==================== nibble_serial_subtractor
--- config.mk ---
export PLATFORM = sky130hd
export DESIGN_NAME = nibble_serial_subtractor
export DESIGN_NICKNAME = d
export VERILOG_FILES = /design/src/rtl/nibble_serial_subtractor.sv
export SDC_FILE = /design/constraint.sdc
export NUM_CORES = 1
export LEC_CHECK = 0
export ABC_AREA = 1
export CELL_PAD_IN_SITES_DETAIL_PLACEMENT = 0
export CELL_PAD_IN_SITES_GLOBAL_PLACEMENT = 1
export CORE_ASPECT_RATIO = 1.4
export CORE_MARGIN = 2
export CORE_UTILIZATION = 38
export CTS_CLUSTER_DIAMETER = 200
export CTS_CLUSTER_SIZE = 10
export DETAILED_ROUTE_END_ITERATION = 7
export PLACE_DENSITY = 0.91
export SLEW_MARGIN = 20
export SYNTH_ARGS = -nofsm -noshare
export SYNTH_HDL_FRONTEND = slang
export SYNTH_SLANG_ARGS = --single-unit
--- constraint.sdc ---
create_clock -name clk -period 3.41 [get_ports clk]
set_input_delay 1.023 -clock clk [delete_from_list [all_inputs] [get_ports clk]]
set_output_delay 1.023 -clock clk [all_outputs]
set_load 0.005 [all_outputs]
--- src/rtl/nibble_serial_subtractor.sv ---
// Multi-cycle subtractor: diff = a - b - bin, one 4-bit lookahead slice per clock,
// least-significant nibble first, with start/busy/done handshake and condition flags.
module nibble_serial_subtractor #(
  parameter  int NIBBLES = 4,
  localparam int WIDTH   = 4 * NIBBLES
) (
  input  logic             clk,
  input  logic             reset,
  input  logic             start,
  input  logic [WIDTH-1:0] a,
  input  logic [WIDTH-1:0] b,
  input  logic             bin,
  output logic             busy,
  output logic             done,
  output logic [WIDTH-1:0] diff,
  output logic             bout,
  output logic             zero,
  output logic             neg,
  output logic             ovf
);

  localparam int            KW     = (NIBBLES > 1) ? $clog2(NIBBLES) : 1;
  localparam logic [KW-1:0] K_LAST = KW'(NIBBLES - 1);

  typedef enum logic [1:0] {
    IDLE,
    RUN,
    DONE
  } state_t;

  // 4-bit carry-lookahead adder slice; returns {cout, sum}.
  function automatic logic [4:0] cla4(input logic [3:0] x, input logic [3:0] y,
                                      input logic cin);
    logic [3:0] g;
    logic [3:0] p;
    logic [4:0] c;
    g    = x & y;
    p    = x ^ y;
    c[0] = cin;
    c[1] = g[0] | (p[0] & c[0]);
    c[2] = g[1] | (p[1] & g[0]) | (p[1] & p[0] & c[0]);
    c[3] = g[2] | (p[2] & g[1]) | (p[2] & p[1] & g[0]) | (p[2] & p[1] & p[0] & c[0]);
    c[4] = g[3] | (p[3] & g[2]) | (p[3] & p[2] & g[1]) | (p[3] & p[2] & p[1] & g[0])
         | (p[3] & p[2] & p[1] & p[0] & c[0]);
    return {c[4], p ^ c[3:0]};
  endfunction

  state_t             state_q;
  state_t             state_d;
  logic               accept;
  logic               last;

  logic [WIDTH-1:0]   a_q;
  logic [WIDTH-1:0]   b_q;
  logic [WIDTH-1:0]   res_q;
  logic [WIDTH-1:0]   res_d;
  logic               borrow_q;
  logic [KW-1:0]      k_q;

  logic [3:0]         a_nib;
  logic [3:0]         b_nib;
  logic [3:0]         sum_nib;
  logic               cout;

  // NOTE: every signal driven here gets a default first, so no path leaves it unassigned
  // and no latch is inferred.
  always_comb begin
    state_d = state_q;
    accept  = 1'b0;
    last    = 1'b0;
    unique case (state_q)
      IDLE: begin
        if (start) accept = 1'b1;
      end
      RUN: begin
        if (k_q == K_LAST) begin
          last    = 1'b1;
          state_d = DONE;
        end
      end
      DONE: begin
        if (start) accept = 1'b1;
        else       state_d = IDLE;
      end
      default: state_d = IDLE;
    endcase
    if (accept) state_d = RUN;
  end

  // Subtraction as a + ~b + ~borrow; the slice's carry-out is the inverted borrow.
  always_comb begin
    a_nib = a_q[4*k_q +: 4];
    b_nib = b_q[4*k_q +: 4];
    {cout, sum_nib} = cla4(a_nib, ~b_nib, ~borrow_q);
    res_d = res_q;
    res_d[4*k_q +: 4] = sum_nib;
  end

  // NOTE: sequential state uses non-blocking assignments so every register samples
  // the pre-edge values regardless of statement order.
  always_ff @(posedge clk) begin
    if (reset) state_q <= IDLE;
    else       state_q <= state_d;
  end

  // NOTE: operand, result and borrow registers are reset too, so no stale operand
  // survives a reset; the in-flight operation is simply dropped.
  always_ff @(posedge clk) begin
    if (reset) begin
      a_q      <= '0;
      b_q      <= '0;
      res_q    <= '0;
      borrow_q <= 1'b0;
      k_q      <= '0;
      diff     <= '0;
      bout     <= 1'b0;
      zero     <= 1'b0;
      neg      <= 1'b0;
      ovf      <= 1'b0;
    end else if (accept) begin
      a_q      <= a;
      b_q      <= b;
      borrow_q <= bin;
      k_q      <= '0;
    end else if (state_q == RUN) begin
      res_q    <= res_d;
      borrow_q <= ~cout;
      k_q      <= k_q + KW'(1);
      if (last) begin
        // Flags are taken from the completed result only, never from partial nibbles.
        diff <= res_d;
        bout <= ~cout;
        zero <= (res_d == '0);
        neg  <= res_d[WIDTH-1];
        ovf  <= (a_q[WIDTH-1] != b_q[WIDTH-1]) && (res_d[WIDTH-1] != a_q[WIDTH-1]);
      end
    end
  end

  assign busy = (state_q == RUN);
  assign done = (state_q == DONE);

endmodule

==================== sum_splitter
File: src/rtl/sum_splitter.sv
// sum_splitter: recovers operands a and c from {a+b, b+c, b} triples and
// buffers them in a small FIFO with a delivered-transaction counter.
//
// Handshake: a transfer happens on a rising clk edge when valid && ready are
// both high on that interface. The producer holds its payload stable while
// valid && !ready. valid may drop without a transfer. in_ready depends only on
// registered state (never on out_ready). out_valid/out_a/out_c come from
// registered state only, so there is no input-to-output bypass.
module sum_splitter #(
  parameter int WIDTH = 8,
  parameter int DEPTH = 4,
  parameter int CNT_W = 16
) (
  input  logic                       clk,
  input  logic                       rst_n,
  input  logic                       in_valid,
  output logic                       in_ready,
  input  logic [WIDTH-1:0]           in_sum_ab,
  input  logic [WIDTH-1:0]           in_sum_bc,
  input  logic [WIDTH-1:0]           in_b,
  output logic                       out_valid,
  input  logic                       out_ready,
  output logic [WIDTH-1:0]           out_a,
  output logic [WIDTH-1:0]           out_c,
  output logic [$clog2(DEPTH):0]     level,
  output logic [CNT_W-1:0]           count
);

  localparam int AW = $clog2(DEPTH);
  localparam int LW = AW + 1;
  localparam logic [LW-1:0] FULL_LVL = LW'(DEPTH);

  logic [WIDTH-1:0] mem_a [DEPTH];
  logic [WIDTH-1:0] mem_c [DEPTH];
  logic [AW-1:0]    wptr;
  logic [AW-1:0]    rptr;
  logic [LW-1:0]    level_q;
  logic [CNT_W-1:0] count_q;

  logic             push;
  logic             pop;
  logic [WIDTH-1:0] diff_a;
  logic [WIDTH-1:0] diff_c;

  // Handshake qualifiers and the operand recovery (modulo 2^WIDTH, borrow dropped).
  always_comb begin
    in_ready  = (level_q != FULL_LVL);
    out_valid = (level_q != '0);
    push      = in_valid && in_ready;
    pop       = out_valid && out_ready;
    diff_a    = in_sum_ab - in_b;
    diff_c    = in_sum_bc - in_b;
  end

  // Head entry is shown only while valid; zero otherwise.
  always_comb begin
    out_a = '0;
    out_c = '0;
    if (out_valid) begin
      out_a = mem_a[rptr];
      out_c = mem_c[rptr];
    end
  end

  // FIFO storage write on push; cleared on reset so no stale data survives.
  always_ff @(posedge clk or negedge rst_n) begin
    if (!rst_n) begin
      for (int i = 0; i < DEPTH; i++) begin
        mem_a[i] <= '0;
        mem_c[i] <= '0;
      end
    end else if (push) begin
      mem_a[wptr] <= diff_a;
      mem_c[wptr] <= diff_c;
    end
  end

  // Pointers wrap naturally since DEPTH is a power of two.
  always_ff @(posedge clk or negedge rst_n) begin
    if (!rst_n) begin
      wptr <= '0;
      rptr <= '0;
    end else begin
      if (push) wptr <= wptr + AW'(1);
      if (pop)  rptr <= rptr + AW'(1);
    end
  end

  // Occupancy tracking; simultaneous push and pop leave it unchanged.
  always_ff @(posedge clk or negedge rst_n) begin
    if (!rst_n) begin
      level_q <= '0;
    end else if (push && !pop) begin
      level_q <= level_q + LW'(1);
    end else if (pop && !push) begin
      level_q <= level_q - LW'(1);
    end
  end

  // Delivered-transaction counter, wraps without saturation.
  always_ff @(posedge clk or negedge rst_n) begin
    if (!rst_n) begin
      count_q <= '0;
    end else if (pop) begin
      count_q <= count_q + CNT_W'(1);
    end
  end

  assign level = level_q;
  assign count = count_q;

endmodule

File: config.mk
export PLATFORM = sky130hd
export DESIGN_NAME = sum_splitter
export DESIGN_NICKNAME = d
export VERILOG_FILES = /design/src/rtl/sum_splitter.sv
export SDC_FILE = /design/constraint.sdc
export NUM_CORES = 1
export LEC_CHECK = 0
export ABC_AREA = 1
export CORE_UTILIZATION = 25
export DETAILED_ROUTE_END_ITERATION = 8
export SETUP_SLACK_MARGIN = 0.02
export SYNTH_ARGS = -nofsm -noshare
export SYNTH_HDL_FRONTEND = slang
export SYNTH_SLANG_ARGS = --single-unit
File: constraint.sdc
create_clock -name clk -period 2 [get_ports clk]
set_clock_uncertainty 0.15 [all_clocks]
set_input_delay 0.4 -clock clk [delete_from_list [all_inputs] [get_ports clk]]
set_output_delay 0.4 -clock clk [all_outputs]
set_load 0.02 [all_outputs]
==================== rs485_addr_receiver
[src/rtl/rs485_addr_receiver.sv]
// rs485_addr_receiver: 11-bit RS485 address/data frame receiver.
// Frame: start(0), 8 data bits LSB first, flag (1 = address, 0 = data), stop(1).
// An address frame selects or deselects this node; data frames are delivered
// only while selected. A stop-bit error raises frame_err and parks the receiver
// in BREAK until the line returns high.
module rs485_addr_receiver #(
  parameter logic [7:0] SLAVE_ADDR   = 8'h01,
  parameter logic [7:0] BCAST_ADDR   = 8'hFF,
  parameter int         CLKS_PER_BIT = 50
) (
  input  logic       clk,
  input  logic       reset,
  input  logic       Rx,
  output logic       addr_match,
  output logic [7:0] rx_data,
  output logic       rx_valid,
  output logic       frame_err,
  output logic       busy
);

  // Counter only ever has to hold CLKS_PER_BIT-1.
  localparam int CNT_W = $clog2(CLKS_PER_BIT);
  localparam logic [CNT_W-1:0] CNT_LAST = CNT_W'(CLKS_PER_BIT - 1);
  localparam logic [CNT_W-1:0] CNT_HALF = CNT_W'(CLKS_PER_BIT / 2 - 1);

  typedef enum logic [2:0] {
    ST_IDLE,
    ST_START,
    ST_DATA,
    ST_FLAG,
    ST_STOP,
    ST_BREAK
  } state_t;

  state_t           r_state;
  state_t           w_state_next;
  logic             r_sync1;
  logic             r_rxs;
  logic [CNT_W-1:0] r_cnt;
  logic [2:0]       r_bit_idx;
  logic [7:0]       r_shift;
  logic             r_flag;
  logic             r_selected;
  logic             w_bit_done;
  logic             w_half_done;
  logic             w_stop_sample;
  logic             w_cnt_clr;

  assign w_bit_done    = (r_cnt == CNT_LAST);
  assign w_half_done   = (r_cnt == CNT_HALF);
  assign w_stop_sample = (r_state == ST_STOP) && w_bit_done;
  assign w_cnt_clr     = (w_state_next != r_state) || w_bit_done ||
                         (r_state == ST_IDLE) || (r_state == ST_BREAK);

  // Two-flop synchronizer for the asynchronous Rx line.
  // NOTE: both flops reset to 1 (line idle level) so reset release never
  // looks like a start bit.
  always_ff @(posedge clk or negedge reset) begin
    if (!reset) begin
      r_sync1 <= 1'b1;
      r_rxs   <= 1'b1;
    end else begin
      // NOTE: non-blocking assignments make r_rxs see the old r_sync1,
      // giving a true two-stage pipeline.
      r_sync1 <= Rx;
      r_rxs   <= r_sync1;
    end
  end

  // State register.
  always_ff @(posedge clk or negedge reset) begin
    if (!reset) r_state <= ST_IDLE;
    else        r_state <= w_state_next;
  end

  // Next-state logic.
  always_comb begin
    // NOTE: default first so every path assigns w_state_next (no latch).
    w_state_next = r_state;
    case (r_state)
      ST_IDLE:  if (!r_rxs) w_state_next = ST_START;
      ST_START: if (w_half_done) w_state_next = r_rxs ? ST_IDLE : ST_DATA;
      ST_DATA:  if (w_bit_done && (r_bit_idx == 3'd7)) w_state_next = ST_FLAG;
      ST_FLAG:  if (w_bit_done) w_state_next = ST_STOP;
      ST_STOP:  if (w_bit_done) w_state_next = r_rxs ? ST_IDLE : ST_BREAK;
      ST_BREAK: if (r_rxs) w_state_next = ST_IDLE;
      default:  w_state_next = ST_IDLE;
    endcase
  end

  // Bit-timing counter: cleared on every state change and at each bit end.
  always_ff @(posedge clk or negedge reset) begin
    if (!reset)         r_cnt <= '0;
    else if (w_cnt_clr) r_cnt <= '0;
    else                r_cnt <= r_cnt + 1'b1;
  end

  // Mid-bit sampling of data bits (LSB first) and the flag bit.
  always_ff @(posedge clk or negedge reset) begin
    if (!reset) begin
      r_shift   <= 8'h00;
      r_bit_idx <= 3'd0;
      r_flag    <= 1'b0;
    end else begin
      if (r_state == ST_IDLE) r_bit_idx <= 3'd0;
      if ((r_state == ST_DATA) && w_bit_done) begin
        r_shift   <= {r_rxs, r_shift[7:1]};
        r_bit_idx <= r_bit_idx + 3'd1;
      end
      if ((r_state == ST_FLAG) && w_bit_done) r_flag <= r_rxs;
    end
  end

  // Frame evaluation at the stop sample; all outputs registered.
  always_ff @(posedge clk or negedge reset) begin
    if (!reset) begin
      addr_match <= 1'b0;
      rx_valid   <= 1'b0;
      frame_err  <= 1'b0;
      busy       <= 1'b0;
      rx_data    <= 8'h00;
      r_selected <= 1'b0;
    end else begin
      addr_match <= 1'b0;
      rx_valid   <= 1'b0;
      frame_err  <= 1'b0;
      busy       <= (w_state_next != ST_IDLE);
      if (w_stop_sample) begin
        if (!r_rxs) begin
          frame_err  <= 1'b1;
          r_selected <= 1'b0;
        end else if (r_flag) begin
          // Own-address match is checked first so it wins if both addresses are equal.
          if (r_shift == SLAVE_ADDR) begin
            addr_match <= 1'b1;
            r_selected <= 1'b1;
          end else if (r_shift == BCAST_ADDR) begin
            r_selected <= 1'b1;
          end else begin
            r_selected <= 1'b0;
          end
        end else if (r_selected) begin
          rx_data  <= r_shift;
          rx_valid <= 1'b1;
        end
      end
    end
  end

endmodule

[config.mk]
export PLATFORM = sky130hd
export DESIGN_NAME = rs485_addr_receiver
export DESIGN_NICKNAME = d
export VERILOG_FILES = /design/src/rtl/rs485_addr_receiver.sv
export SDC_FILE = /design/constraint.sdc
export NUM_CORES = 1
export LEC_CHECK = 0
export CORE_MARGIN = 5
export CORE_UTILIZATION = 61
export DETAILED_ROUTE_END_ITERATION = 7
export HOLD_SLACK_MARGIN = 0.08
export PLACE_DENSITY = 0.93
export SYNTH_ARGS = -nofsm -noshare
export SYNTH_HDL_FRONTEND = slang
export SYNTH_SLANG_ARGS = --single-unit
[constraint.sdc]
create_clock -name clk -period 3.7 [get_ports clk]
set_input_delay 0.74 -clock clk [delete_from_list [all_inputs] [get_ports clk]]
set_output_delay 0.74 -clock clk [all_outputs]
set_load 0.05 [all_outputs]
==================== dsp_sram_responder
==> config.mk <==
export PLATFORM = sky130hd
export DESIGN_NAME = dsp_sram_responder
export DESIGN_NICKNAME = d
export VERILOG_FILES = /design/src/rtl/dsp_sram_responder.sv
export SDC_FILE = /design/constraint.sdc
export NUM_CORES = 1
export LEC_CHECK = 0
export ABC_CLOCK_PERIOD_IN_PS = 7380
export CAP_MARGIN = 25
export CORE_MARGIN = 5
export CORE_UTILIZATION = 35
export DETAILED_ROUTE_END_ITERATION = 7
export HOLD_SLACK_MARGIN = 0.02
export PLACE_DENSITY = 0.62
export SYNTH_ARGS = -nofsm -noshare
export SYNTH_HDL_FRONTEND = slang
export SYNTH_SLANG_ARGS = --single-unit
==> constraint.sdc <==
create_clock -name clk -period 7.38 [get_ports clk]
set_input_delay 1.107 -clock clk [delete_from_list [all_inputs] [get_ports clk]]
set_output_delay 1.107 -clock clk [all_outputs]
set_load 0.1 [all_outputs]
==> src/rtl/dsp_sram_responder.sv <==
// Memory-stage responder: loads served on two 1-cycle SRAM banks, stores posted in a write buffer.
// Optional macro DSP_MEM_FWD_EN: loads hitting the write buffer are forwarded instead of stalled.
module dsp_sram_responder #(
   parameter int DATA_W   = 16,
   parameter int ADDR_W   = 15,
   parameter int WB_DEPTH = 4
) (
   input  logic              clk,
   input  logic              rst,
   input  logic              req_valid,
   input  logic              req_write,
   input  logic [15:0]       req_addr,
   input  logic [DATA_W-1:0] req_wdata,
   output logic              req_ready,
   output logic              rsp_valid,
   output logic [DATA_W-1:0] rsp_rdata,
   input  logic              flush_req,
   output logic              flush_done,
   output logic              b1_en,
   output logic              b1_we,
   output logic [ADDR_W-1:0] b1_addr,
   output logic [DATA_W-1:0] b1_wdata,
   input  logic [DATA_W-1:0] b1_rdata,
   output logic              b2_en,
   output logic              b2_we,
   output logic [ADDR_W-1:0] b2_addr,
   output logic [DATA_W-1:0] b2_wdata,
   input  logic [DATA_W-1:0] b2_rdata
);
   localparam int PTR_W = $clog2(WB_DEPTH);

   typedef enum logic [1:0] {RUN, FLUSH, DONE} state_t;

   typedef struct packed {
      logic [15:0]       addr;
      logic [DATA_W-1:0] data;
   } wb_entry_t;

   state_t           state, state_nxt;
   wb_entry_t        wb_mem [WB_DEPTH];
   wb_entry_t        head_ent;
   logic [PTR_W-1:0] head, tail, idx;
   logic [PTR_W:0]   count;
   logic             wb_full, head_bank, ld_bank;
   logic             hit, fwd, hit_stall, full_stall;
   logic [DATA_W-1:0] hit_data;
   logic             run, ld_acc, ld_sram, st_acc, drain;
   logic             rsp_vld_q, rsp_fwd_q, rsp_bank_q;
   logic [DATA_W-1:0] fwd_data_q;

   assign head_ent  = wb_mem[head];
   assign head_bank = head_ent.addr[15];
   assign ld_bank   = req_addr[15];
   assign wb_full   = (count == (PTR_W+1)'(WB_DEPTH));

   // Walk oldest to youngest so the youngest matching entry is the one that sticks.
   always_comb begin
      hit      = 1'b0;
      hit_data = '0;
      idx      = '0;
      for (int i = 0; i < WB_DEPTH; i++) begin
         idx = head + PTR_W'(i);
         if (((PTR_W+1)'(i) < count) && (wb_mem[idx].addr == req_addr)) begin
            hit      = 1'b1;
            hit_data = wb_mem[idx].data;
         end
      end
   end

`ifdef DSP_MEM_FWD_EN
   assign fwd       = hit;
   assign hit_stall = 1'b0;
`else
   assign fwd       = 1'b0;
   assign hit_stall = hit;
`endif

   // A full buffer must not be starved by loads to the bank its head is waiting on.
   assign full_stall = wb_full && (ld_bank == head_bank);
   assign run        = (state == RUN) && !rst;
   assign req_ready  = run && (req_write ? !wb_full : !(full_stall || hit_stall));
   assign ld_acc     = req_valid && !req_write && req_ready;
   assign st_acc     = req_valid && req_write && req_ready;
   assign ld_sram    = ld_acc && !fwd;
   assign drain      = !rst && (count != '0) && !(ld_sram && (ld_bank == head_bank));

   always_comb begin
      b1_en    = 1'b0;
      b1_we    = 1'b0;
      b1_addr  = '0;
      b1_wdata = '0;
      b2_en    = 1'b0;
      b2_we    = 1'b0;
      b2_addr  = '0;
      b2_wdata = '0;
      if (ld_sram) begin
         if (ld_bank) begin
            b2_en   = 1'b1;
            b2_addr = req_addr[ADDR_W-1:0];
         end else begin
            b1_en   = 1'b1;
            b1_addr = req_addr[ADDR_W-1:0];
         end
      end
      if (drain) begin
         if (head_bank) begin
            b2_en    = 1'b1;
            b2_we    = 1'b1;
            b2_addr  = head_ent.addr[ADDR_W-1:0];
            b2_wdata = head_ent.data;
         end else begin
            b1_en    = 1'b1;
            b1_we    = 1'b1;
            b1_addr  = head_ent.addr[ADDR_W-1:0];
            b1_wdata = head_ent.data;
         end
      end
   end

   always_comb begin
      state_nxt = state;
      case (state)
         RUN:     if (flush_req) state_nxt = FLUSH;
         FLUSH:   if ((count == '0) && !drain) state_nxt = DONE;
         DONE:    state_nxt = RUN;
         default: state_nxt = RUN;
      endcase
   end

   // Entry storage needs no reset; count/pointers define what is live.
   always_ff @(posedge clk) begin
      if (st_acc) wb_mem[tail] <= '{addr: req_addr, data: req_wdata};
   end

   always_ff @(posedge clk) begin
      if (rst) begin
         state      <= RUN;
         head       <= '0;
         tail       <= '0;
         count      <= '0;
         rsp_vld_q  <= 1'b0;
         rsp_fwd_q  <= 1'b0;
         rsp_bank_q <= 1'b0;
         fwd_data_q <= '0;
      end else begin
         state      <= state_nxt;
         if (st_acc) tail <= tail + 1'b1;
         if (drain)  head <= head + 1'b1;
         count      <= count + (PTR_W+1)'(st_acc) - (PTR_W+1)'(drain);
         rsp_vld_q  <= ld_acc;
         rsp_fwd_q  <= ld_acc && fwd;
         rsp_bank_q <= ld_bank;
         fwd_data_q <= hit_data;
      end
   end

   assign rsp_valid  = rsp_vld_q && !rst;
   assign rsp_rdata  = !rsp_valid ? '0 :
                       rsp_fwd_q  ? fwd_data_q :
                       rsp_bank_q ? b2_rdata : b1_rdata;
   assign flush_done = (state == DONE) && !rst;
endmodule

==> layout pictures side by side <==
Clock nets.
image #1
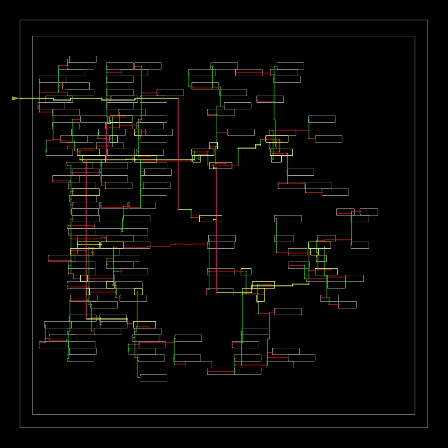
image #2
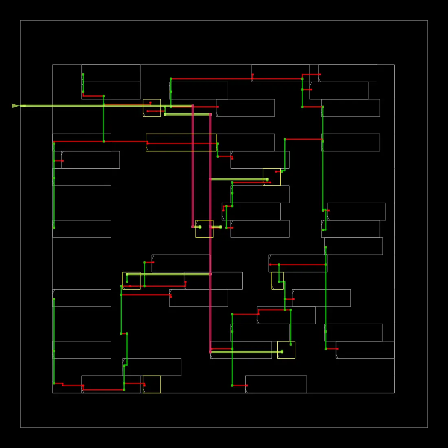
image #3
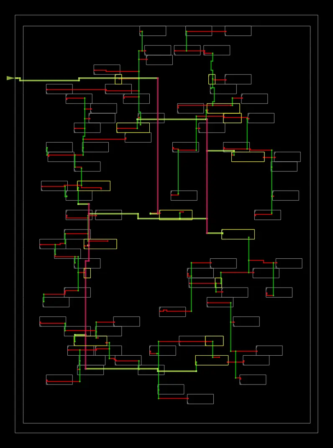
image #4
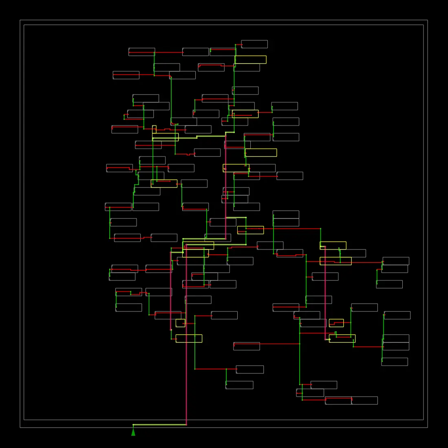
Image #2 is rs485_addr_receiver.
Image #4 is sum_splitter.
Image #3 is nibble_serial_subtractor.
Image #1 is dsp_sram_responder.
Of these, fewest sequential cells: image #2
Of these, most clock buffers: image #1

==> sum_splitter/util_map.png <==
Drawn at 2 px/um. The die is cut into 14 by 14 equal tiles; black is low, pale yellow is high, 0 to 100% covered.
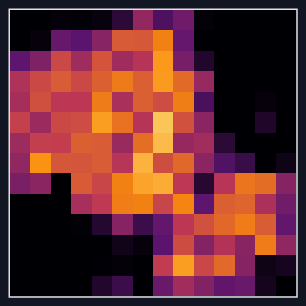
The densest ninth of the die: centre. The fullest tile reaches 88%. The emptiest ninth of the die: upper right. 5.1% of the tiles are over 75% full.

==> notes.md, sum_splitter <==
Status of the implementation.

- The worst setup path endpoint is out_c[7], for reference.
- The number of DRC markers in iteration 0 is between 200 and 300, for reference.
- The vertical die dimension reported for this design is ~140 um.
- The core region is 19500 sq um.
- The area reported by Yosys stat is 4980 sq um, for reference.
- The checks that failed: negative setup slack.
- The cell family contributing the most delay on the critical path is flip-flops.
- The number of logic gates is 471, for reference.
- The flow ran to the end, but the final reports show violations.
- The worst path setup slack after routing is -141 ps, for reference.
- The slack of the worst reg-to-reg path is 100 ps, for reference.
- The post-route netlist has 20.7% of its cells at a drive strength greater than 1.
- In this run the horizontal extent of the chip is 143 um.
- The leakage power of the design is 3.50 nW, for reference.
- The power of the combinational group is 5.33 mW, for reference.
- Setup repair after global routing could not meet its margin everywhere.
- Ranked by total cell area, the synthesized netlist is headed by sky130_fd_sc_hd__dfrtp_1 44%, sky130_fd_sc_hd__nand2_1 16%, sky130_fd_sc_hd__ha_1 5.0%.
- The critical path launch point is rptr[0], for reference.
- The maximum single-stage delay on the critical path is 440 ps, for reference.
- The final number of hold-violating endpoints is 0, for reference.
- After layout the clock buffers and inverters come to 5.41% of cell area.
- The number of nets at the end of the flow is 808, for reference.
- The last timing report of the flow puts the setup violation total at 16.
- The cell count of the worst reg-to-reg path is 11, for reference.
- The floorplan die area is 20500 sq um, for reference.
- The maximum level of the CTS H-tree is 3, for reference.
## sum_splitter: cell usage after synthesis (all sizes together)
library cell  count
a21oi            37
buf              16
nand4             3
fa                3
or2               3
xor2             14
nand3            38
nand3b            6
nand2           221
nor2             64
dfrtp            87
inv              63
xnor2             6
o21ai            55
clkbuf            4
nor3              1
ha               20
## sum_splitter: worst register-to-register path: stages (launching register included)
cell	delay [ps]
sky130_fd_sc_hd__dfrtp_2	380
sky130_fd_sc_hd__inv_4	40
sky130_fd_sc_hd__buf_4	140
sky130_fd_sc_hd__nand3_4	80
sky130_fd_sc_hd__nand2_4	70
sky130_fd_sc_hd__inv_8	60
sky130_fd_sc_hd__ha_4	120
sky130_fd_sc_hd__inv_2	40
sky130_fd_sc_hd__fa_2	350
sky130_fd_sc_hd__a21oi_1	120
sky130_fd_sc_hd__o21ai_1	90
sky130_fd_sc_hd__xor2_1	150
## sum_splitter: state kept, by name, summed over array words and instances, names as in the netlist
signal	cells
mem_c	32
wptr	2
rptr	2
level	3
count	16
mem_a	32
## sum_splitter: metrics by stage
stage,power (mW),cell area (sq um)
floorplan,5.86,5010
global placement,8.05,6360
detailed placement,8.10,6360
CTS,10.2,6740
global route,11.2,6870
finish,10.4,6870
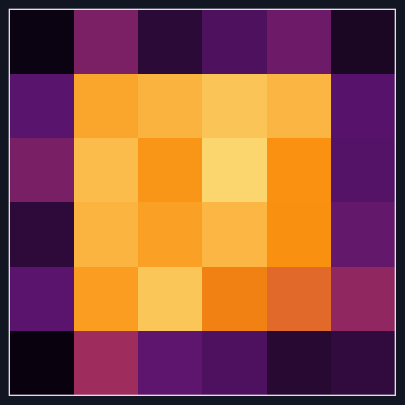
(rs485_addr_receiver/util_map.png)
Drawn at 6 px/um. The die is cut into 6 by 6 equal tiles; black is low, pale yellow is high, 0 to 100% covered.
39% of the tiles are over 75% full. The fullest tile reaches 91%. The mean over all tiles is 48%. The densest ninth of the die: centre.
final core occ: 72.1%
Initial Util: 64.2%
Floorplan Core Area: 2780 sq um

==> notes.md, rs485_addr_receiver <==
Status of the implementation.

- The power per cell area is 387 nW/um^2, for reference.
- Clock-pin slew was measured on the worst setup and hold paths at ~120 ps.
- The finished cells cover 2010 sq um.
- Among logic cells in the layout, the one with the most instances is sky130_fd_sc_hd__dfrtp_1.
- The top cell types in the final layout, fill and taps aside, are 34 x sky130_fd_sc_hd__dfrtp_1, 14 x sky130_fd_sc_hd__clkdlybuf4s50_1, 9 x sky130_fd_sc_hd__mux2_2.
- Looking at the critical path, the single cell with the biggest stage delay is sky130_fd_sc_hd__clkdlybuf4s50_1.
- The worst hold path begins at r_sync1.
- The class occupying the most area after layout is reported as flip-flops and latches.
- The count of boundary I/O pins is 15, for reference.
- For the worst flop-to-flop path, the logic depth is 6.
- The total setup buffers inserted after CTS is 0, for reference.
- The final-layout clock buffer total is 5, for reference.
- Following the worst setup path forward leads to its endpoint at rx_data[6].
- According to the timing report, the arrival time at the worst endpoint equals 1520 ps.
- The flow ran to the end, and the final reports show no timing, DRC or antenna violations.
- The synthesized flop and latch total is 36, for reference.
- Global routing used 17.9% of the available tracks across all layers.
- The largest net degree at the start of global routing is 37, for reference.
==> rs485_addr_receiver: sequential cells by signal, indices dropped and copies added, names as in the netlist, 3 cells and up <==
name / flops
r_bit_idx: 3
rx_data: 8
r_state: 3
r_cnt: 6
r_shift: 8
==> rs485_addr_receiver: logic make-up (layout without fill, tap and decap cells) <==
logic type                 count (synthesis)  count (layout)  share of synthesized area [%]
and+or+nand+nor                           44              44                           16.1
adders and majority gates                  5               5                           3.50
buffers and inverters                     13              28                           3.64
muxes                                     17              17                           12.4
AOI/OAI and AO/OA                         27              27                           11.8
DFF                                       36              36                           50.6
xor gates and xnor gates                   4               4                           1.96
==> rs485_addr_receiver: report_power, final <==
group	internal (mW)	switching (mW)	total, mW	leakage (nW)
combinational	0.0310	0.0390	0.0700	0.427
clock	0.141	0.136	0.277	0.0412
sequential	0.409	0.0218	0.430	0.484
==> rs485_addr_receiver: metal layers <==
layer / share of wire, % / up-vias / track usage, %
li1: - / 564 / -
met1: 40 / 616 / 21.3
met2: 52 / 40 / 29.4
met3: 6.3 / 7 / 6.30
met4: 1.7 / 0 / 7.89
met5: 0 / - / 0
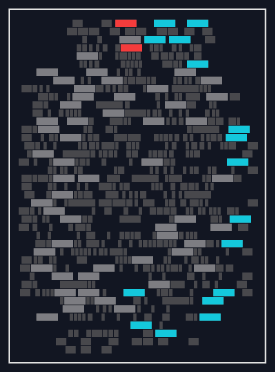
(nibble_serial_subtractor/ff_map.png)
Drawn at 3 px/um. Other sequential cells in the stronger grey, the rest of the logic in the fainter grey.
Red shows state_q, sequential cells 2. Cyan shows diff, sequential cells 16.

==> notes.md, nibble_serial_subtractor <==
Status of the implementation.

- In the synthesized netlist the async set-or-reset flop fraction comes to 0%.
- Summing the areas of all compound-gate instances in the mapped netlist gives 19.1% of the synthesized area.
- The via count of the first global-routing pass is ~3000.
- The count of buffers inserted at the top-level ports is 57, for reference.
- The met2 wire length is 4520 um, for reference.
- The largest area contributor in the netlist is sky130_fd_sc_hd__dfxtp_1, for reference.
- Looking at the worst setup and hold paths, the clock pins of their registers show a slew of around 60 ps.
- Cells with a size suffix above 1 make up approximately 7.3% of the layout.
- The count of inserted antenna diode cells is 0, for reference.
- The clock network area share is 6.22%, for reference.
- Detailed placement reports a standard cell area of 4110 sq um.
- Per the Yosys statistics, synthesis produced roughly 500 cells.
- In the synthesized netlist, the number of instances is 495.
- The run finished with clean final reports.
- STA puts the critical path data required time at 3680 ps.
- The cell at the root of the clock tree is sky130_fd_sc_hd__clkbuf_16, for reference.
- The startpoint identified for the worst hold timing path is a_q[4].
- For this design the ratio of total power to cell area is 510 nW/um^2.
- The critical path's top delay family is simple AND/OR/NAND/NOR gates, for reference.
- The total setup buffers inserted after CTS is 0, for reference.
==> nibble_serial_subtractor: cell usage after synthesis (all sizes together), types with 3 or more instances <==
cell	count
nand2	85
o21bai	3
nor2	97
a21oi	19
o22ai	4
inv	69
clkbuf	12
dfxtp	72
o211ai	19
nand3	13
ha	11
nand4	7
o21ai	59
buf	15
==> nibble_serial_subtractor: report_power, final <==
part	switching, mW	internal [mW]	leakage [nW]
clock	0.337	0.522	0.141
combinational	0.272	0.174	1.30
sequential	0.0345	0.897	0.591
==> nibble_serial_subtractor: worst max path at each step <==
stage                     endpoint  slack, ps  cells after the start
after floorplan               zero        900                     15
after global placement        zero        690                     15
after detailed placement      zero        580                     15
after CTS                     zero        540                     15
after global routing          zero        260                     14
final                         zero        560                     15
==> nibble_serial_subtractor: flip-flops by register name (all words and copies together), names as in the netlist <==
| register | cells |
|---|---|
| a_q | 16 |
| b_q | 16 |
| diff | 16 |
| res_q | 16 |
| k_q | 2 |
| state_q | 2 |
| borrow_q | 1 |
| bout | 1 |
| ovf | 1 |
| zero | 1 |
==> nibble_serial_subtractor: tightest hold or removal path: cells and delay by family (launching register included) <==
kind	cells	cell delay, ps
flip-flops	1	320
AND/OR/NAND/NOR	2	130
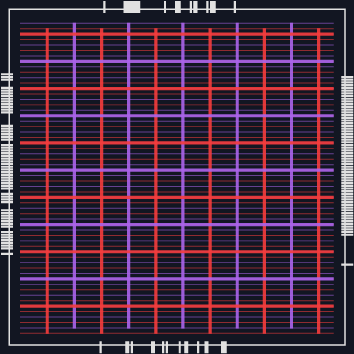
(dsp_sram_responder/floorplan.png)
Drawn at 2 px/um. Pins as bars on the die edge.
Purple shows VDD. Red shows VSS.
58 met1 rails follow the rows. The core has 57 rows.

==> notes.md, dsp_sram_responder <==
Status of the implementation.

- The number of distinct library cells after synthesis is 49, for reference.
- The cell row count is between 50 and 60, for reference.
- The final HPWL from detailed placement is ~16000 um, for reference.
- The relative contribution of sequential cells to total power is 28.8%, for reference.
- From the final report, the count of setup violators was given as 0.
- The most common cell in the synthesized netlist is sky130_fd_sc_hd__edfxtp_1, for reference.
- The layout summary lists the proportion of cells stronger than drive strength 1 as 26.6%.
- The routability congestion estimate from global placement is 0.809, for reference.
- The detailed-routing wirelength on met1 is 9730 um, for reference.
- The count of inverters other than clock inverters in the layout is 18, for reference.
- STA on the placed design reports a worst setup slack of 926 ps.
- The nature of the critical path endpoint is a primary output, for reference.
- The CTS sink count is 141, for reference.
- The share of the clock period used by the worst path is 88.3%, for reference.
- Sequential cells placed in the final layout were counted as 141.
- The final-layout clock buffer total is 18, for reference.
- The flow ran to the end, and the final reports show no timing, DRC or antenna violations.
- In this run the top signal layer used is met4.
- The number of antenna violations at the first check in global routing is 0.
- For the worst setup path, the data arrival time is 5410 ps.
- Counting the buffers created by CTS gives 17.
- Before placement the cells fill between 30 and 40% of the core.
- TritonCTS built the clock tree.
- The latest clock arrival within the worst-skew pair is 430 ps, for reference.
- The final max-slew violation count recorded for this run is 0.
- After floorplanning, the die was sized to cover roughly 28000 sq um.
- The cell at the root of the clock tree is sky130_fd_sc_hd__clkbuf_16, for reference.
- From bottom edge to top edge, the die measures approximately 170 um.
- The cell count after synthesis is 660, for reference.
- The area reported by Yosys stat is roughly 8600 sq um, for reference.
## dsp_sram_responder: final timing paths
check,from,endpoint,slack [ps],cells after the start
setup / recovery,req_addr[15],b1_addr[11],860,11
hold / removal,state[1],state[1],480,1
setup reg to reg,head[0],count[1],3100,11
hold reg to reg,state[1],state[1],480,1
## dsp_sram_responder: critical path, delay by kind of cell
family	cells	cell delay, ps
buffers and inverters	4	1620
and+or+nand+nor	4	1620
xor gates and xnor gates	1	520
AOI/OAI and AO/OA	2	510
## dsp_sram_responder: registers in the layout, indices dropped and copies added (netlist names), named ones only
name,cells
wb_mem,128
count,3
head,2
state,2
tail,2
rsp_bank_q,1
rsp_vld_q,1
## dsp_sram_responder: metal layers
layer | vias up | GRT usage [%]
met1 | 2977 | 21.1
met4 | 0 | 5.16
met2 | 239 | 26.4
met5 | - | 0
li1 | 2761 | -
met3 | 31 | 4.17
## dsp_sram_responder: logic make-up after synthesis
family,after synthesis,share of synthesized area [%]
AND-OR/OR-AND,68,4.87
XOR/XNOR,64,6.49
adder cells (fa/ha/maj),8,1.25
buffers and inverters,71,3.84
flip-flops,141,47.5
multiplexers,144,26.5
AND/OR/NAND/NOR,164,9.60

==================== reset_sequencer
==> reset_sequencer/clock_nets.png <==
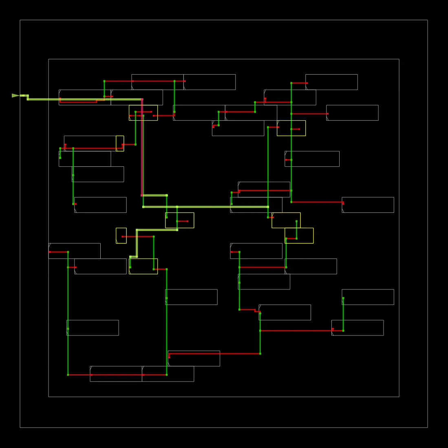

[src/rtl/reset_seq_pkg.sv]
// Shared state encoding, reset-cause codes and default sizing for the reset sequencer.
package reset_seq_pkg;

  typedef enum logic [1:0] {
    WAIT_LOCK = 2'd0,
    STRETCH   = 2'd1,
    RUN       = 2'd2
  } seq_state_t;

  localparam logic [1:0] CAUSE_POR  = 2'd0;
  localparam logic [1:0] CAUSE_LOCK = 2'd1;
  localparam logic [1:0] CAUSE_BTN  = 2'd2;

  localparam int DEFAULT_SYNC_STAGES     = 2;
  localparam int DEFAULT_DEBOUNCE_CYCLES = 80000;
  localparam int DEFAULT_STRETCH_CYCLES  = 16;

  // Counter width that holds 0..n-1, never narrower than one bit.
  function automatic int cnt_width(input int n);
    return (n > 1) ? $clog2(n) : 1;
  endfunction

endpackage

[src/rtl/sync_bit.sv]
// Multi-flop synchronizer for one asynchronous bit; clears to 0 on reset.
module sync_bit
  import reset_seq_pkg::*;
#(
  parameter int SYNC_STAGES = DEFAULT_SYNC_STAGES
) (
  input  logic clk,
  input  logic reset,
  input  logic d,
  output logic q
);

  logic [SYNC_STAGES-1:0] chain;

  always_ff @(posedge clk or posedge reset) begin
    if (reset) begin
      chain <= '0;
    end else begin
      chain <= {chain[SYNC_STAGES-2:0], d};
    end
  end

  assign q = chain[SYNC_STAGES-1];

endmodule

[src/rtl/reset_sequencer.sv]
// Clean J1 core reset from clock-manager lock and a debounced board button.
// Optional RESET_SEQ_LOSS_COUNT_EN adds a saturating 8-bit lock-loss counter output.
module reset_sequencer
  import reset_seq_pkg::*;
#(
  parameter int SYNC_STAGES     = DEFAULT_SYNC_STAGES,
  parameter int DEBOUNCE_CYCLES = DEFAULT_DEBOUNCE_CYCLES,
  parameter int STRETCH_CYCLES  = DEFAULT_STRETCH_CYCLES
) (
  input  logic       clk,
  input  logic       reset,
  input  logic       isLocked,
  input  logic       extReset,
  output logic       coreReset,
  output logic [1:0] resetCause
`ifdef RESET_SEQ_LOSS_COUNT_EN
  ,
  output logic [7:0] lossCount
`endif
);

  localparam int DB_W = cnt_width(DEBOUNCE_CYCLES);
  localparam int ST_W = cnt_width(STRETCH_CYCLES);
  localparam logic [DB_W-1:0] DB_LAST = DB_W'(DEBOUNCE_CYCLES - 1);
  localparam logic [ST_W-1:0] ST_LAST = ST_W'(STRETCH_CYCLES - 1);

  logic            lockSync;
  logic            btnSync;
  logic            btnStable;
  logic [DB_W-1:0] dbCnt;
  logic [ST_W-1:0] stretchCnt;
  logic            abort;
  seq_state_t      state;

  sync_bit #(.SYNC_STAGES(SYNC_STAGES)) u_lock_sync (
    .clk   (clk),
    .reset (reset),
    .d     (isLocked),
    .q     (lockSync)
  );

  sync_bit #(.SYNC_STAGES(SYNC_STAGES)) u_btn_sync (
    .clk   (clk),
    .reset (reset),
    .d     (extReset),
    .q     (btnSync)
  );

  // A new button level is only accepted after it has held for DEBOUNCE_CYCLES in a row.
  always_ff @(posedge clk or posedge reset) begin
    if (reset) begin
      dbCnt     <= '0;
      btnStable <= 1'b0;
    end else if (btnSync == btnStable) begin
      dbCnt <= '0;
    end else if (dbCnt == DB_LAST) begin
      btnStable <= btnSync;
      dbCnt     <= '0;
    end else begin
      dbCnt <= dbCnt + DB_W'(1);
    end
  end

  assign abort = !lockSync || btnStable;

  // coreReset is computed from the next state so it drops only on entry to RUN.
  always_ff @(posedge clk or posedge reset) begin
    if (reset) begin
      state      <= WAIT_LOCK;
      stretchCnt <= '0;
      coreReset  <= 1'b1;
      resetCause <= CAUSE_POR;
`ifdef RESET_SEQ_LOSS_COUNT_EN
      lossCount  <= 8'd0;
`endif
    end else begin
      coreReset <= 1'b1;
      case (state)
        WAIT_LOCK: begin
          if (!abort) begin
            state      <= STRETCH;
            stretchCnt <= '0;
          end
        end
        STRETCH: begin
          if (abort) begin
            state <= WAIT_LOCK;
          end else if (stretchCnt == ST_LAST) begin
            state     <= RUN;
            coreReset <= 1'b0;
          end else begin
            stretchCnt <= stretchCnt + ST_W'(1);
          end
        end
        RUN: begin
          if (abort) begin
            state      <= WAIT_LOCK;
            resetCause <= lockSync ? CAUSE_BTN : CAUSE_LOCK;
`ifdef RESET_SEQ_LOSS_COUNT_EN
            if (!lockSync && lossCount != 8'hFF) begin
              lossCount <= lossCount + 8'd1;
            end
`endif
          end else begin
            coreReset <= 1'b0;
          end
        end
        default: begin
          state <= WAIT_LOCK;
        end
      endcase
    end
  end

endmodule

[config.mk]
export PLATFORM = sky130hd
export DESIGN_NAME = reset_sequencer
export DESIGN_NICKNAME = d
export VERILOG_FILES = /design/src/rtl/reset_seq_pkg.sv /design/src/rtl/sync_bit.sv /design/src/rtl/reset_sequencer.sv
export SDC_FILE = /design/constraint.sdc
export NUM_CORES = 1
export LEC_CHECK = 0
export ABC_AREA = 1
export ABC_CLOCK_PERIOD_IN_PS = 1800
export CAP_MARGIN = 20
export CORE_MARGIN = 5
export CORE_UTILIZATION = 40
export CTS_CLUSTER_SIZE = 14
export DETAILED_ROUTE_END_ITERATION = 12
export PLACE_DENSITY = 0.55
export SLEW_MARGIN = 20
export SYNTH_ARGS = -nofsm -noshare
export SYNTH_HDL_FRONTEND = slang
export SYNTH_SLANG_ARGS = --single-unit
export TNS_END_PERCENT = 5
[constraint.sdc]
create_clock -name clk -period 1.8 [get_ports clk]
set_clock_uncertainty 0.2 [all_clocks]
set_input_delay 0.27 -clock clk [delete_from_list [all_inputs] [get_ports clk]]
set_output_delay 0.27 -clock clk [all_outputs]
set_load 0.1 [all_outputs]
==================== uart_tx_arbiter
## src/rtl/uart_tx_arb_pkg.sv

```systemverilog
// Shared types and default sizing for the uart_tx round-robin arbiter.
package uart_tx_arb_pkg;

  localparam int N_REQ_DEF     = 4;
  localparam int DATA_W_DEF    = 8;
  localparam int START_TMO_DEF = 4;

  typedef enum logic [1:0] {
    ARB       = 2'd0,
    ISSUE     = 2'd1,
    WAIT_BUSY = 2'd2,
    SEND      = 2'd3
  } arb_state_e;

endpackage

```

## src/rtl/rr_pick.sv

```systemverilog
// Combinational round-robin picker: first valid & unmasked index at or after ptr, with wrap.
module rr_pick
  import uart_tx_arb_pkg::*;
#(
  parameter int N = N_REQ_DEF,
  localparam int W = $clog2(N)
) (
  input  logic [N-1:0] valid,
  input  logic [W-1:0] ptr,
  input  logic [N-1:0] mask,
  output logic [W-1:0] idx,
  output logic         found
);

  logic [W-1:0] cand;

  // Explicit wrap compare keeps non-power-of-2 N correct.
  always_comb begin
    idx   = '0;
    found = 1'b0;
    cand  = ptr;
    for (int k = 0; k < N; k++) begin
      if (!found && valid[cand] && mask[cand]) begin
        idx   = cand;
        found = 1'b1;
      end
      cand = (cand == W'(N - 1)) ? '0 : cand + 1'b1;
    end
  end

endmodule

```

## src/rtl/uart_tx_arbiter.sv

```systemverilog
// Round-robin scheduler sharing one uart_tx among N_REQ byte requesters.
// Optional packet lock with macro UART_TX_ARB_LOCK_EN.
// state     | meaning
// ARB       | idle, accept one byte when uart is not busy
// ISSUE     | pulse tx_start with the registered byte
// WAIT_BUSY | wait for tx_busy to rise, bounded by START_TMO
// SEND      | frame in flight, wait for tx_busy to fall
module uart_tx_arbiter
  import uart_tx_arb_pkg::*;
#(
  parameter int N_REQ     = N_REQ_DEF,
  parameter int DATA_W    = DATA_W_DEF,
  parameter int START_TMO = START_TMO_DEF,
  localparam int ID_W     = $clog2(N_REQ),
  localparam int TMO_W    = $clog2(START_TMO + 1)
) (
  input  logic                      clk,
  input  logic                      reset,
  input  logic [N_REQ-1:0]          req_valid,
  input  logic [N_REQ*DATA_W-1:0]   req_data,
  input  logic [N_REQ-1:0]          req_last,
  output logic [N_REQ-1:0]          req_ready,
  output logic                      tx_start,
  output logic [DATA_W-1:0]         tx_data,
  input  logic                      tx_busy,
  output logic [ID_W-1:0]           grant_id,
  output logic                      grant_valid,
  output logic                      err_nostart
);

  arb_state_e       state, state_nxt;
  logic [ID_W-1:0]  rr_ptr;
  logic [TMO_W-1:0] tmo;
  logic [ID_W-1:0]  pick_idx;
  logic             pick_found;
  logic [N_REQ-1:0] mask;
  logic             accept;
  logic             tmo_done;
  logic             advance;
  logic [ID_W-1:0]  ptr_inc;

  rr_pick #(.N(N_REQ)) u_pick (
    .valid (req_valid),
    .ptr   (rr_ptr),
    .mask  (mask),
    .idx   (pick_idx),
    .found (pick_found)
  );

`ifdef UART_TX_ARB_LOCK_EN
  logic            lock;
  logic [ID_W-1:0] lock_owner;

  always_comb begin
    mask = '1;
    if (lock) mask = {{(N_REQ-1){1'b0}}, 1'b1} << lock_owner;
  end

  // The round-robin pointer only moves once a packet completes.
  assign advance = req_last[pick_idx];

  always_ff @(posedge clk) begin
    if (reset) begin
      lock       <= 1'b0;
      lock_owner <= '0;
    end else if (accept) begin
      lock       <= !req_last[pick_idx];
      lock_owner <= pick_idx;
    end else if (tmo_done) begin
      lock       <= 1'b0;
    end
  end
`else
  logic unused_last;
  assign unused_last = ^req_last;
  assign mask        = '1;
  assign advance     = 1'b1;
`endif

  assign ptr_inc = (pick_idx == ID_W'(N_REQ - 1)) ? '0 : pick_idx + 1'b1;

  always_ff @(posedge clk) begin
    if (reset) state <= ARB;
    else       state <= state_nxt;
  end

  always_comb begin
    state_nxt = state;
    req_ready = '0;
    tx_start  = 1'b0;
    accept    = 1'b0;
    tmo_done  = 1'b0;
    case (state)
      ARB: begin
        if (!tx_busy && pick_found) begin
          accept              = 1'b1;
          req_ready[pick_idx] = 1'b1;
          state_nxt           = ISSUE;
        end
      end
      ISSUE: begin
        tx_start  = 1'b1;
        state_nxt = WAIT_BUSY;
      end
      WAIT_BUSY: begin
        if (tx_busy) begin
          state_nxt = SEND;
        end else if (tmo == TMO_W'(START_TMO - 1)) begin
          tmo_done  = 1'b1;
          state_nxt = ARB;
        end
      end
      SEND: begin
        if (!tx_busy) state_nxt = ARB;
      end
      default: state_nxt = ARB;
    endcase
  end

  always_ff @(posedge clk) begin
    if (reset) begin
      tx_data     <= '0;
      grant_id    <= '0;
      grant_valid <= 1'b0;
      err_nostart <= 1'b0;
      rr_ptr      <= '0;
      tmo         <= '0;
    end else begin
      err_nostart <= tmo_done;
      if (accept) begin
        tx_data     <= req_data[pick_idx*DATA_W +: DATA_W];
        grant_id    <= pick_idx;
        grant_valid <= 1'b1;
        if (advance) rr_ptr <= ptr_inc;
      end
      if (tmo_done || (state == SEND && !tx_busy)) grant_valid <= 1'b0;
      if (state == ISSUE) tmo <= '0;
      else if (state == WAIT_BUSY && !tx_busy) tmo <= tmo + 1'b1;
    end
  end

endmodule

```

## config.mk

```make
export PLATFORM = sky130hd
export DESIGN_NAME = uart_tx_arbiter
export DESIGN_NICKNAME = d
export VERILOG_FILES = /design/src/rtl/uart_tx_arb_pkg.sv /design/src/rtl/rr_pick.sv /design/src/rtl/uart_tx_arbiter.sv
export SDC_FILE = /design/constraint.sdc
export NUM_CORES = 1
export LEC_CHECK = 0
export CORE_MARGIN = 1.5
export CORE_UTILIZATION = 44
export CTS_CLUSTER_SIZE = 12
export DETAILED_ROUTE_END_ITERATION = 16
export PLACE_DENSITY = 0.82
export SLEW_MARGIN = 20
export SYNTH_ARGS = -nofsm -noshare
export SYNTH_HDL_FRONTEND = slang
export SYNTH_HIERARCHICAL = 1
export SYNTH_SLANG_ARGS = --single-unit
```

## constraint.sdc

```tcl
create_clock -name clk -period 8.2 [get_ports clk]
set_clock_uncertainty 0.2 [all_clocks]
set_input_delay 1.64 -clock clk [delete_from_list [all_inputs] [get_ports clk]]
set_output_delay 1.64 -clock clk [all_outputs]
set_load 0.02 [all_outputs]
```

==> uart_tx_arbiter/clock_nets.png <==
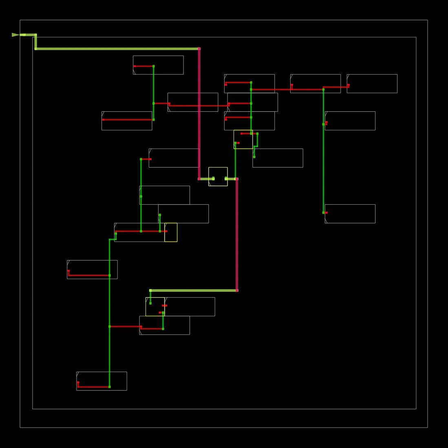
registers: 19
number of buffers inserted during clock tree synthesis: 3

==> notes.md, uart_tx_arbiter <==
Status of the implementation.

- The clock network area share is 1.34%, for reference.
- The flow reports power dissipated in sequential cells as between 0.1 and 0.15 mW.
- The total routing usage reported by global routing is between 20 and 25%, for reference.
- Net switching is 42.2% of the power.
- The part of the power in combinational logic is 71.0%, for reference.
- The run finished with clean final reports.
- The library cell contributing the largest single delay on the critical path is sky130_fd_sc_hd__clkdlybuf4s50_1, for reference.
- In this run the biggest area consumer among cell types represents 27.0% of the synthesized area.
- The largest registers in the layout are tx_data (8), tmo (3).
- The setup violation total in the final timing report is 0, for reference.
- In this run the remaining antenna-violating nets after routing total 0.
- The uppermost signal routing layer after detailed routing is met4, for reference.
- The biggest area contributor in the post-synthesis netlist is sky130_fd_sc_hd__dfxtp_1.
- RePlAce ended its routability-driven mode at a weighted congestion of 0.707.
- The count of inserted antenna diode cells is 0, for reference.
-- uart_tx_arbiter: cells by family after synthesis --
family,count (synthesis),synth area share [%]
simple gates,73,29.8
compound gates,32,16.0
flops,19,27.0
buf+inv,14,5.23
mux,11,15.6
fa+ha+maj,7,6.21
other cells,1,0.266
-- uart_tx_arbiter: worst paths after layout --
path | from | to | slack (ps) | depth (start not counted)
worst min-delay path | tx_data[6] | tx_data[6] | 260 | 2
worst max register to register | rr_ptr[0] | tx_data[4] | 4790 | 10
worst min register to register | tx_data[6] | tx_data[6] | 260 | 2
worst max-delay path | req_valid[0] | req_ready[1] | 1970 | 10
-- uart_tx_arbiter: metrics by stage --
| step | hold slack (ps) | power [mW] | utilization, % | setup slack, ps |
|---|---|---|---|---|
| 3_3_place_gp | 242 | 0.606 | 66.5 | 2010 |
| 4_1_cts | 260 | 0.669 | 67.4 | 1960 |
| 2_1_floorplan | 256 | 0.488 | - | 2830 |
| 6_report | 260 | 0.662 | 67.4 | 1970 |
| 3_5_place_dp | 246 | 0.619 | 66.5 | 1970 |
| 5_1_grt | 278 | 0.726 | 67.4 | 1780 |
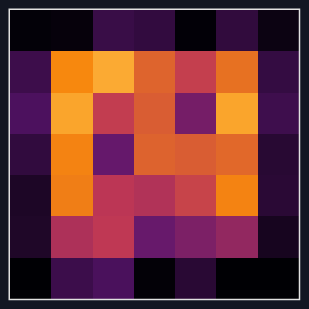
(reset_sequencer/util_map.png)
Drawn at 4 px/um. The die is cut into 7 by 7 equal tiles; black is low, pale yellow is high, 0 to 100% covered.
6.1% of the tiles are over 75% full. The densest ninth of the die: centre. The emptiest ninth of the die: lower right. 14% of the tiles are nearly empty.

About reset_sequencer/clock_nets.png:
clock network power: 0.554 mW
clock latency of the later-clocked register in the worst-skew pair: 270 ps
TritonCTS Sinks: 31
number of buffers inserted during clock tree synthesis: 5
registers: 31

==> notes.md, reset_sequencer <==
Status of the implementation.

- The flow ran to the end, and the final reports show no timing, DRC or antenna violations.
- The cell count of the worst reg-to-reg path is 6, for reference.
- The count of inserted antenna diode cells is 0, for reference.
- The met2 wire length is roughly 1600 um, for reference.
- The number of buffers inserted by hold repair at cts is 0, for reference.
- The area recorded from the Yosys report for this design is 1550 sq um.
- The data required time reported for the critical path is between 1500 and 2000 ps.
- Across all register-to-register paths, the minimum setup slack is approximately 140 ps.
- The slew at the pin closest to its max-slew limit is 469 ps, for reference.
- The biggest combinational cell group after synthesis is simple AND/OR/NAND/NOR gates, for reference.
- Per the post-synthesis report, the number of cells in the design is ~190.
- In this run the top signal layer used is met4.
- The number of cells reported by Yosys stat comes to 187.
- The register with the most flip-flops in the layout has 17 of them.
- The leakage power of the design is roughly 0.77 nW, for reference.
- The xor and xnor area share after synthesis is 5.09%, for reference.
- After detailed routing, the wire length on met1 is approximately 1300 um.
- The count of buffers inserted at the top-level ports is 6, for reference.
- The overall power consumption is 2.06 mW, for reference.
- By area, flip-flops and latches come first.
## reset_sequencer: per-stage QoR
| stage | hold slack, ps | worst slack (ps) | instances | area (sq um) |
|---|---|---|---|---|
| after floorplan | 101 | 305 | 187 | 1550 |
| after global placement | 132 | 181 | 242 | 1720 |
| after detailed placement | 136 | 121 | 242 | 1720 |
| after CTS | 133 | 114 | 250 | 1810 |
| after global routing | 150 | 21.7 | 250 | 1820 |
| final | 129 | 142 | 250 | 1820 |
## reset_sequencer: cells in the mapped netlist, drive strengths merged
master,instances
or2,1
nor2,42
nand3,11
nor3,1
o21ai,6
o211ai,2
nand2,49
inv,16
xor2,8
dfrtp,30
nor3b,1
o21bai,4
ha,5
xnor2,1
o22ai,1
dfstp,1
nand4,8
## reset_sequencer: worst max-delay path, cell delays in order (launching register included)
cell and delay, ps:
sky130_fd_sc_hd__dfrtp_1 390, sky130_fd_sc_hd__ha_1 200, sky130_fd_sc_hd__nand3_1 180, sky130_fd_sc_hd__nor2_4 180, sky130_fd_sc_hd__nand3_1 160, sky130_fd_sc_hd__nand2_4 160
sky130_fd_sc_hd__nor2_1 60

==> layout pictures side by side <==
Signal wires on met2.
picture 1
Drawn at 4 px/um.
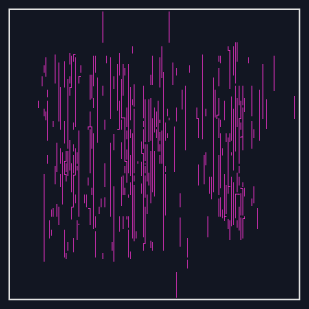
picture 2
Drawn at 6 px/um.
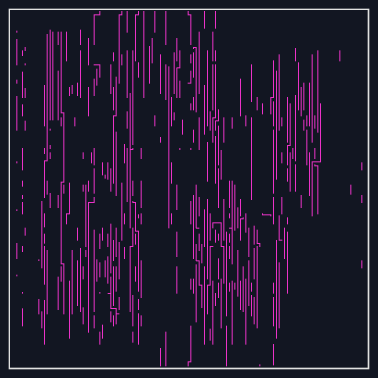
- picture 1 = reset_sequencer
- picture 2 = uart_tx_arbiter
Of these, largest die: picture 1


==================== ws2812_chain
==> ws2812_chain/floorplan.png <==
Drawn at 2 px/um. Pins as bars on the die edge.
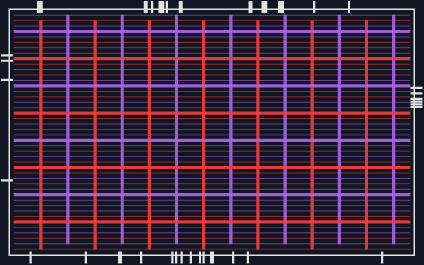

### src/rtl/ws2812_chain.sv
// WS2812/WS2812B serial LED-chain driver: fetches NUM_LEDS GRB pixels from an
// external store, scales them by a frame-latched brightness and bit-bangs them.
module ws2812_chain #(
  parameter  int NUM_LEDS  = 256,
  parameter  int T0H_CYC   = 10,
  parameter  int T1H_CYC   = 20,
  parameter  int BIT_CYC   = 31,
  parameter  int RESET_CYC = 2000,
  localparam int ADDR_W    = (NUM_LEDS > 1) ? $clog2(NUM_LEDS) : 1
) (
  input  logic              clock,
  input  logic              reset,
  input  logic              start,
  input  logic              auto_refresh,
  input  logic [7:0]        brightness,
  output logic              pix_req,
  output logic [ADDR_W-1:0] pix_addr,
  input  logic [23:0]       pix_data,
  output logic              o_out,
  output logic              busy,
  output logic              frame_done
);

  localparam int K_W = $clog2(BIT_CYC);
  localparam int L_W = (RESET_CYC > 1) ? $clog2(RESET_CYC) : 1;
  localparam logic [K_W-1:0]    K_LAST   = K_W'(BIT_CYC - 1);
  localparam logic [L_W-1:0]    L_LAST   = L_W'(RESET_CYC - 1);
  localparam logic [ADDR_W-1:0] PIX_LAST = ADDR_W'(NUM_LEDS - 1);

  typedef enum logic [2:0] {
    S_IDLE,
    S_LOAD,
    S_CAPTURE,
    S_SEND,
    S_LATCH
  } state_t;

  state_t            state_reg;
  logic [7:0]        bright_reg;
  logic [K_W-1:0]    k_reg;
  logic [4:0]        bit_reg;
  logic [ADDR_W-1:0] pix_cnt_reg;
  logic [L_W-1:0]    lat_cnt_reg;
  logic [23:0]       shift_reg;
  logic [23:0]       hold_reg;
  logic              cap_pend_reg;
  logic              pix_req_reg;
  logic [ADDR_W-1:0] pix_addr_reg;
  logic              o_out_reg;
  logic              busy_reg;
  logic              frame_done_reg;

  // (c * (b + 1)) >> 8 keeps 255 as an exact passthrough and 0 as black.
  function automatic logic [7:0] scale8(input logic [7:0] c, input logic [8:0] b1);
    logic [15:0] p;
    p = {8'd0, c} * {7'd0, b1};
    return 8'(p >> 8);
  endfunction

  logic [8:0]  bright_p1;
  logic [23:0] scaled;
  assign bright_p1 = {1'b0, bright_reg} + 9'd1;

  genvar gi;
  generate
    for (gi = 0; gi < 3; gi++) begin : g_chan
      assign scaled[gi*8 +: 8] = scale8(pix_data[gi*8 +: 8], bright_p1);
    end
  endgenerate

  logic [K_W:0] k_inc;
  logic         hi_next;
  logic         bit_end;
  logic         pix_end;
  logic [23:0]  next_pix;

  assign k_inc    = {1'b0, k_reg} + (K_W+1)'(1);
  assign hi_next  = shift_reg[23] ? (k_inc < (K_W+1)'(T1H_CYC)) : (k_inc < (K_W+1)'(T0H_CYC));
  assign bit_end  = (k_reg == K_LAST);
  assign pix_end  = bit_end && (bit_reg == 5'd23);
  // Bypass the holding register when the prefetched word lands on the boundary edge.
  assign next_pix = cap_pend_reg ? scaled : hold_reg;

  always_ff @(posedge clock) begin
    if (reset) begin
      state_reg      <= S_IDLE;
      bright_reg     <= 8'd0;
      k_reg          <= '0;
      bit_reg        <= 5'd0;
      pix_cnt_reg    <= '0;
      lat_cnt_reg    <= '0;
      shift_reg      <= 24'd0;
      hold_reg       <= 24'd0;
      cap_pend_reg   <= 1'b0;
      pix_req_reg    <= 1'b0;
      pix_addr_reg   <= '0;
      o_out_reg      <= 1'b0;
      busy_reg       <= 1'b0;
      frame_done_reg <= 1'b0;
    end else begin
      pix_req_reg    <= 1'b0;
      frame_done_reg <= 1'b0;
      cap_pend_reg   <= pix_req_reg;
      if (cap_pend_reg) hold_reg <= scaled;

      case (state_reg)
        S_IDLE: begin
          o_out_reg <= 1'b0;
          busy_reg  <= 1'b0;
          if (start) begin
            bright_reg   <= brightness;
            state_reg    <= S_LOAD;
            pix_req_reg  <= 1'b1;
            pix_addr_reg <= '0;
            busy_reg     <= 1'b1;
          end
        end
        S_LOAD: state_reg <= S_CAPTURE;
        S_CAPTURE: begin
          shift_reg   <= scaled;
          state_reg   <= S_SEND;
          k_reg       <= '0;
          bit_reg     <= 5'd0;
          pix_cnt_reg <= '0;
          o_out_reg   <= 1'b1;
        end
        S_SEND: begin
          if (!bit_end) begin
            k_reg     <= k_inc[K_W-1:0];
            o_out_reg <= hi_next;
          end else begin
            k_reg <= '0;
            if (pix_end) begin
              if (pix_cnt_reg == PIX_LAST) begin
                state_reg      <= S_LATCH;
                lat_cnt_reg    <= '0;
                o_out_reg      <= 1'b0;
                frame_done_reg <= (RESET_CYC == 1);
              end else begin
                shift_reg   <= next_pix;
                bit_reg     <= 5'd0;
                pix_cnt_reg <= pix_cnt_reg + ADDR_W'(1);
                o_out_reg   <= 1'b1;
              end
            end else begin
              shift_reg <= {shift_reg[22:0], 1'b0};
              bit_reg   <= bit_reg + 5'd1;
              o_out_reg <= 1'b1;
              // Entering the final bit of a non-last pixel: fetch the next one.
              if (bit_reg == 5'd22 && pix_cnt_reg != PIX_LAST) begin
                pix_req_reg  <= 1'b1;
                pix_addr_reg <= pix_cnt_reg + ADDR_W'(1);
              end
            end
          end
        end
        S_LATCH: begin
          o_out_reg <= 1'b0;
          if (lat_cnt_reg == L_LAST) begin
            if (auto_refresh) begin
              bright_reg   <= brightness;
              state_reg    <= S_LOAD;
              pix_req_reg  <= 1'b1;
              pix_addr_reg <= '0;
            end else begin
              state_reg <= S_IDLE;
              busy_reg  <= 1'b0;
            end
          end else begin
            lat_cnt_reg    <= lat_cnt_reg + L_W'(1);
            frame_done_reg <= (lat_cnt_reg + L_W'(1) == L_LAST);
          end
        end
        default: state_reg <= S_IDLE;
      endcase
    end
  end

  assign pix_req    = pix_req_reg;
  assign pix_addr   = pix_addr_reg;
  assign o_out      = o_out_reg;
  assign busy       = busy_reg;
  assign frame_done = frame_done_reg;

endmodule

### config.mk
export PLATFORM = sky130hd
export DESIGN_NAME = ws2812_chain
export DESIGN_NICKNAME = d
export VERILOG_FILES = /design/src/rtl/ws2812_chain.sv
export SDC_FILE = /design/constraint.sdc
export NUM_CORES = 1
export LEC_CHECK = 0
export CAP_MARGIN = 25
export CELL_PAD_IN_SITES_DETAIL_PLACEMENT = 1
export CELL_PAD_IN_SITES_GLOBAL_PLACEMENT = 1
export CORE_ASPECT_RATIO = 0.6
export CORE_MARGIN = 1.5
export CORE_UTILIZATION = 48
export CTS_CLUSTER_DIAMETER = 150
export DETAILED_ROUTE_END_ITERATION = 10
export GPL_TIMING_DRIVEN = 0
export PLACE_DENSITY = 0.88
export SLEW_MARGIN = 20
export SYNTH_ARGS = -nofsm -noshare
export SYNTH_HDL_FRONTEND = slang
export SYNTH_SLANG_ARGS = --single-unit
### constraint.sdc
create_clock -name clock -period 6.66 [get_ports clock]
set_input_delay 0.999 -clock clock [delete_from_list [all_inputs] [get_ports clock]]
set_output_delay 0.999 -clock clock [all_outputs]
set_load 0.05 [all_outputs]
==================== color_event_filter
==> src/rtl/color_event_filter.sv <==
// Debounces the colour-sensor code into a stable colour, counts promotions per
// colour, and queues "new colour" events in a small FWFT FIFO for the controller.
module color_event_filter #(
   parameter int CONFIRM_CYCLES = 1000,
   parameter int NONE_HOLD      = 512,
   parameter int FIFO_DEPTH     = 4,
   parameter int CNT_W          = 8
) (
   input  logic             clk,
   input  logic             rst_n,
   input  logic [2:0]       color,
   input  logic             ev_ready,
   output logic [1:0]       stable_color,
   output logic             ev_valid,
   output logic [1:0]       ev_color,
   output logic [CNT_W-1:0] count_r,
   output logic [CNT_W-1:0] count_g,
   output logic [CNT_W-1:0] count_b,
   output logic             overflow
);

   localparam int MW = $clog2(CONFIRM_CYCLES + 1);
   localparam int ZW = $clog2(NONE_HOLD + 1);
   localparam int PW = $clog2(FIFO_DEPTH);
   localparam int OW = $clog2(FIFO_DEPTH + 1);

   localparam logic [MW-1:0]    MATCH_MAX = MW'(CONFIRM_CYCLES);
   localparam logic [ZW-1:0]    ZERO_MAX  = ZW'(NONE_HOLD);
   localparam logic [ZW-1:0]    ZERO_LAST = ZW'(NONE_HOLD - 1);
   localparam logic [OW-1:0]    OCC_FULL  = OW'(FIFO_DEPTH);
   localparam logic [CNT_W-1:0] CNT_MAX   = '1;

   logic [1:0]       cand_q, cand_d;
   logic [MW-1:0]    matchCnt_q, matchCnt_d;
   logic [ZW-1:0]    zeroRun_q, zeroRun_d;
   logic [1:0]       stable_q, stable_d;
   logic [CNT_W-1:0] countR_q, countR_d;
   logic [CNT_W-1:0] countG_q, countG_d;
   logic [CNT_W-1:0] countB_q, countB_d;
   logic             overflow_q, overflow_d;

   logic [1:0]       mem_q [FIFO_DEPTH];
   logic [1:0]       mem_d [FIFO_DEPTH];
   logic [PW-1:0]    rd_q, rd_d;
   logic [PW-1:0]    wr_q, wr_d;
   logic [OW-1:0]    occ_q, occ_d;
   logic [1:0]       evColor_q, evColor_d;

   logic [1:0]       cleanColor;
   logic             promote;
   logic             pop;
   logic             full;
   logic             doWrite;

   // Codes 4..7 carry no colour and are folded into "none".
   assign cleanColor = color[2] ? 2'd0 : color[1:0];

   assign promote = (matchCnt_q == MATCH_MAX) && (cand_q != 2'd0) && (cand_q != stable_q);

   always_comb begin
      cand_d     = cand_q;
      matchCnt_d = matchCnt_q;
      zeroRun_d  = zeroRun_q;
      stable_d   = stable_q;
      countR_d   = countR_q;
      countG_d   = countG_q;
      countB_d   = countB_q;

      if (promote) begin
         stable_d = cand_q;
         case (cand_q)
            2'd1:    if (countR_q != CNT_MAX) countR_d = countR_q + CNT_W'(1);
            2'd2:    if (countG_q != CNT_MAX) countG_d = countG_q + CNT_W'(1);
            default: if (countB_q != CNT_MAX) countB_d = countB_q + CNT_W'(1);
         endcase
      end

      if (cleanColor != 2'd0) begin
         zeroRun_d = '0;
         if (cleanColor == cand_q) begin
            if (matchCnt_q != MATCH_MAX) matchCnt_d = matchCnt_q + MW'(1);
         end else begin
            cand_d     = cleanColor;
            matchCnt_d = MW'(1);
         end
      end else begin
         if (zeroRun_q != ZERO_MAX) zeroRun_d = zeroRun_q + ZW'(1);
         // A long enough gap forgets the candidate so the same colour can re-promote.
         if (zeroRun_q == ZERO_LAST) begin
            cand_d     = 2'd0;
            matchCnt_d = '0;
            stable_d   = 2'd0;
         end
      end
   end

   assign pop     = (occ_q != '0) && ev_ready;
   assign full    = (occ_q == OCC_FULL);
   assign doWrite = promote && (!full || pop);

   always_comb begin
      mem_d      = mem_q;
      rd_d       = rd_q;
      wr_d       = wr_q;
      overflow_d = overflow_q;

      if (doWrite) begin
         mem_d[wr_q] = cand_q;
         wr_d        = wr_q + PW'(1);
      end
      if (pop) rd_d = rd_q + PW'(1);
      if (promote && full && !pop) overflow_d = 1'b1;

      occ_d = occ_q + OW'(doWrite) - OW'(pop);
      // Head is read from the post-write image so a push into an emptying FIFO shows at once.
      evColor_d = (occ_d == '0) ? 2'd0 : mem_d[rd_d];
   end

   always_ff @(posedge clk) begin
      if (!rst_n) begin
         cand_q     <= 2'd0;
         matchCnt_q <= '0;
         zeroRun_q  <= '0;
         stable_q   <= 2'd0;
         countR_q   <= '0;
         countG_q   <= '0;
         countB_q   <= '0;
         overflow_q <= 1'b0;
         mem_q      <= '{default: 2'd0};
         rd_q       <= '0;
         wr_q       <= '0;
         occ_q      <= '0;
         evColor_q  <= 2'd0;
      end else begin
         cand_q     <= cand_d;
         matchCnt_q <= matchCnt_d;
         zeroRun_q  <= zeroRun_d;
         stable_q   <= stable_d;
         countR_q   <= countR_d;
         countG_q   <= countG_d;
         countB_q   <= countB_d;
         overflow_q <= overflow_d;
         mem_q      <= mem_d;
         rd_q       <= rd_d;
         wr_q       <= wr_d;
         occ_q      <= occ_d;
         evColor_q  <= evColor_d;
      end
   end

   assign stable_color = stable_q;
   assign ev_valid     = (occ_q != '0);
   assign ev_color     = evColor_q;
   assign count_r      = countR_q;
   assign count_g      = countG_q;
   assign count_b      = countB_q;
   assign overflow     = overflow_q;

endmodule

==> config.mk <==
export PLATFORM = sky130hd
export DESIGN_NAME = color_event_filter
export DESIGN_NICKNAME = d
export VERILOG_FILES = /design/src/rtl/color_event_filter.sv
export SDC_FILE = /design/constraint.sdc
export NUM_CORES = 1
export LEC_CHECK = 0
export CAP_MARGIN = 10
export CORE_MARGIN = 2
export CORE_UTILIZATION = 35
export DETAILED_ROUTE_END_ITERATION = 7
export RECOVER_POWER = 50
export SLEW_MARGIN = 20
export SYNTH_ARGS = -nofsm -noshare
export SYNTH_HDL_FRONTEND = slang
export SYNTH_SLANG_ARGS = --single-unit
==> constraint.sdc <==
create_clock -name clk -period 3.3 [get_ports clk]
set_clock_uncertainty 0.1 [all_clocks]
set_input_delay 0.33 -clock clk [delete_from_list [all_inputs] [get_ports clk]]
set_output_delay 0.33 -clock clk [all_outputs]
set_load 0.01 [all_outputs]
==> ws2812_chain/util_map.png <==
Drawn at 2 px/um. The die is cut into 20 by 12 equal tiles; black is low, pale yellow is high, 0 to 100% covered.
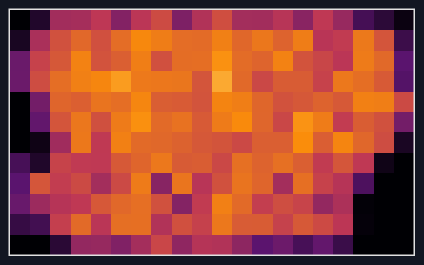
The mean over all tiles is 50%. 2.5% of the tiles are over 75% full. 7.5% of the tiles are nearly empty. The fullest tile reaches 81%.
Initial Util: 49.1%
final core occ: 54.6%
Floorplan Core Area: 23200 sq um

## Picture notes: ws2812_chain/floorplan.png
Purple shows VDD. Red shows VSS.
8 straps on met5. 44 met1 rails follow the rows. The core has 43 rows. 48 signal pins sit on the boundary.

==> notes.md, ws2812_chain <==
Status of the implementation.

- Per the OpenROAD power report, leakage power amounts to between 5 and 6 nW.
- The worst-case clock buffer depth is 2, for reference.
- The maximum VDD drop is ~0.12 mV, for reference.
- The floorplan report gives the top-level pin count as roughly 48.
- The post-layout instance count excluding filler cells is 1731, for reference.
- The latest clock arrival within the worst-skew pair is 370 ps, for reference.
- The worst setup path is launched from a flop.
- Yosys attributes the largest share of cell area to sky130_fd_sc_hd__fa_1 21%, sky130_fd_sc_hd__dfxtp_1 18%, sky130_fd_sc_hd__ha_1 11%.
- The run finished with clean final reports.
- The clock network burns 22.2% of the power.
- The fraction of met1 tracks used by global routing is ~43%, for reference.
- The total overflow left after global routing is 0.
- The critical path contains buffers and inverters numbering 3 combined.
- Per the post-synthesis report, the number of cells in the design is 1353.
- Wire segments on met2 add up to 17500 um in the final route.
- The synthesis run identifies the leading combinational cell family as adder cells.
- The final number of hold-violating endpoints is 0, for reference.
- Counting distinct cell types in the post-synthesis netlist gives roughly 75.
- The type of the setup path with the least slack is flop to flop, for reference.
- The most common logic cell in the routed design is sky130_fd_sc_hd__inv_1, for reference.
-- ws2812_chain: area by class of cell --
cell class	count	share of cell area, %
multi-input combinational	1028	67.7
buffer	63	2.38
clock inverter	5	0.474
tap	315	3.11
sequential	101	16.0
inverter	161	4.77
clock buffer	11	1.92
timing repair buffer	47	3.70
-- ws2812_chain: power groups by stage --
stage / clock [mW] / sequential (mW) / combinational (mW)
floorplan: 0 / 0.675 / 0.858
global placement: 0 / 0.673 / 1.19
detailed placement: 0 / 0.675 / 1.28
CTS: 0.565 / 0.663 / 1.30
global route: 0.588 / 0.670 / 1.47
finish: 0.568 / 0.667 / 1.32
-- ws2812_chain: worst max path at each step --
stage | from | endpoint | cells past startpoint
global route | bright_reg[0] | shift_reg[6] | 20
floorplan | bright_reg[0] | shift_reg[6] | 20
global placement | bright_reg[0] | shift_reg[23] | 20
CTS | bright_reg[0] | shift_reg[6] | 19
detailed placement | bright_reg[0] | shift_reg[23] | 20
finish | bright_reg[0] | shift_reg[13] | 20
-- ws2812_chain: repair_timing --
item / 4_1_cts / 5_1_grt
setup endpoints to repair: 8 / 17
gates resized: 4 / 27
endpoints found under the hold margin: 0 / 0
cloned: 0 / 0
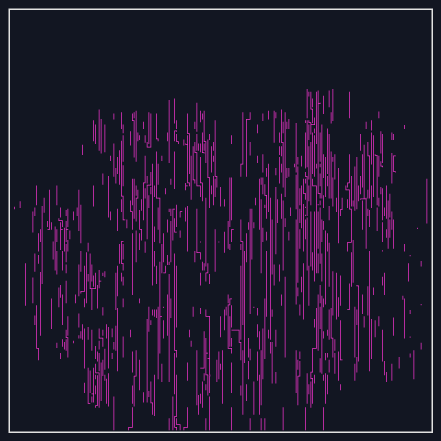
(color_event_filter/m2.png)
Drawn at 4 px/um.
388 nets have wire on it. The longest straight run is 35.4 um. The wires run mostly vertical.
routed via count: 2998
met2 Track Usage GR: 24.2%
Post-Route WL: 7930 um

==> notes.md, color_event_filter <==
Status of the implementation.

- The data required time at the worst endpoint is 3430 ps, for reference.
- Once layout is done, the placed cells without fillers occupy 4460 sq um.
- The type of the setup path with the least slack is primary input to flop, for reference.
- The portion of the layout cell area used by non-clock buffers is 10.8%, for reference.
- STA classifies the critical path startpoint as a primary input.
- The final critical path takes up just under 100% of the cycle.
- Global routing finished with a remaining overflow of 0.
- The largest area contributor in the netlist is sky130_fd_sc_hd__dfxtp_1, for reference.
- Warnings reported by Yosys during synthesis add up to 0.
- The well tap count is 133, for reference.
- In this run, distinct cell masters in the synthesized netlist total 56.
- Summed over all cells, the static leakage comes to 1.72 nW.
- The run finished with clean final reports.
- The global-route wire length before repair is 13600 um, for reference.
- Hold timing on the final database bottoms out at a slack of 367 ps.
- The number of logged tool warnings is 33, for reference.
- Looking at the critical path, the single cell with the biggest stage delay is sky130_fd_sc_hd__or4b_1.
- The non-clock buffer total of the final layout is roughly 54, for reference.
- met2 is the most crowded layer.
- The floorplan die area is 11100 sq um, for reference.
- The script reports the combined buffer and inverter count of the critical path as 3.
- The switching power is 0.395 mW, for reference.
- Dividing the detail-routed wire length by the instance count gives 13.5 um.
- Per the detailed placement report, the placed cell area equals 4230 sq um.
- Among all stages on the critical path, the maximum delay recorded is 520 ps.
## color_event_filter: per-stage QoR
| stage | setup WS (ps) | power (mW) |
|---|---|---|
| final | 115 | 1.63 |
| after global placement | -120 | 0.926 |
| after floorplan | 15.5 | 0.889 |
| after global routing | -5.55 | 1.70 |
| after detailed placement | -242 | 0.928 |
| after CTS | 26.0 | 1.65 |
## color_event_filter: cell usage in the layout, fill, tap and decap left out, drive strengths merged, types with 6 or more instances in the layout
cell         count
ha              16
a21oi            7
or3              6
nor2            21
nand2           34
and3             7
clkbuf          15
nand2b           9
and2            14
nor3            12
nand3           27
a21boi          15
o21ai           11
xnor2           10
nand4           13
buf             15
nor4             6
inv             14
dlygate4sd3     30
mux2i           15
dfxtp           66
xor2            19
nor2b           17
## color_event_filter: state kept, by name, indices dropped and copies added (netlist names)
register and flops:
matchCnt_q 10, zeroRun_q 10, count_b 8, count_g 8
count_r 8, mem_q 8, occ_q 3, cand_q 2
ev_color 2, rd_q 2, stable_color 2, wr_q 2
overflow 1
## color_event_filter: repair_timing
item | in CTS | in global routing
hold endpoints to repair | 0 | 0
gates resized | 0 | 8
setup endpoints to repair | 0 | 2

==================== corr_search_sequencer
==> corr_search_sequencer/ff_map.png <==
Drawn at 2 px/um. Other sequential cells in the stronger grey, the rest of the logic in the fainter grey.
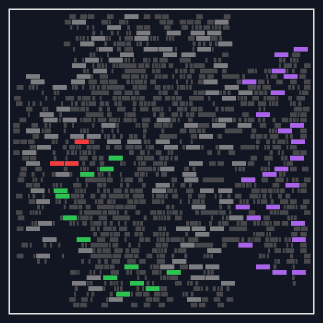

$ cat src/rtl/corr_pkg.sv
// Shared widths, FSM state encoding and coordinate type for the correlation
// search sequencer.
package corr_pkg;

  localparam int COORD_W_DEFAULT = 13;
  localparam int CORR_W_DEFAULT  = 24;

  typedef enum logic [2:0] {
    IDLE,
    CHECK,
    ISSUE,
    WAIT,
    DONE
  } state_t;

  typedef logic [COORD_W_DEFAULT-1:0] coord_t;

endpackage

$ cat src/rtl/corr_argmax_tracker.sv
// Running arg-max of engine scores. A tie keeps the earlier candidate; the
// first update after a clear is always taken, whatever its score.
module corr_argmax_tracker #(
  parameter int COORD_W = 13,
  parameter int CORR_W  = 24
) (
  input  logic               iCLK,
  input  logic               iRST,
  input  logic               iClear,
  input  logic               iUpdate,
  input  logic [CORR_W-1:0]  iValue,
  input  logic [COORD_W-1:0] iX,
  input  logic [COORD_W-1:0] iY,
  output logic [CORR_W-1:0]  oBest,
  output logic [COORD_W-1:0] oXbest,
  output logic [COORD_W-1:0] oYbest
);

  logic               first_q, first_d;
  logic [CORR_W-1:0]  best_q, best_d;
  logic [COORD_W-1:0] xbest_q, xbest_d;
  logic [COORD_W-1:0] ybest_q, ybest_d;

  always_comb begin
    first_d = first_q;
    best_d  = best_q;
    xbest_d = xbest_q;
    ybest_d = ybest_q;
    if (iClear) begin
      first_d = 1'b1;
      best_d  = '0;
      xbest_d = '0;
      ybest_d = '0;
    end else if (iUpdate && (first_q || (iValue > best_q))) begin
      first_d = 1'b0;
      best_d  = iValue;
      xbest_d = iX;
      ybest_d = iY;
    end
  end

  always_ff @(posedge iCLK) begin
    if (iRST) begin
      first_q <= 1'b0;
      best_q  <= '0;
      xbest_q <= '0;
      ybest_q <= '0;
    end else begin
      first_q <= first_d;
      best_q  <= best_d;
      xbest_q <= xbest_d;
      ybest_q <= ybest_d;
    end
  end

  assign oBest  = best_q;
  assign oXbest = xbest_q;
  assign oYbest = ybest_q;

endmodule

$ cat src/rtl/corr_search_sequencer.sv
// Walks the ROI in raster order once per frame-done edge, issuing one engine
// start per candidate and reporting the arg-max with a done pulse.
module corr_search_sequencer
  import corr_pkg::*;
#(
  parameter int COORD_W = COORD_W_DEFAULT,
  parameter int CORR_W  = CORR_W_DEFAULT,
  parameter int STEP    = 1
) (
  input  logic               iCLK,
  input  logic               iRST,
  input  logic               iFrameDone,
  input  logic               iAbort,
  input  logic [COORD_W-1:0] iXmin,
  input  logic [COORD_W-1:0] iXmax,
  input  logic [COORD_W-1:0] iYmin,
  input  logic [COORD_W-1:0] iYmax,
  output logic               oCorrStart,
  output logic [COORD_W-1:0] oX,
  output logic [COORD_W-1:0] oY,
  input  logic               iCorrValid,
  input  logic [CORR_W-1:0]  iCorrValue,
  output logic               oBusy,
  output logic               oDone,
  output logic               oResultValid,
  output logic [COORD_W-1:0] oXresult,
  output logic [COORD_W-1:0] oYresult,
  output logic [CORR_W-1:0]  oBestCorr
);

  localparam logic [COORD_W:0] STEP_EXT = (COORD_W+1)'(STEP);

  state_t             state_q, state_d;
  logic               fd_q;
  logic [COORD_W-1:0] x_q, x_d, y_q, y_d;
  logic [COORD_W-1:0] xmin_q, xmin_d, xmax_q, xmax_d;
  logic [COORD_W-1:0] ymin_q, ymin_d, ymax_q, ymax_d;
  logic               start_q, start_d;
  logic               done_q, done_d;
  logic               rvalid_q, rvalid_d;
  logic               busy_q, busy_d;
  logic               trk_clear, trk_update;
  logic               fd_rise;
  logic [COORD_W:0]   x_inc, y_inc;

  assign fd_rise = iFrameDone & ~fd_q;
  // One extra bit so a step past the top of the coordinate range never wraps.
  assign x_inc   = {1'b0, x_q} + STEP_EXT;
  assign y_inc   = {1'b0, y_q} + STEP_EXT;

  always_comb begin
    state_d    = state_q;
    x_d        = x_q;
    y_d        = y_q;
    xmin_d     = xmin_q;
    xmax_d     = xmax_q;
    ymin_d     = ymin_q;
    ymax_d     = ymax_q;
    start_d    = 1'b0;
    done_d     = 1'b0;
    rvalid_d   = rvalid_q;
    trk_clear  = 1'b0;
    trk_update = 1'b0;

    case (state_q)
      IDLE: begin
        if (fd_rise) begin
          xmin_d    = iXmin;
          xmax_d    = iXmax;
          ymin_d    = iYmin;
          ymax_d    = iYmax;
          x_d       = iXmin;
          y_d       = iYmin;
          rvalid_d  = 1'b0;
          trk_clear = 1'b1;
          state_d   = CHECK;
        end
      end
      CHECK: begin
        if ((xmin_q > xmax_q) || (ymin_q > ymax_q)) begin
          state_d = DONE;
          done_d  = 1'b1;
        end else begin
          state_d = ISSUE;
          start_d = 1'b1;
        end
      end
      ISSUE: state_d = WAIT;
      WAIT: begin
        if (iCorrValid) begin
          trk_update = 1'b1;
          if (x_inc <= {1'b0, xmax_q}) begin
            x_d     = x_inc[COORD_W-1:0];
            state_d = ISSUE;
            start_d = 1'b1;
          end else if (y_inc <= {1'b0, ymax_q}) begin
            x_d     = xmin_q;
            y_d     = y_inc[COORD_W-1:0];
            state_d = ISSUE;
            start_d = 1'b1;
          end else begin
            // Reaching DONE from WAIT implies at least one evaluated candidate.
            state_d  = DONE;
            done_d   = 1'b1;
            rvalid_d = 1'b1;
          end
        end
      end
      DONE:    state_d = IDLE;
      default: state_d = IDLE;
    endcase

    if (iAbort && (state_q != IDLE)) begin
      state_d    = IDLE;
      x_d        = x_q;
      y_d        = y_q;
      start_d    = 1'b0;
      done_d     = 1'b0;
      rvalid_d   = 1'b0;
      trk_update = 1'b0;
    end

    busy_d = (state_d != IDLE);
  end

  always_ff @(posedge iCLK) begin
    if (iRST) begin
      state_q  <= IDLE;
      fd_q     <= 1'b0;
      x_q      <= '0;
      y_q      <= '0;
      xmin_q   <= '0;
      xmax_q   <= '0;
      ymin_q   <= '0;
      ymax_q   <= '0;
      start_q  <= 1'b0;
      done_q   <= 1'b0;
      rvalid_q <= 1'b0;
      busy_q   <= 1'b0;
    end else begin
      state_q  <= state_d;
      fd_q     <= iFrameDone;
      x_q      <= x_d;
      y_q      <= y_d;
      xmin_q   <= xmin_d;
      xmax_q   <= xmax_d;
      ymin_q   <= ymin_d;
      ymax_q   <= ymax_d;
      start_q  <= start_d;
      done_q   <= done_d;
      rvalid_q <= rvalid_d;
      busy_q   <= busy_d;
    end
  end

  corr_argmax_tracker #(
    .COORD_W (COORD_W),
    .CORR_W  (CORR_W)
  ) u_tracker (
    .iCLK    (iCLK),
    .iRST    (iRST),
    .iClear  (trk_clear),
    .iUpdate (trk_update),
    .iValue  (iCorrValue),
    .iX      (x_q),
    .iY      (y_q),
    .oBest   (oBestCorr),
    .oXbest  (oXresult),
    .oYbest  (oYresult)
  );

  assign oCorrStart   = start_q;
  assign oX           = x_q;
  assign oY           = y_q;
  assign oBusy        = busy_q;
  assign oDone        = done_q;
  assign oResultValid = rvalid_q;

endmodule

$ cat config.mk
export PLATFORM = sky130hd
export DESIGN_NAME = corr_search_sequencer
export DESIGN_NICKNAME = d
export VERILOG_FILES = /design/src/rtl/corr_pkg.sv /design/src/rtl/corr_argmax_tracker.sv /design/src/rtl/corr_search_sequencer.sv
export SDC_FILE = /design/constraint.sdc
export NUM_CORES = 1
export LEC_CHECK = 0
export CAP_MARGIN = 10
export CORE_UTILIZATION = 35
export CTS_CLUSTER_DIAMETER = 200
export DETAILED_ROUTE_END_ITERATION = 8
export SYNTH_ARGS = -nofsm -noshare
export SYNTH_HDL_FRONTEND = slang
export SYNTH_SLANG_ARGS = --single-unit
$ cat constraint.sdc
create_clock -name iCLK -period 4.5 [get_ports iCLK]
set_clock_uncertainty 0.2 [all_clocks]
set_input_delay 0.675 -clock iCLK [delete_from_list [all_inputs] [get_ports iCLK]]
set_output_delay 0.675 -clock iCLK [all_outputs]
set_load 0.05 [all_outputs]
==================== dac_spi_writer
## src/rtl/dac_spi_writer_pkg.sv

```systemverilog
// Shared definitions for the DAC SPI writer: default widths, the DAC
// command prefix, FSM state encoding and the frame-length helper.
package dac_spi_writer_pkg;

  localparam int         DATA_WIDTH_DEF = 12;
  localparam int         CMD_BITS_DEF   = 4;
  localparam logic [3:0] CMD_WORD_DEF   = 4'b0011;  // write and update
  localparam int         CLK_DIV_DEF    = 4;
  localparam int         CS_HIGH_DEF    = 2;

  typedef enum logic [1:0] {
    ST_IDLE  = 2'd0,
    ST_SETUP = 2'd1,
    ST_SHIFT = 2'd2,
    ST_HOLD  = 2'd3
  } state_t;

  function automatic int frame_bits(input int data_width, input int cmd_bits);
    return data_width + cmd_bits;
  endfunction

endpackage

```

## src/rtl/dac_spi_writer_spi_tick_gen.sv

```systemverilog
// SCLK half-period timer. Down-counts CLK_DIV cycles while enabled and
// raises tick for one cycle at each terminal count; reloads when disabled
// so every frame starts with a full half-period.
// Ports: clk, rst (sync, active high), en (count enable), tick (half-period end).
module spi_tick_gen
  import dac_spi_writer_pkg::*;
#(
  parameter int CLK_DIV = CLK_DIV_DEF
) (
  input  logic clk,
  input  logic rst,
  input  logic en,
  output logic tick
);

  localparam int                CNT_W  = $clog2(CLK_DIV + 1);
  localparam logic [CNT_W-1:0]  RELOAD = CNT_W'(CLK_DIV - 1);

  logic [CNT_W-1:0] cnt;

  always_ff @(posedge clk) begin
    if (rst || !en) begin
      cnt <= RELOAD;
    end else if (cnt == '0) begin
      cnt <= RELOAD;
    end else begin
      cnt <= cnt - 1'b1;
    end
  end

  assign tick = en && (cnt == '0);

endmodule

```

## src/rtl/dac_spi_writer.sv

```systemverilog
// Serialises offset-binary samples into CS-framed, MSB-first SPI writes
// ({CMD_WORD, sample}) for the actuator-channel DAC. One word is taken per
// valid/ready handshake; nothing is buffered beyond the word being shifted.
// Ports:
//   clk, rst            system clock, synchronous active-high reset
//   data_in/valid/ready upstream handshake (accept = valid & ready)
//   dac_cs_n/sclk/sdi   SPI to DAC (sclk idle low, DAC samples on rise)
//   busy                high from accept until data_ready returns
//   frame_done          one-cycle pulse when data_ready returns high
//
// state    | meaning
// ---------+----------------------------------------------------------
// ST_IDLE  | data_ready high, waiting for a word
// ST_SETUP | cs_n low, sclk low for one half-period before the first rise
// ST_SHIFT | clocking bits out; sdi advances on each sclk fall
// ST_HOLD  | cs_n high for CS_HIGH cycles before the next frame may start
module dac_spi_writer
  import dac_spi_writer_pkg::*;
#(
  parameter int                  DATA_WIDTH = DATA_WIDTH_DEF,
  parameter int                  CMD_BITS   = CMD_BITS_DEF,
  parameter logic [CMD_BITS-1:0] CMD_WORD   = CMD_BITS'(CMD_WORD_DEF),
  parameter int                  CLK_DIV    = CLK_DIV_DEF,
  parameter int                  CS_HIGH    = CS_HIGH_DEF
) (
  input  logic                  clk,
  input  logic                  rst,
  input  logic [DATA_WIDTH-1:0] data_in,
  input  logic                  data_valid,
  output logic                  data_ready,
  output logic                  dac_cs_n,
  output logic                  dac_sclk,
  output logic                  dac_sdi,
  output logic                  busy,
  output logic                  frame_done
);

  localparam int FRAME_BITS = frame_bits(DATA_WIDTH, CMD_BITS);
  localparam int BIT_W      = $clog2(FRAME_BITS);
  localparam int HOLD_W     = $clog2(CS_HIGH + 1);

  state_t                  state;
  logic [FRAME_BITS-1:0]   shreg;
  logic [BIT_W-1:0]        bit_cnt;
  logic [HOLD_W-1:0]       hold_cnt;
  logic                    tick;
  logic                    accept;

  assign accept = data_valid && data_ready;

  spi_tick_gen #(
    .CLK_DIV (CLK_DIV)
  ) u_tick_gen (
    .clk  (clk),
    .rst  (rst),
    .en   (state != ST_IDLE),
    .tick (tick)
  );

  always_ff @(posedge clk) begin
    if (rst) begin
      state      <= ST_IDLE;
      data_ready <= 1'b0;
      dac_cs_n   <= 1'b1;
      dac_sclk   <= 1'b0;
      dac_sdi    <= 1'b0;
      busy       <= 1'b0;
      frame_done <= 1'b0;
      shreg      <= '0;
      bit_cnt    <= '0;
      hold_cnt   <= '0;
    end else begin
      frame_done <= 1'b0;
      case (state)
        ST_IDLE: begin
          if (accept) begin
            shreg      <= {CMD_WORD, data_in};
            dac_sdi    <= CMD_WORD[CMD_BITS-1];
            dac_cs_n   <= 1'b0;
            dac_sclk   <= 1'b0;
            data_ready <= 1'b0;
            busy       <= 1'b1;
            bit_cnt    <= BIT_W'(FRAME_BITS - 1);
            state      <= ST_SETUP;
          end else begin
            data_ready <= 1'b1;
          end
        end
        ST_SETUP: begin
          if (tick) begin
            dac_sclk <= 1'b1;
            state    <= ST_SHIFT;
          end
        end
        ST_SHIFT: begin
          // bit_cnt is the index of the bit currently on sdi; it steps on
          // each rise so bit 0's low phase can be told apart from bit 1's.
          if (tick) begin
            if (dac_sclk) begin
              dac_sclk <= 1'b0;
              if (bit_cnt != '0) begin
                shreg   <= shreg << 1;
                dac_sdi <= shreg[FRAME_BITS-2];
              end
            end else if (bit_cnt == '0) begin
              dac_cs_n <= 1'b1;
              hold_cnt <= HOLD_W'(CS_HIGH - 1);
              state    <= ST_HOLD;
            end else begin
              dac_sclk <= 1'b1;
              bit_cnt  <= bit_cnt - 1'b1;
            end
          end
        end
        ST_HOLD: begin
          if (hold_cnt == '0) begin
            data_ready <= 1'b1;
            frame_done <= 1'b1;
            busy       <= 1'b0;
            state      <= ST_IDLE;
          end else begin
            hold_cnt <= hold_cnt - 1'b1;
          end
        end
        default: state <= ST_IDLE;
      endcase
    end
  end

endmodule

```

## config.mk

```make
export PLATFORM = sky130hd
export DESIGN_NAME = dac_spi_writer
export DESIGN_NICKNAME = d
export VERILOG_FILES = /design/src/rtl/dac_spi_writer_pkg.sv /design/src/rtl/dac_spi_writer_spi_tick_gen.sv /design/src/rtl/dac_spi_writer.sv
export SDC_FILE = /design/constraint.sdc
export NUM_CORES = 1
export LEC_CHECK = 0
export ABC_AREA = 1
export CAP_MARGIN = 20
export CORE_AREA = 2 2 88 90
export CTS_BUF_LIST = sky130_fd_sc_hd__clkbuf_4 sky130_fd_sc_hd__clkbuf_8
export CTS_CLUSTER_DIAMETER = 30
export DETAILED_ROUTE_END_ITERATION = 10
export DIE_AREA = 0 0 90 92
export PLACE_DENSITY = 0.43
export SYNTH_ARGS = -nofsm -noshare
export SYNTH_HDL_FRONTEND = slang
export SYNTH_SLANG_ARGS = --single-unit
```

## constraint.sdc

```tcl
create_clock -name clk -period 1.8 [get_ports clk]
set_clock_uncertainty 0.05 [all_clocks]
set_input_delay 0.54 -clock clk [delete_from_list [all_inputs] [get_ports clk]]
set_output_delay 0.54 -clock clk [all_outputs]
set_load 0.03 [all_outputs]
```

==> corr_search_sequencer/m2.png <==
Drawn at 2 px/um.
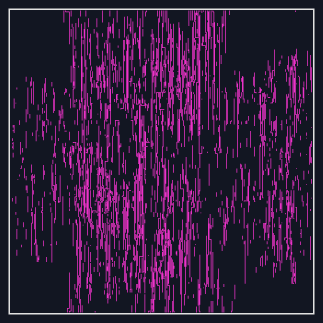
995 nets have wire on it. The layer carries 9660 um of wire.

About corr_search_sequencer/ff_map.png:
Red shows state_q, sequential cells 3. Green shows xmin_q, sequential cells 13. Purple shows u_tracker.oBest, sequential cells 24.
power in sequential cells: 1.44 mW
sequential cell area in the final layout: 2740 sq um

==> notes.md, corr_search_sequencer <==
Status of the implementation.

- In this run the standard cell core region covers approximately 22000 sq um.
- The latest clock arrival within the worst-skew pair is 420 ps, for reference.
- After detailed routing, the total wire length is 22700 um.
- Ranked by power, first place goes to the clock network.
- The synthesized netlist devotes 2.46% of its cell area to XOR and XNOR gates.
- The initial core utilization is ~36%, for reference.
- Net switching is 35.0% of the power.
- The flow ran to the end, and the final reports show no timing, DRC or antenna violations.
- The slew at the pin closest to its max-slew limit is 1070 ps, for reference.
- The count of boundary I/O pins is 161, for reference.
- The report counts max-capacitance violations totalling 0.
- The number of logged tool warnings is 26, for reference.
- The startpoint of the worst-slack reg-to-reg timing path is oY[0], for reference.
- The startpoint kind of the worst setup timing path is a flop, for reference.
- For the worst min-delay path, the startpoint reported by OpenROAD is u_tracker.oYbest[9].
- The final-layout setup total negative slack is 0 ps, for reference.
- The via count of the first global-routing pass is 6615, for reference.
corr_search_sequencer: critical path, cell delays in order (launching register included):
cell and delay (ps):
sky130_fd_sc_hd__dfxtp_1 480, sky130_fd_sc_hd__nand3_2 160, sky130_fd_sc_hd__or2_1 350, sky130_fd_sc_hd__nor2_1 370, sky130_fd_sc_hd__nand3_1 210, sky130_fd_sc_hd__xnor2_1 170
sky130_fd_sc_hd__ha_1 300, sky130_fd_sc_hd__nand4_1 120, sky130_fd_sc_hd__nor4_1 380, sky130_fd_sc_hd__a31oi_1 160, sky130_fd_sc_hd__o221ai_2 220, sky130_fd_sc_hd__and2_1 520
sky130_fd_sc_hd__a311oi_2 170
corr_search_sequencer: cell type report:
cell class	instances	area [sq um]
multi-input combinational	729	4640
sequential	137	2740
clock buffer	20	447
timing repair buffer	169	1670
inverter	57	214
fill	2198	11700
tap	280	350
clock inverter	11	173
corr_search_sequencer: layer usage:
layer	share of wire, %	wire length [um]	GRT usage [%]
met5	0	0	0
met4	1.5	338	5.54
met3	6.9	1570	4.43
met2	43	9660	30.0
met1	49	11100	28.6
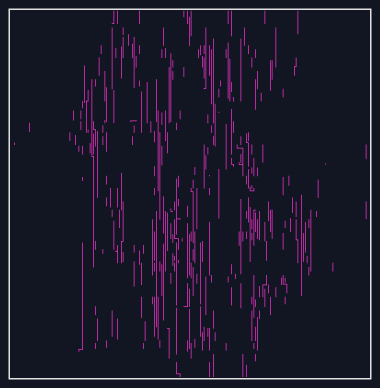
(dac_spi_writer/m2.png)
Drawn at 4 px/um.
The layer carries 1590 um of wire. The layer holds 43% of the routed length.

==> notes.md, dac_spi_writer <==
Status of the implementation.

- The run finished with clean final reports.
- The post-detailed-route count of antenna-violating nets is 0, for reference.
- The final number of hold-violating endpoints is 0, for reference.
- The share of the clock period used by the worst path is between 90% and 100%, for reference.
- The final HPWL from detailed placement is ~2800 um, for reference.
- According to the floorplan report, the placeable core area is 7450 sq um.
- The worst path setup slack after routing is 155 ps, for reference.
- The finished layout holds 383 standard cells, fillers aside.
- Subtracting the final worst setup slack from the clock period gives 1650 ps.
- Per the OpenROAD floorplan log, the height of the die is 92 um.
- The synthesized-area fraction occupied by adder cells is approximately 6.3%, for reference.
- For this run, the register share of the synthesized area comes to 36.1%.
- The slowest stage of the critical path belongs to the cell sky130_fd_sc_hd__dfxtp_1.
- The total routing usage reported by global routing is 9.68%, for reference.
- For this run, global-route usage on met2 was measured as 15.2%.
==> dac_spi_writer: routing by layer <==
metal  up-vias  share of wire (%)
met5         -                  0
met1       658                 53
met2        13                 43
met4         0                2.0
met3         5                2.5
li1        826                  -
==> dac_spi_writer: layout make-up <==
type                    instances  area (sq um)
fillers                       846          5180
repair buffers                 33           314
flip-flops and latches         32           641
inverters                      28           105
clock buffers                   5          68.8
clock inverters                 3          42.5
well taps                     102           128
multi-input cells             180           968
==> dac_spi_writer: critical path: cells and delay by family, from the launching register on <==
kind | cells | cell delay, ps
flops | 1 | 340
buf+inv | 3 | 400
simple gates | 6 | 470
fa+ha+maj | 1 | 270
==> dac_spi_writer: flip-flops by register name, indices dropped and copies added (netlist names) <==
signal and flops:
dac_sclk 1, shreg 15, dac_sdi 1, data_ready 1
bit_cnt 4, busy 1, hold_cnt 2, frame_done 1
dac_cs_n 1, state 2, u_tick_gen.cnt 3
==> dac_spi_writer: power groups by stage <==
stage	Clock [mW]	Sequential (mW)	Combinational, mW
after CTS	0.730	1.03	1.77
after floorplan	0	1.10	1.24
after detailed placement	0	1.04	1.78
final	0.703	1.03	1.76
after global placement	0	1.04	1.78
after global routing	0.758	1.06	2.01

==================== servo_pwm_gen
==> servo_pwm_gen/ff_map.png <==
Drawn at 4 px/um. Other sequential cells in the stronger grey, the rest of the logic in the fainter grey.
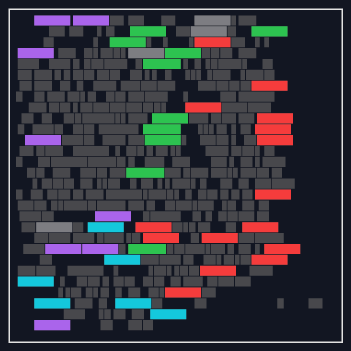

## config.mk

```make
export PLATFORM = sky130hd
export DESIGN_NAME = servo_pwm_gen
export DESIGN_NICKNAME = d
export VERILOG_FILES = /design/src/rtl/servo_pwm_gen.sv
export SDC_FILE = /design/constraint.sdc
export NUM_CORES = 1
export LEC_CHECK = 0
export CAP_MARGIN = 40
export CORE_UTILIZATION = 40
export CTS_BUF_LIST = sky130_fd_sc_hd__clkbuf_8
export DETAILED_ROUTE_END_ITERATION = 10
export PLACE_DENSITY = 0.65
export SYNTH_ARGS = -nofsm -noshare
export SYNTH_HDL_FRONTEND = slang
export SYNTH_SLANG_ARGS = --single-unit
```

## constraint.sdc

```tcl
create_clock -name Clk -period 1.7 [get_ports Clk]
set_clock_uncertainty 0.05 [all_clocks]
set_input_delay 0.34 -clock Clk [delete_from_list [all_inputs] [get_ports Clk]]
set_output_delay 0.34 -clock Clk [all_outputs]
set_load 0.02 [all_outputs]
```

## src/rtl/servo_pwm_gen.sv

```systemverilog
// Hobby-servo PWM generator: turns an 8-bit angle into a fixed-period frame
// whose high pulse is MIN_US + angle*US_PER_DEG microseconds long.
module servo_pwm_gen #(
    parameter int CLK_DIV    = 50,
    parameter int FRAME_US   = 20000,
    parameter int MIN_US     = 600,
    parameter int US_PER_DEG = 10,
    parameter int MAX_ANGLE  = 180
) (
    input  logic       Clk,
    input  logic       iRst_n,
    input  logic [7:0] iAngle,
    input  logic       iEn,
    output logic       oPwm,
    output logic       oFrame,
    output logic [7:0] oAngleQ,
    output logic       oClamped
);

    localparam int PS_W = (CLK_DIV > 1) ? $clog2(CLK_DIV) : 1;
    localparam int US_W = $clog2(FRAME_US);

    localparam logic [PS_W-1:0] PS_LAST   = PS_W'(CLK_DIV - 1);
    localparam logic [US_W-1:0] US_LAST   = US_W'(FRAME_US - 1);
    localparam logic [7:0]      ANGLE_MAX = 8'(MAX_ANGLE);
    localparam logic [US_W-1:0] MIN_LEN   = US_W'(MIN_US);
    localparam logic [US_W-1:0] DEG_LEN   = US_W'(US_PER_DEG);

    logic [PS_W-1:0] prescaler;
    logic [US_W-1:0] us_cnt;
    logic [US_W-1:0] pulse_len;
    logic            en_q;

    logic            tick;
    logic            boundary;
    logic            over;
    logic [7:0]      angle_sat;
    logic [US_W-1:0] pulse_next;

    // The longest legal pulse is below FRAME_US, so US_W bits hold the full
    // product and sum without losing any bits.
    always_comb begin
        tick       = (prescaler == PS_LAST);
        boundary   = tick && (us_cnt == US_LAST);
        over       = (iAngle > ANGLE_MAX);
        angle_sat  = over ? ANGLE_MAX : iAngle;
        pulse_next = MIN_LEN + (US_W'(angle_sat) * DEG_LEN);
    end

    always_ff @(posedge Clk or negedge iRst_n) begin
        if (!iRst_n) begin
            prescaler <= '0;
            us_cnt    <= '0;
        end else begin
            prescaler <= tick ? '0 : prescaler + 1'b1;
            if (tick) begin
                us_cnt <= (us_cnt == US_LAST) ? '0 : us_cnt + 1'b1;
            end
        end
    end

    // Angle and enable are captured only at the frame boundary so a pulse in
    // flight is never shortened or stretched by input changes.
    always_ff @(posedge Clk or negedge iRst_n) begin
        if (!iRst_n) begin
            pulse_len <= MIN_LEN;
            en_q      <= 1'b0;
            oFrame    <= 1'b0;
            oAngleQ   <= '0;
            oClamped  <= 1'b0;
        end else begin
            oFrame <= boundary;
            if (boundary) begin
                pulse_len <= pulse_next;
                en_q      <= iEn;
                oAngleQ   <= angle_sat;
                oClamped  <= over;
            end
        end
    end

    always_ff @(posedge Clk or negedge iRst_n) begin
        if (!iRst_n) begin
            oPwm <= 1'b0;
        end else begin
            oPwm <= en_q && (us_cnt < pulse_len);
        end
    end

endmodule

```

==================== instr_decode
--- config.mk ---
export PLATFORM = sky130hd
export DESIGN_NAME = instr_decode
export DESIGN_NICKNAME = d
export VERILOG_FILES = /design/src/rtl/instr_decode.sv
export SDC_FILE = /design/constraint.sdc
export NUM_CORES = 1
export LEC_CHECK = 0
export ABC_CLOCK_PERIOD_IN_PS = 6500
export CORE_MARGIN = 5
export CORE_UTILIZATION = 23
export DETAILED_ROUTE_END_ITERATION = 12
export GPL_ROUTABILITY_DRIVEN = 0
export SLEW_MARGIN = 20
export SYNTH_ARGS = -nofsm -noshare
export SYNTH_HDL_FRONTEND = slang
export SYNTH_SLANG_ARGS = --single-unit
--- constraint.sdc ---
create_clock -name Clock -period 6.5 [get_ports Clock]
set_clock_uncertainty 0.15 [all_clocks]
set_input_delay 1.3 -clock Clock [delete_from_list [all_inputs] [get_ports Clock]]
set_output_delay 1.3 -clock Clock [all_outputs]
set_load 0.02 [all_outputs]
--- src/rtl/instr_decode.sv ---
// Instruction decode stage: a small FIFO of raw 16-bit words with a combinational
// decoder on the head entry and a RUN/HALTED state machine driven by HALT pops.
module instr_decode #(
  parameter int DEPTH = 2
) (
  input  logic        Clock,
  input  logic        Reset,
  input  logic [15:0] Instruction,
  input  logic        InstrValid,
  output logic        InstrReady,
  input  logic        Flush,
  output logic        OutValid,
  input  logic        OutReady,
  output logic [3:0]  Opcode,
  output logic [3:0]  Rd,
  output logic [3:0]  Rs1,
  output logic [3:0]  Rs2,
  output logic [15:0] Imm,
  output logic        RegWrite,
  output logic        MemRead,
  output logic        MemWrite,
  output logic        Branch,
  output logic        Illegal,
  output logic        Halted,
  output logic        state_dbg
);

  // Handshakes: a word transfers on an edge where valid && ready are both 1;
  // ready never depends on valid, and the producer holds data while valid && !ready.
  localparam int PW = (DEPTH > 1) ? $clog2(DEPTH) : 1;
  localparam int CW = $clog2(DEPTH) + 1;

  typedef enum logic {
    ST_RUN    = 1'b0,
    ST_HALTED = 1'b1
  } state_t;

  state_t          state_q, state_d;
  logic [CW-1:0]   count_q, count_d;
  logic [PW-1:0]   head_q, head_d;
  logic [PW-1:0]   tail_q, tail_d;
  logic [15:0]     buf_q [DEPTH];
  logic [15:0]     buf_d [DEPTH];
  logic            halted_q, halted_d;

  logic            push;
  logic            pop;
  logic            halt_pop;
  logic [15:0]     head_w;

  assign head_w     = buf_q[head_q];
  assign InstrReady = (state_q == ST_RUN) && (count_q < CW'(DEPTH)) && !Flush;
  assign OutValid   = (state_q == ST_RUN) && (count_q != '0);
  assign push       = InstrValid && InstrReady;
  assign pop        = OutValid && OutReady && !Flush;
  assign halt_pop   = pop && (head_w[15:12] == 4'hF);
  assign Halted     = halted_q;
  assign state_dbg  = state_q;

  always_comb begin
    state_d = state_q;
    count_d = count_q;
    head_d  = head_q;
    tail_d  = tail_q;
    buf_d   = buf_q;
    if (push) begin
      buf_d[tail_q] = Instruction;
    end
    if (Flush) begin
      state_d = ST_RUN;
      count_d = '0;
      head_d  = '0;
      tail_d  = '0;
    end else if (halt_pop) begin
      // HALT is consumed and takes anything pushed alongside it down with the buffer.
      state_d = ST_HALTED;
      count_d = '0;
      head_d  = '0;
      tail_d  = '0;
    end else begin
      count_d = count_q + CW'(push) - CW'(pop);
      if (push) tail_d = tail_q + PW'(1);
      if (pop)  head_d = head_q + PW'(1);
    end
    halted_d = (state_d == ST_HALTED);
  end

  always_ff @(posedge Clock) begin
    if (Reset) begin
      state_q  <= ST_RUN;
      count_q  <= '0;
      head_q   <= '0;
      tail_q   <= '0;
      halted_q <= 1'b0;
    end else begin
      state_q  <= state_d;
      count_q  <= count_d;
      head_q   <= head_d;
      tail_q   <= tail_d;
      halted_q <= halted_d;
    end
    buf_q <= buf_d;
  end

  always_comb begin
    Opcode   = '0;
    Rd       = '0;
    Rs1      = '0;
    Rs2      = '0;
    Imm      = '0;
    RegWrite = 1'b0;
    MemRead  = 1'b0;
    MemWrite = 1'b0;
    Branch   = 1'b0;
    Illegal  = 1'b0;
    if (OutValid) begin
      Opcode = head_w[15:12];
      Rd     = head_w[11:8];
      Rs1    = head_w[7:4];
      Rs2    = head_w[3:0];
      Imm    = {{8{head_w[7]}}, head_w[7:0]};
      case (head_w[15:12])
        4'h1, 4'h2, 4'h3, 4'h4, 4'h5: RegWrite = 1'b1;
        4'h6: begin
          RegWrite = 1'b1;
          MemRead  = 1'b1;
        end
        4'h7: MemWrite = 1'b1;
        4'h8, 4'h9: Branch = 1'b1;
        4'hA, 4'hB, 4'hC, 4'hD, 4'hE: Illegal = 1'b1;
        default: ;
      endcase
    end
  end

endmodule
==================== thirty_two_bit_alu
==> src/rtl/thirty_two_bit_alu.sv <==
// -----------------------------------------------------------------------------
// thirty_two_bit_alu
//
// Single-stage registered ALU. Operands and the op code are captured on every
// rising clock edge. The result and its three flags appear on the outputs one
// cycle later. There is no handshake, and a new operation is accepted on every
// cycle.
//
// Ports
//   clk       in   1      clock; all state changes on its rising edge
//   rst       in   1      synchronous, active-high reset
//   a         in   WIDTH  operand A, two's complement
//   b         in   WIDTH  operand B, two's complement
//   op        in   3      operation select
//                           000 AND, 001 OR, 010 ADD, 110 SUB, 111 SLT
//                           011/100/101 produce a zero result with no overflow
//   result    out  WIDTH  registered operation result
//   set       out  1      registered signed (a < b), for every op code
//   zero      out  1      registered flag, high when result is all zeros
//   overflow  out  1      registered signed overflow of the selected operation
// -----------------------------------------------------------------------------
module thirty_two_bit_alu #(
  parameter int WIDTH = 32
) (
  input  logic                    clk,
  input  logic                    rst,
  input  logic signed [WIDTH-1:0] a,
  input  logic signed [WIDTH-1:0] b,
  input  logic        [2:0]       op,
  output logic signed [WIDTH-1:0] result,
  output logic                    set,
  output logic                    zero,
  output logic                    overflow
);

  localparam logic [2:0] OP_AND = 3'b000;
  localparam logic [2:0] OP_OR  = 3'b001;
  localparam logic [2:0] OP_ADD = 3'b010;
  localparam logic [2:0] OP_SUB = 3'b110;
  localparam logic [2:0] OP_SLT = 3'b111;

  // Signed overflow of a sum. It occurs when both addends share a sign and the
  // sum carries the other sign. Subtraction reuses this function with the
  // inverted subtrahend, because a - b is computed as a + ~b + 1.
  function automatic logic add_ovf(
    input logic signed [WIDTH-1:0] x,
    input logic signed [WIDTH-1:0] y,
    input logic signed [WIDTH-1:0] s
  );
    add_ovf = (x[WIDTH-1] == y[WIDTH-1]) && (s[WIDTH-1] != x[WIDTH-1]);
  endfunction

  // Sign of (a - b) corrected by the subtraction overflow gives the true signed
  // less-than. This holds even for extreme operands such as
  // 0x80000000 vs 0x7FFFFFFF.
  function automatic logic signed_lt(
    input logic signed [WIDTH-1:0] diff,
    input logic                    diff_ovf
  );
    signed_lt = diff[WIDTH-1] ^ diff_ovf;
  endfunction

  logic signed [WIDTH-1:0] b_inv;
  logic signed [WIDTH-1:0] sum;
  logic signed [WIDTH-1:0] diff;
  logic                    sum_ovf;
  logic                    diff_ovf;
  logic                    lt;

  logic signed [WIDTH-1:0] result_nxt;
  logic                    ovf_nxt;

  // Both adders are evaluated every cycle. The diff path also feeds the set
  // flag, whatever the selected op is, so the adders are not shared.
  always_comb begin
    b_inv    = ~b;
    sum      = a + b;
    diff     = a + b_inv + {{(WIDTH-1){1'b0}}, 1'b1};
    sum_ovf  = add_ovf(a, b, sum);
    diff_ovf = add_ovf(a, b_inv, diff);
    lt       = signed_lt(diff, diff_ovf);
  end

  always_comb begin
    result_nxt = '0;
    ovf_nxt    = 1'b0;
    unique case (op)
      OP_AND: result_nxt = a & b;
      OP_OR:  result_nxt = a | b;
      OP_ADD: begin
        result_nxt = sum;
        ovf_nxt    = sum_ovf;
      end
      OP_SUB: begin
        result_nxt = diff;
        ovf_nxt    = diff_ovf;
      end
      OP_SLT: begin
        result_nxt = {{(WIDTH-1){1'b0}}, lt};
        ovf_nxt    = diff_ovf;
      end
      default: begin
        result_nxt = '0;
        ovf_nxt    = 1'b0;
      end
    endcase
  end

  // ---- stage p1: output registers (all outputs come straight from here) ----
  logic signed [WIDTH-1:0] result_p1;
  logic                    set_p1;
  logic                    zero_p1;
  logic                    ovf_p1;

  // The zero flag is computed from result_nxt, the same value that loads
  // result_p1. It therefore always agrees with the registered result, and no
  // comparator sits behind the flop.
  always_ff @(posedge clk) begin
    if (rst) begin
      result_p1 <= '0;
      set_p1    <= 1'b0;
      zero_p1   <= 1'b1;
      ovf_p1    <= 1'b0;
    end else begin
      result_p1 <= result_nxt;
      set_p1    <= lt;
      zero_p1   <= (result_nxt == '0);
      ovf_p1    <= ovf_nxt;
    end
  end

  assign result   = result_p1;
  assign set      = set_p1;
  assign zero     = zero_p1;
  assign overflow = ovf_p1;

endmodule

==> config.mk <==
export PLATFORM = sky130hd
export DESIGN_NAME = thirty_two_bit_alu
export DESIGN_NICKNAME = d
export VERILOG_FILES = /design/src/rtl/thirty_two_bit_alu.sv
export SDC_FILE = /design/constraint.sdc
export NUM_CORES = 1
export LEC_CHECK = 0
export CORE_MARGIN = 2
export CORE_UTILIZATION = 50
export DETAILED_ROUTE_END_ITERATION = 8
export PLACE_DENSITY = 0.76
export SLEW_MARGIN = 10
export SYNTH_ARGS = -nofsm -noshare
export SYNTH_HDL_FRONTEND = slang
export SYNTH_SLANG_ARGS = --single-unit
==> constraint.sdc <==
create_clock -name clk -period 4.68 [get_ports clk]
set_input_delay 1.17 -clock clk [delete_from_list [all_inputs] [get_ports clk]]
set_output_delay 1.17 -clock clk [all_outputs]
set_load 0.005 [all_outputs]

==> layout pictures side by side <==
PDN straps and rails.
panel A
Drawn at 4 px/um. Pins as bars on the die edge.
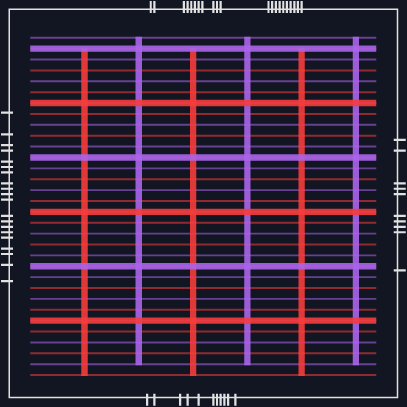
panel B
Drawn at 3 px/um. Pins as bars on the die edge.
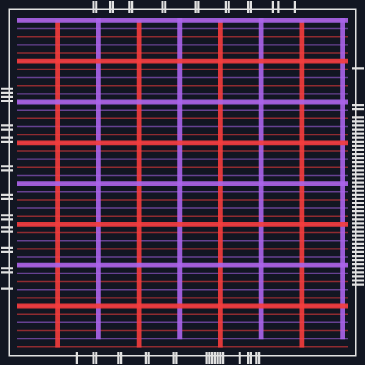
panel C
Drawn at 4 px/um. Pins as bars on the die edge.
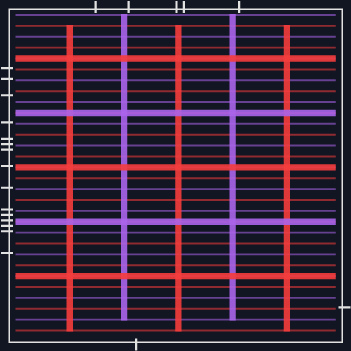
- panel B = thirty_two_bit_alu
- panel A = instr_decode
- panel C = servo_pwm_gen
- largest die: panel B
- smallest die: panel C

==> instr_decode/clock_nets.png <==
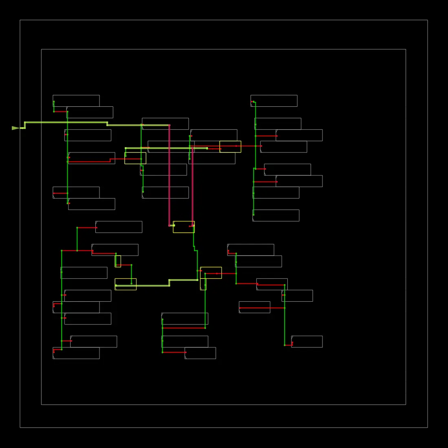
clock latency of the later-clocked register in the worst-skew pair: 280 ps
registers: 37
TritonCTS Sinks: 37

==> notes.md, instr_decode <==
Status of the implementation.

- The flow ran to the end, and the final reports show no timing, DRC or antenna violations.
- The worst-case IR drop observed on VDD is 0.102 mV.
- Setup slack on the critical path of the routed design comes to 2400 ps.
- The post-layout instance count excluding filler cells is between 200 and 300, for reference.
- In this run the biggest area consumer among cell types represents 55.6% of the synthesized area.
- The synthesis run shows the most used standard cells to be 32 x sky130_fd_sc_hd__edfxtp_1, 19 x sky130_fd_sc_hd__nor2_1, 18 x sky130_fd_sc_hd__buf_4.
- The final number of hold-violating endpoints is 0, for reference.
- The final antenna diode tally reported by the flow is 0.
- TritonCTS built the clock tree.
- Counting instances, the worst hold path has a depth of 2.
- The clock-pin transition on the worst setup and hold timing paths is 70 ps, for reference.
- In the final report, the number of pins over their slew limit comes to 0.
- After synthesis, the largest family of logic cells by area is simple AND/OR/NAND/NOR gates.
- The slew at the pin closest to its max-slew limit is 925 ps, for reference.
- Across all checked pins, the minimum headroom to the slew limit is 38.3%.
- For the finished layout, the period the worst path requires is 4100 ps.
- The via count of the first global-routing pass is roughly 1300, for reference.
- The height of the chip is 96.7 um, for reference.
- Yosys attributes the largest share of cell area to sky130_fd_sc_hd__edfxtp_1 56%, sky130_fd_sc_hd__mux2i_1 8.7%, sky130_fd_sc_hd__buf_4 7.8%.
- After layout, the design draws a total of 0.467 mW.
- No sink is reached through more buffers than the 2 on the longest clock path.
- In the hold report, the worst path ends at count_q[1].
- STA lists the endpoint of the worst register-to-register path as count_q[1].
- The cell area after layout is 2400 sq um, for reference.
- The most common logic cell in the routed design is sky130_fd_sc_hd__clkdlybuf4s50_1, for reference.
- Setup repair after global routing left no endpoint under its margin.
- The placed instance area is about 2300 sq um, for reference.
- The worst setup path endpoint is InstrReady, for reference.
- The share of the clock period used by the worst path is 63.2%, for reference.
- The data required time reported for the critical path is roughly 5000 ps.
[instr_decode: critical path, stage by stage]
cell                              delay [ps]
sky130_fd_sc_hd__clkdlybuf4s50_1         510
sky130_fd_sc_hd__nor3_1                  210
sky130_fd_sc_hd__clkdlybuf4s50_1         640
[instr_decode: final cells by class]
| type | count | area, sq um | share of cell area [%] |
|---|---|---|---|
| flip-flops and latches | 37 | 1060 | 44.2 |
| clock inverters | 1 | 3.75 | 0.156 |
| clock buffers | 6 | 72.6 | 3.02 |
| inverters | 2 | 7.51 | 0.313 |
| repair buffers | 62 | 618 | 25.7 |
| well taps | 99 | 124 | 5.16 |
| multi-input cells | 73 | 514 | 21.4 |
[instr_decode: sequential cells by signal, summed over array words and instances (netlist names)]
register / cells
Halted: 1
head_q: 1
buf_q: 32
count_q: 2
tail_q: 1
[instr_decode: report_power, final]
group	internal (mW)	switching [mW]
combinational	0.0294	0.0283
clock	0.0721	0.0702
sequential	0.265	0.00229
total	0.367	0.101
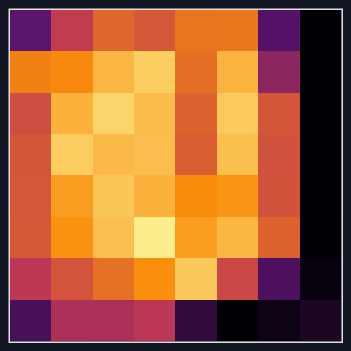
(servo_pwm_gen/util_map.png)
Drawn at 4 px/um. The die is cut into 8 by 8 equal tiles; black is low, pale yellow is high, 0 to 100% covered.
The emptiest ninth of the die: lower right. 13% of the tiles are nearly empty. The fullest tile reaches 96%. The mean over all tiles is 56%.
Initial Util: 41.4%
final core occ: 62.4%
Floorplan Core Area: 6310 sq um

## Picture notes: servo_pwm_gen/ff_map.png
Purple shows oAngleQ, sequential cells 8. Green shows pulse_len, sequential cells 10. Cyan shows prescaler, sequential cells 6. Red shows us_cnt, sequential cells 15.

==> notes.md, servo_pwm_gen <==
Status of the implementation.

- The flow ran to the end, but the final reports show violations.
- The final reports fail on negative setup slack.
- The chip area line in the Yosys stat output reads 2620 sq um.
- The layout cell share with drive strength beyond 1 is 41.7%, for reference.
- Synthesis produced a netlist with a net count of 314.
- The clock-pin transition on the worst setup and hold timing paths is 80 ps, for reference.
- For this design, Yosys synthesis ends with a cell count of between 200 and 300.
- The fraction of the yosys area taken by sequential cells is roughly two fifths, for reference.
- The final-layout setup total negative slack is -8050 ps, for reference.
- The nature of the critical path endpoint is a flop, for reference.
- The ratio of routed vias to standard cells is about 5.1, for reference.
- The timing report shows that the slowest cell on the worst path is sky130_fd_sc_hd__ha_1.
- From the final report, the count of setup violators was given as 23.
- The global-route wire length before repair is roughly 11000 um, for reference.
- The number of stages on the worst hold path is 2, for reference.
- Setup slack on the critical path of the routed design comes to -1120 ps.
- The detailed-routing wirelength on met1 is 2790 um, for reference.
- Registers are responsible for roughly two fifths of the overall power.
- For this run, the script counts the antenna cells in the layout as 0.
- In this run the clock root is driven by a sky130_fd_sc_hd__clkbuf_8.
- Dividing the final minimum period by the clock period gives 166%.
- The proportion of netlist area held by the largest area contributor is 37.3%, for reference.
servo_pwm_gen: cell families (layout without fill, tap and decap cells):
family | Yosys count | in the layout
fa+ha+maj | 28 | 28
simple gates | 100 | 100
compound gates | 50 | 50
xor+xnor | 23 | 23
mux | 6 | 6
flops | 43 | 43
buf+inv | 25 | 119
servo_pwm_gen: sequential cells by signal, indices dropped and copies added (netlist names):
name	flops
us_cnt	15
oPwm	1
oFrame	1
oClamped	1
pulse_len	10
en_q	1
oAngleQ	8
prescaler	6
servo_pwm_gen: final cells by class:
type | instances | area, sq um
Clock buffer | 7 | 96.3
Clock inverter | 1 | 3.75
Fill cell | 523 | 2370
Inverter | 18 | 67.6
Multi-Input combinational cell | 207 | 1770
Sequential cell | 43 | 1080
Tap cell | 77 | 96.3
Timing Repair Buffer | 93 | 822
servo_pwm_gen: how the worst max path moves through the flow:
stage | start | end | slack [ps]
finish | iAngle[0] | pulse_len[9] | -1120
floorplan | iAngle[0] | pulse_len[10] | -1160
detailed placement | iAngle[0] | pulse_len[11] | -1750
CTS | iAngle[1] | pulse_len[10] | -1060
global route | iAngle[0] | pulse_len[9] | -1280
global placement | iAngle[0] | pulse_len[11] | -1670
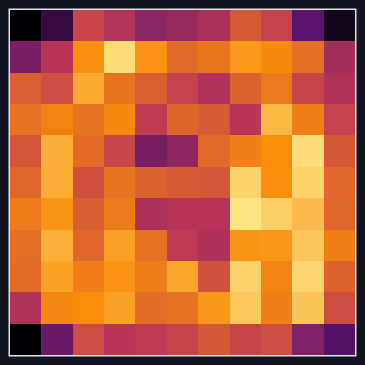
(thirty_two_bit_alu/util_map.png)
Drawn at 3 px/um. The die is cut into 11 by 11 equal tiles; black is low, pale yellow is high, 0 to 100% covered.
The fullest tile reaches 94%. The densest ninth of the die: middle right. 1.7% of the tiles are nearly empty.

==> notes.md, thirty_two_bit_alu <==
Status of the implementation.

- The flow ran to the end, and the final reports show no timing, DRC or antenna violations.
- The height of the chip is around 110 um, for reference.
- The total routing usage reported by global routing is 31.6%, for reference.
- Once detailed placement completed, the half-perimeter wirelength came to roughly 17000 um.
- The critical path in this run is classified as primary input to flop.
- The die is 115 um wide.
- Of the combinational cells, the family taking the most area is AND-OR/OR-AND gates.
- The count of inverters other than clock inverters in the layout is 109, for reference.
- The top cell class by occupied area is logic gates, for reference.
- STA on the placed design reports a worst setup slack of -288 ps.
- The initial core utilization is around half, for reference.
- Total power for the finished layout comes to 1.63 mW.
- The number of sequential cells reported for the layout is 35.
- Per the detail_route report, vias per standard cell equal 5.92.
- The clock-pin transition on the worst setup and hold timing paths is 60 ps, for reference.
- The area reported by Yosys stat is 6160 sq um, for reference.
thirty_two_bit_alu: worst min path at each step:
stage                      to  slack, ps  cells past startpoint
floorplan                 set       1310                      2
global placement    result[1]       1670                      3
detailed placement  result[1]       1680                      3
CTS                 result[1]       1400                      3
global route        result[1]       1420                      3
finish              result[1]       1410                      3
thirty_two_bit_alu: state kept, by name, indices dropped and copies added (netlist names):
register and cells:
result 32, overflow 1, set 1, zero 1
thirty_two_bit_alu: power by group:
group          switching (mW)  internal, mW
Sequential            0.00710         0.321
Combinational           0.494         0.433
Clock                   0.121         0.251
thirty_two_bit_alu: worst max-delay path, delay by kind of cell:
kind,cells,cell delay [ps]
adder cells (fa/ha/maj),2,410
buffers and inverters,5,960
AND-OR/OR-AND,6,1370
AND/OR/NAND/NOR,5,890
thirty_two_bit_alu: metal layers:
| metal | up-vias | global-route usage, % |
|---|---|---|
| met5 | - | 0 |
| met4 | 0 | 6.75 |
| met3 | 37 | 5.22 |
| met2 | 400 | 51.1 |
| met1 | 3311 | 44.2 |
| li1 | 3511 | - |
thirty_two_bit_alu: timing repair:
item / CTS / global route
pin swaps: 0 / 2
endpoints found under the setup margin: 1 / 1
gates resized: 2 / 20
buffers inserted: 0 / 0


## Gallery

Clock nets.
Plate I
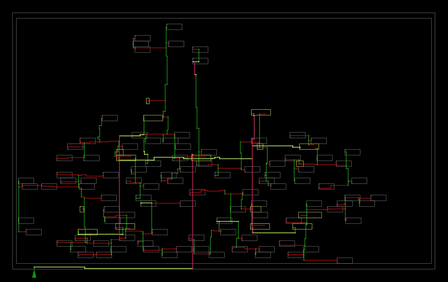
Plate II
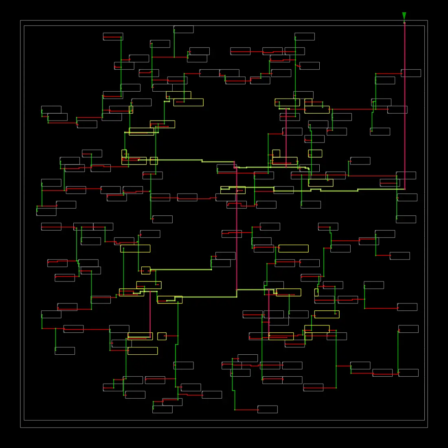
Plate III
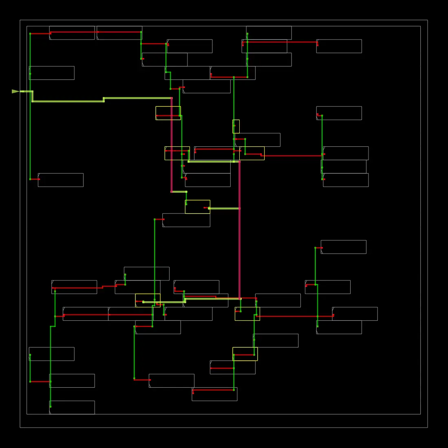
Plate IV
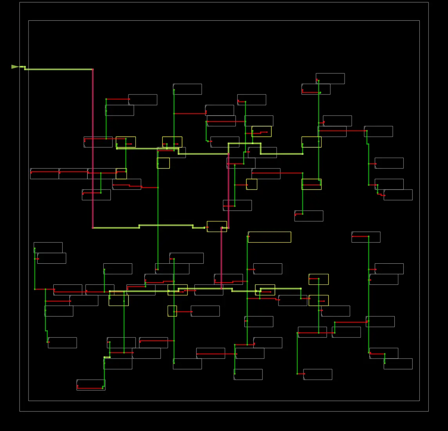
Plate V
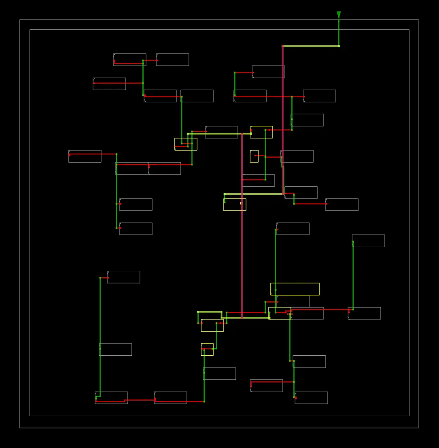
Plate VI
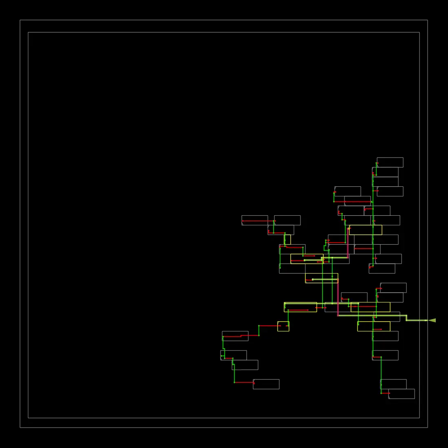
| picture | from |
|---|---|
| Plate II | corr_search_sequencer |
| Plate IV | color_event_filter |
| Plate VI | thirty_two_bit_alu |
| Plate III | servo_pwm_gen |
| Plate V | dac_spi_writer |
| Plate I | ws2812_chain |


==> layout pictures side by side <==
Signal wires on met2.
(a)
Drawn at 3 px/um.
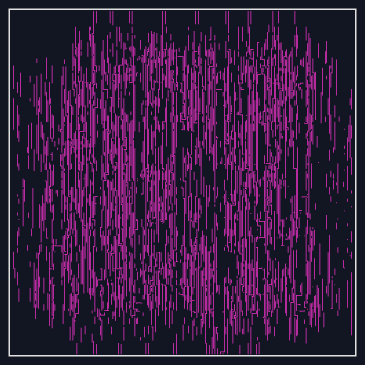
(b)
Drawn at 2 px/um.
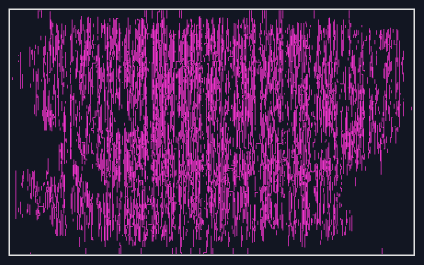
(c)
Drawn at 2 px/um.
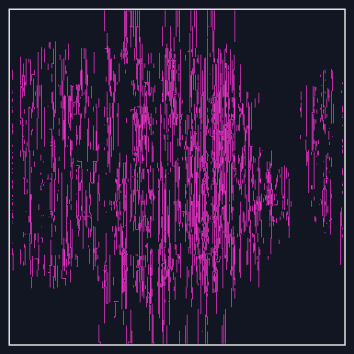
(d)
Drawn at 4 px/um.
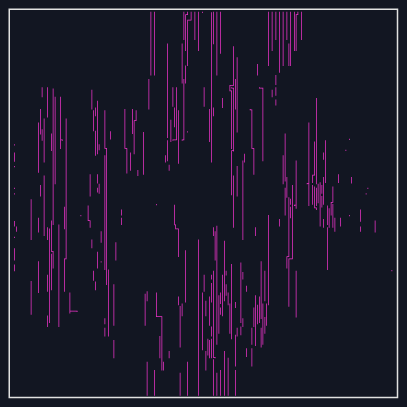
(e)
Drawn at 4 px/um.
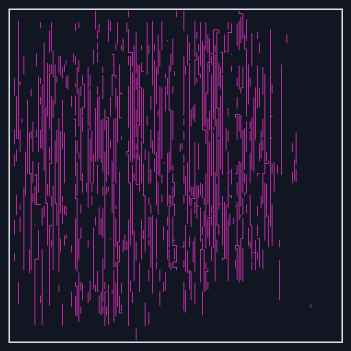
(f)
Drawn at 6 px/um.
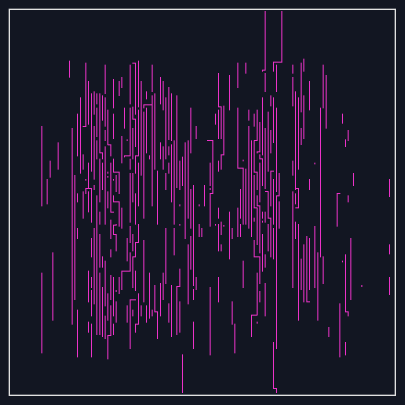
(c) is dsp_sram_responder.
(e) is servo_pwm_gen.
(a) is thirty_two_bit_alu.
(f) is rs485_addr_receiver.
(d) is instr_decode.
(b) is ws2812_chain.
- smallest die: (f)

Power is estimated from default activity; no workload was simulated.
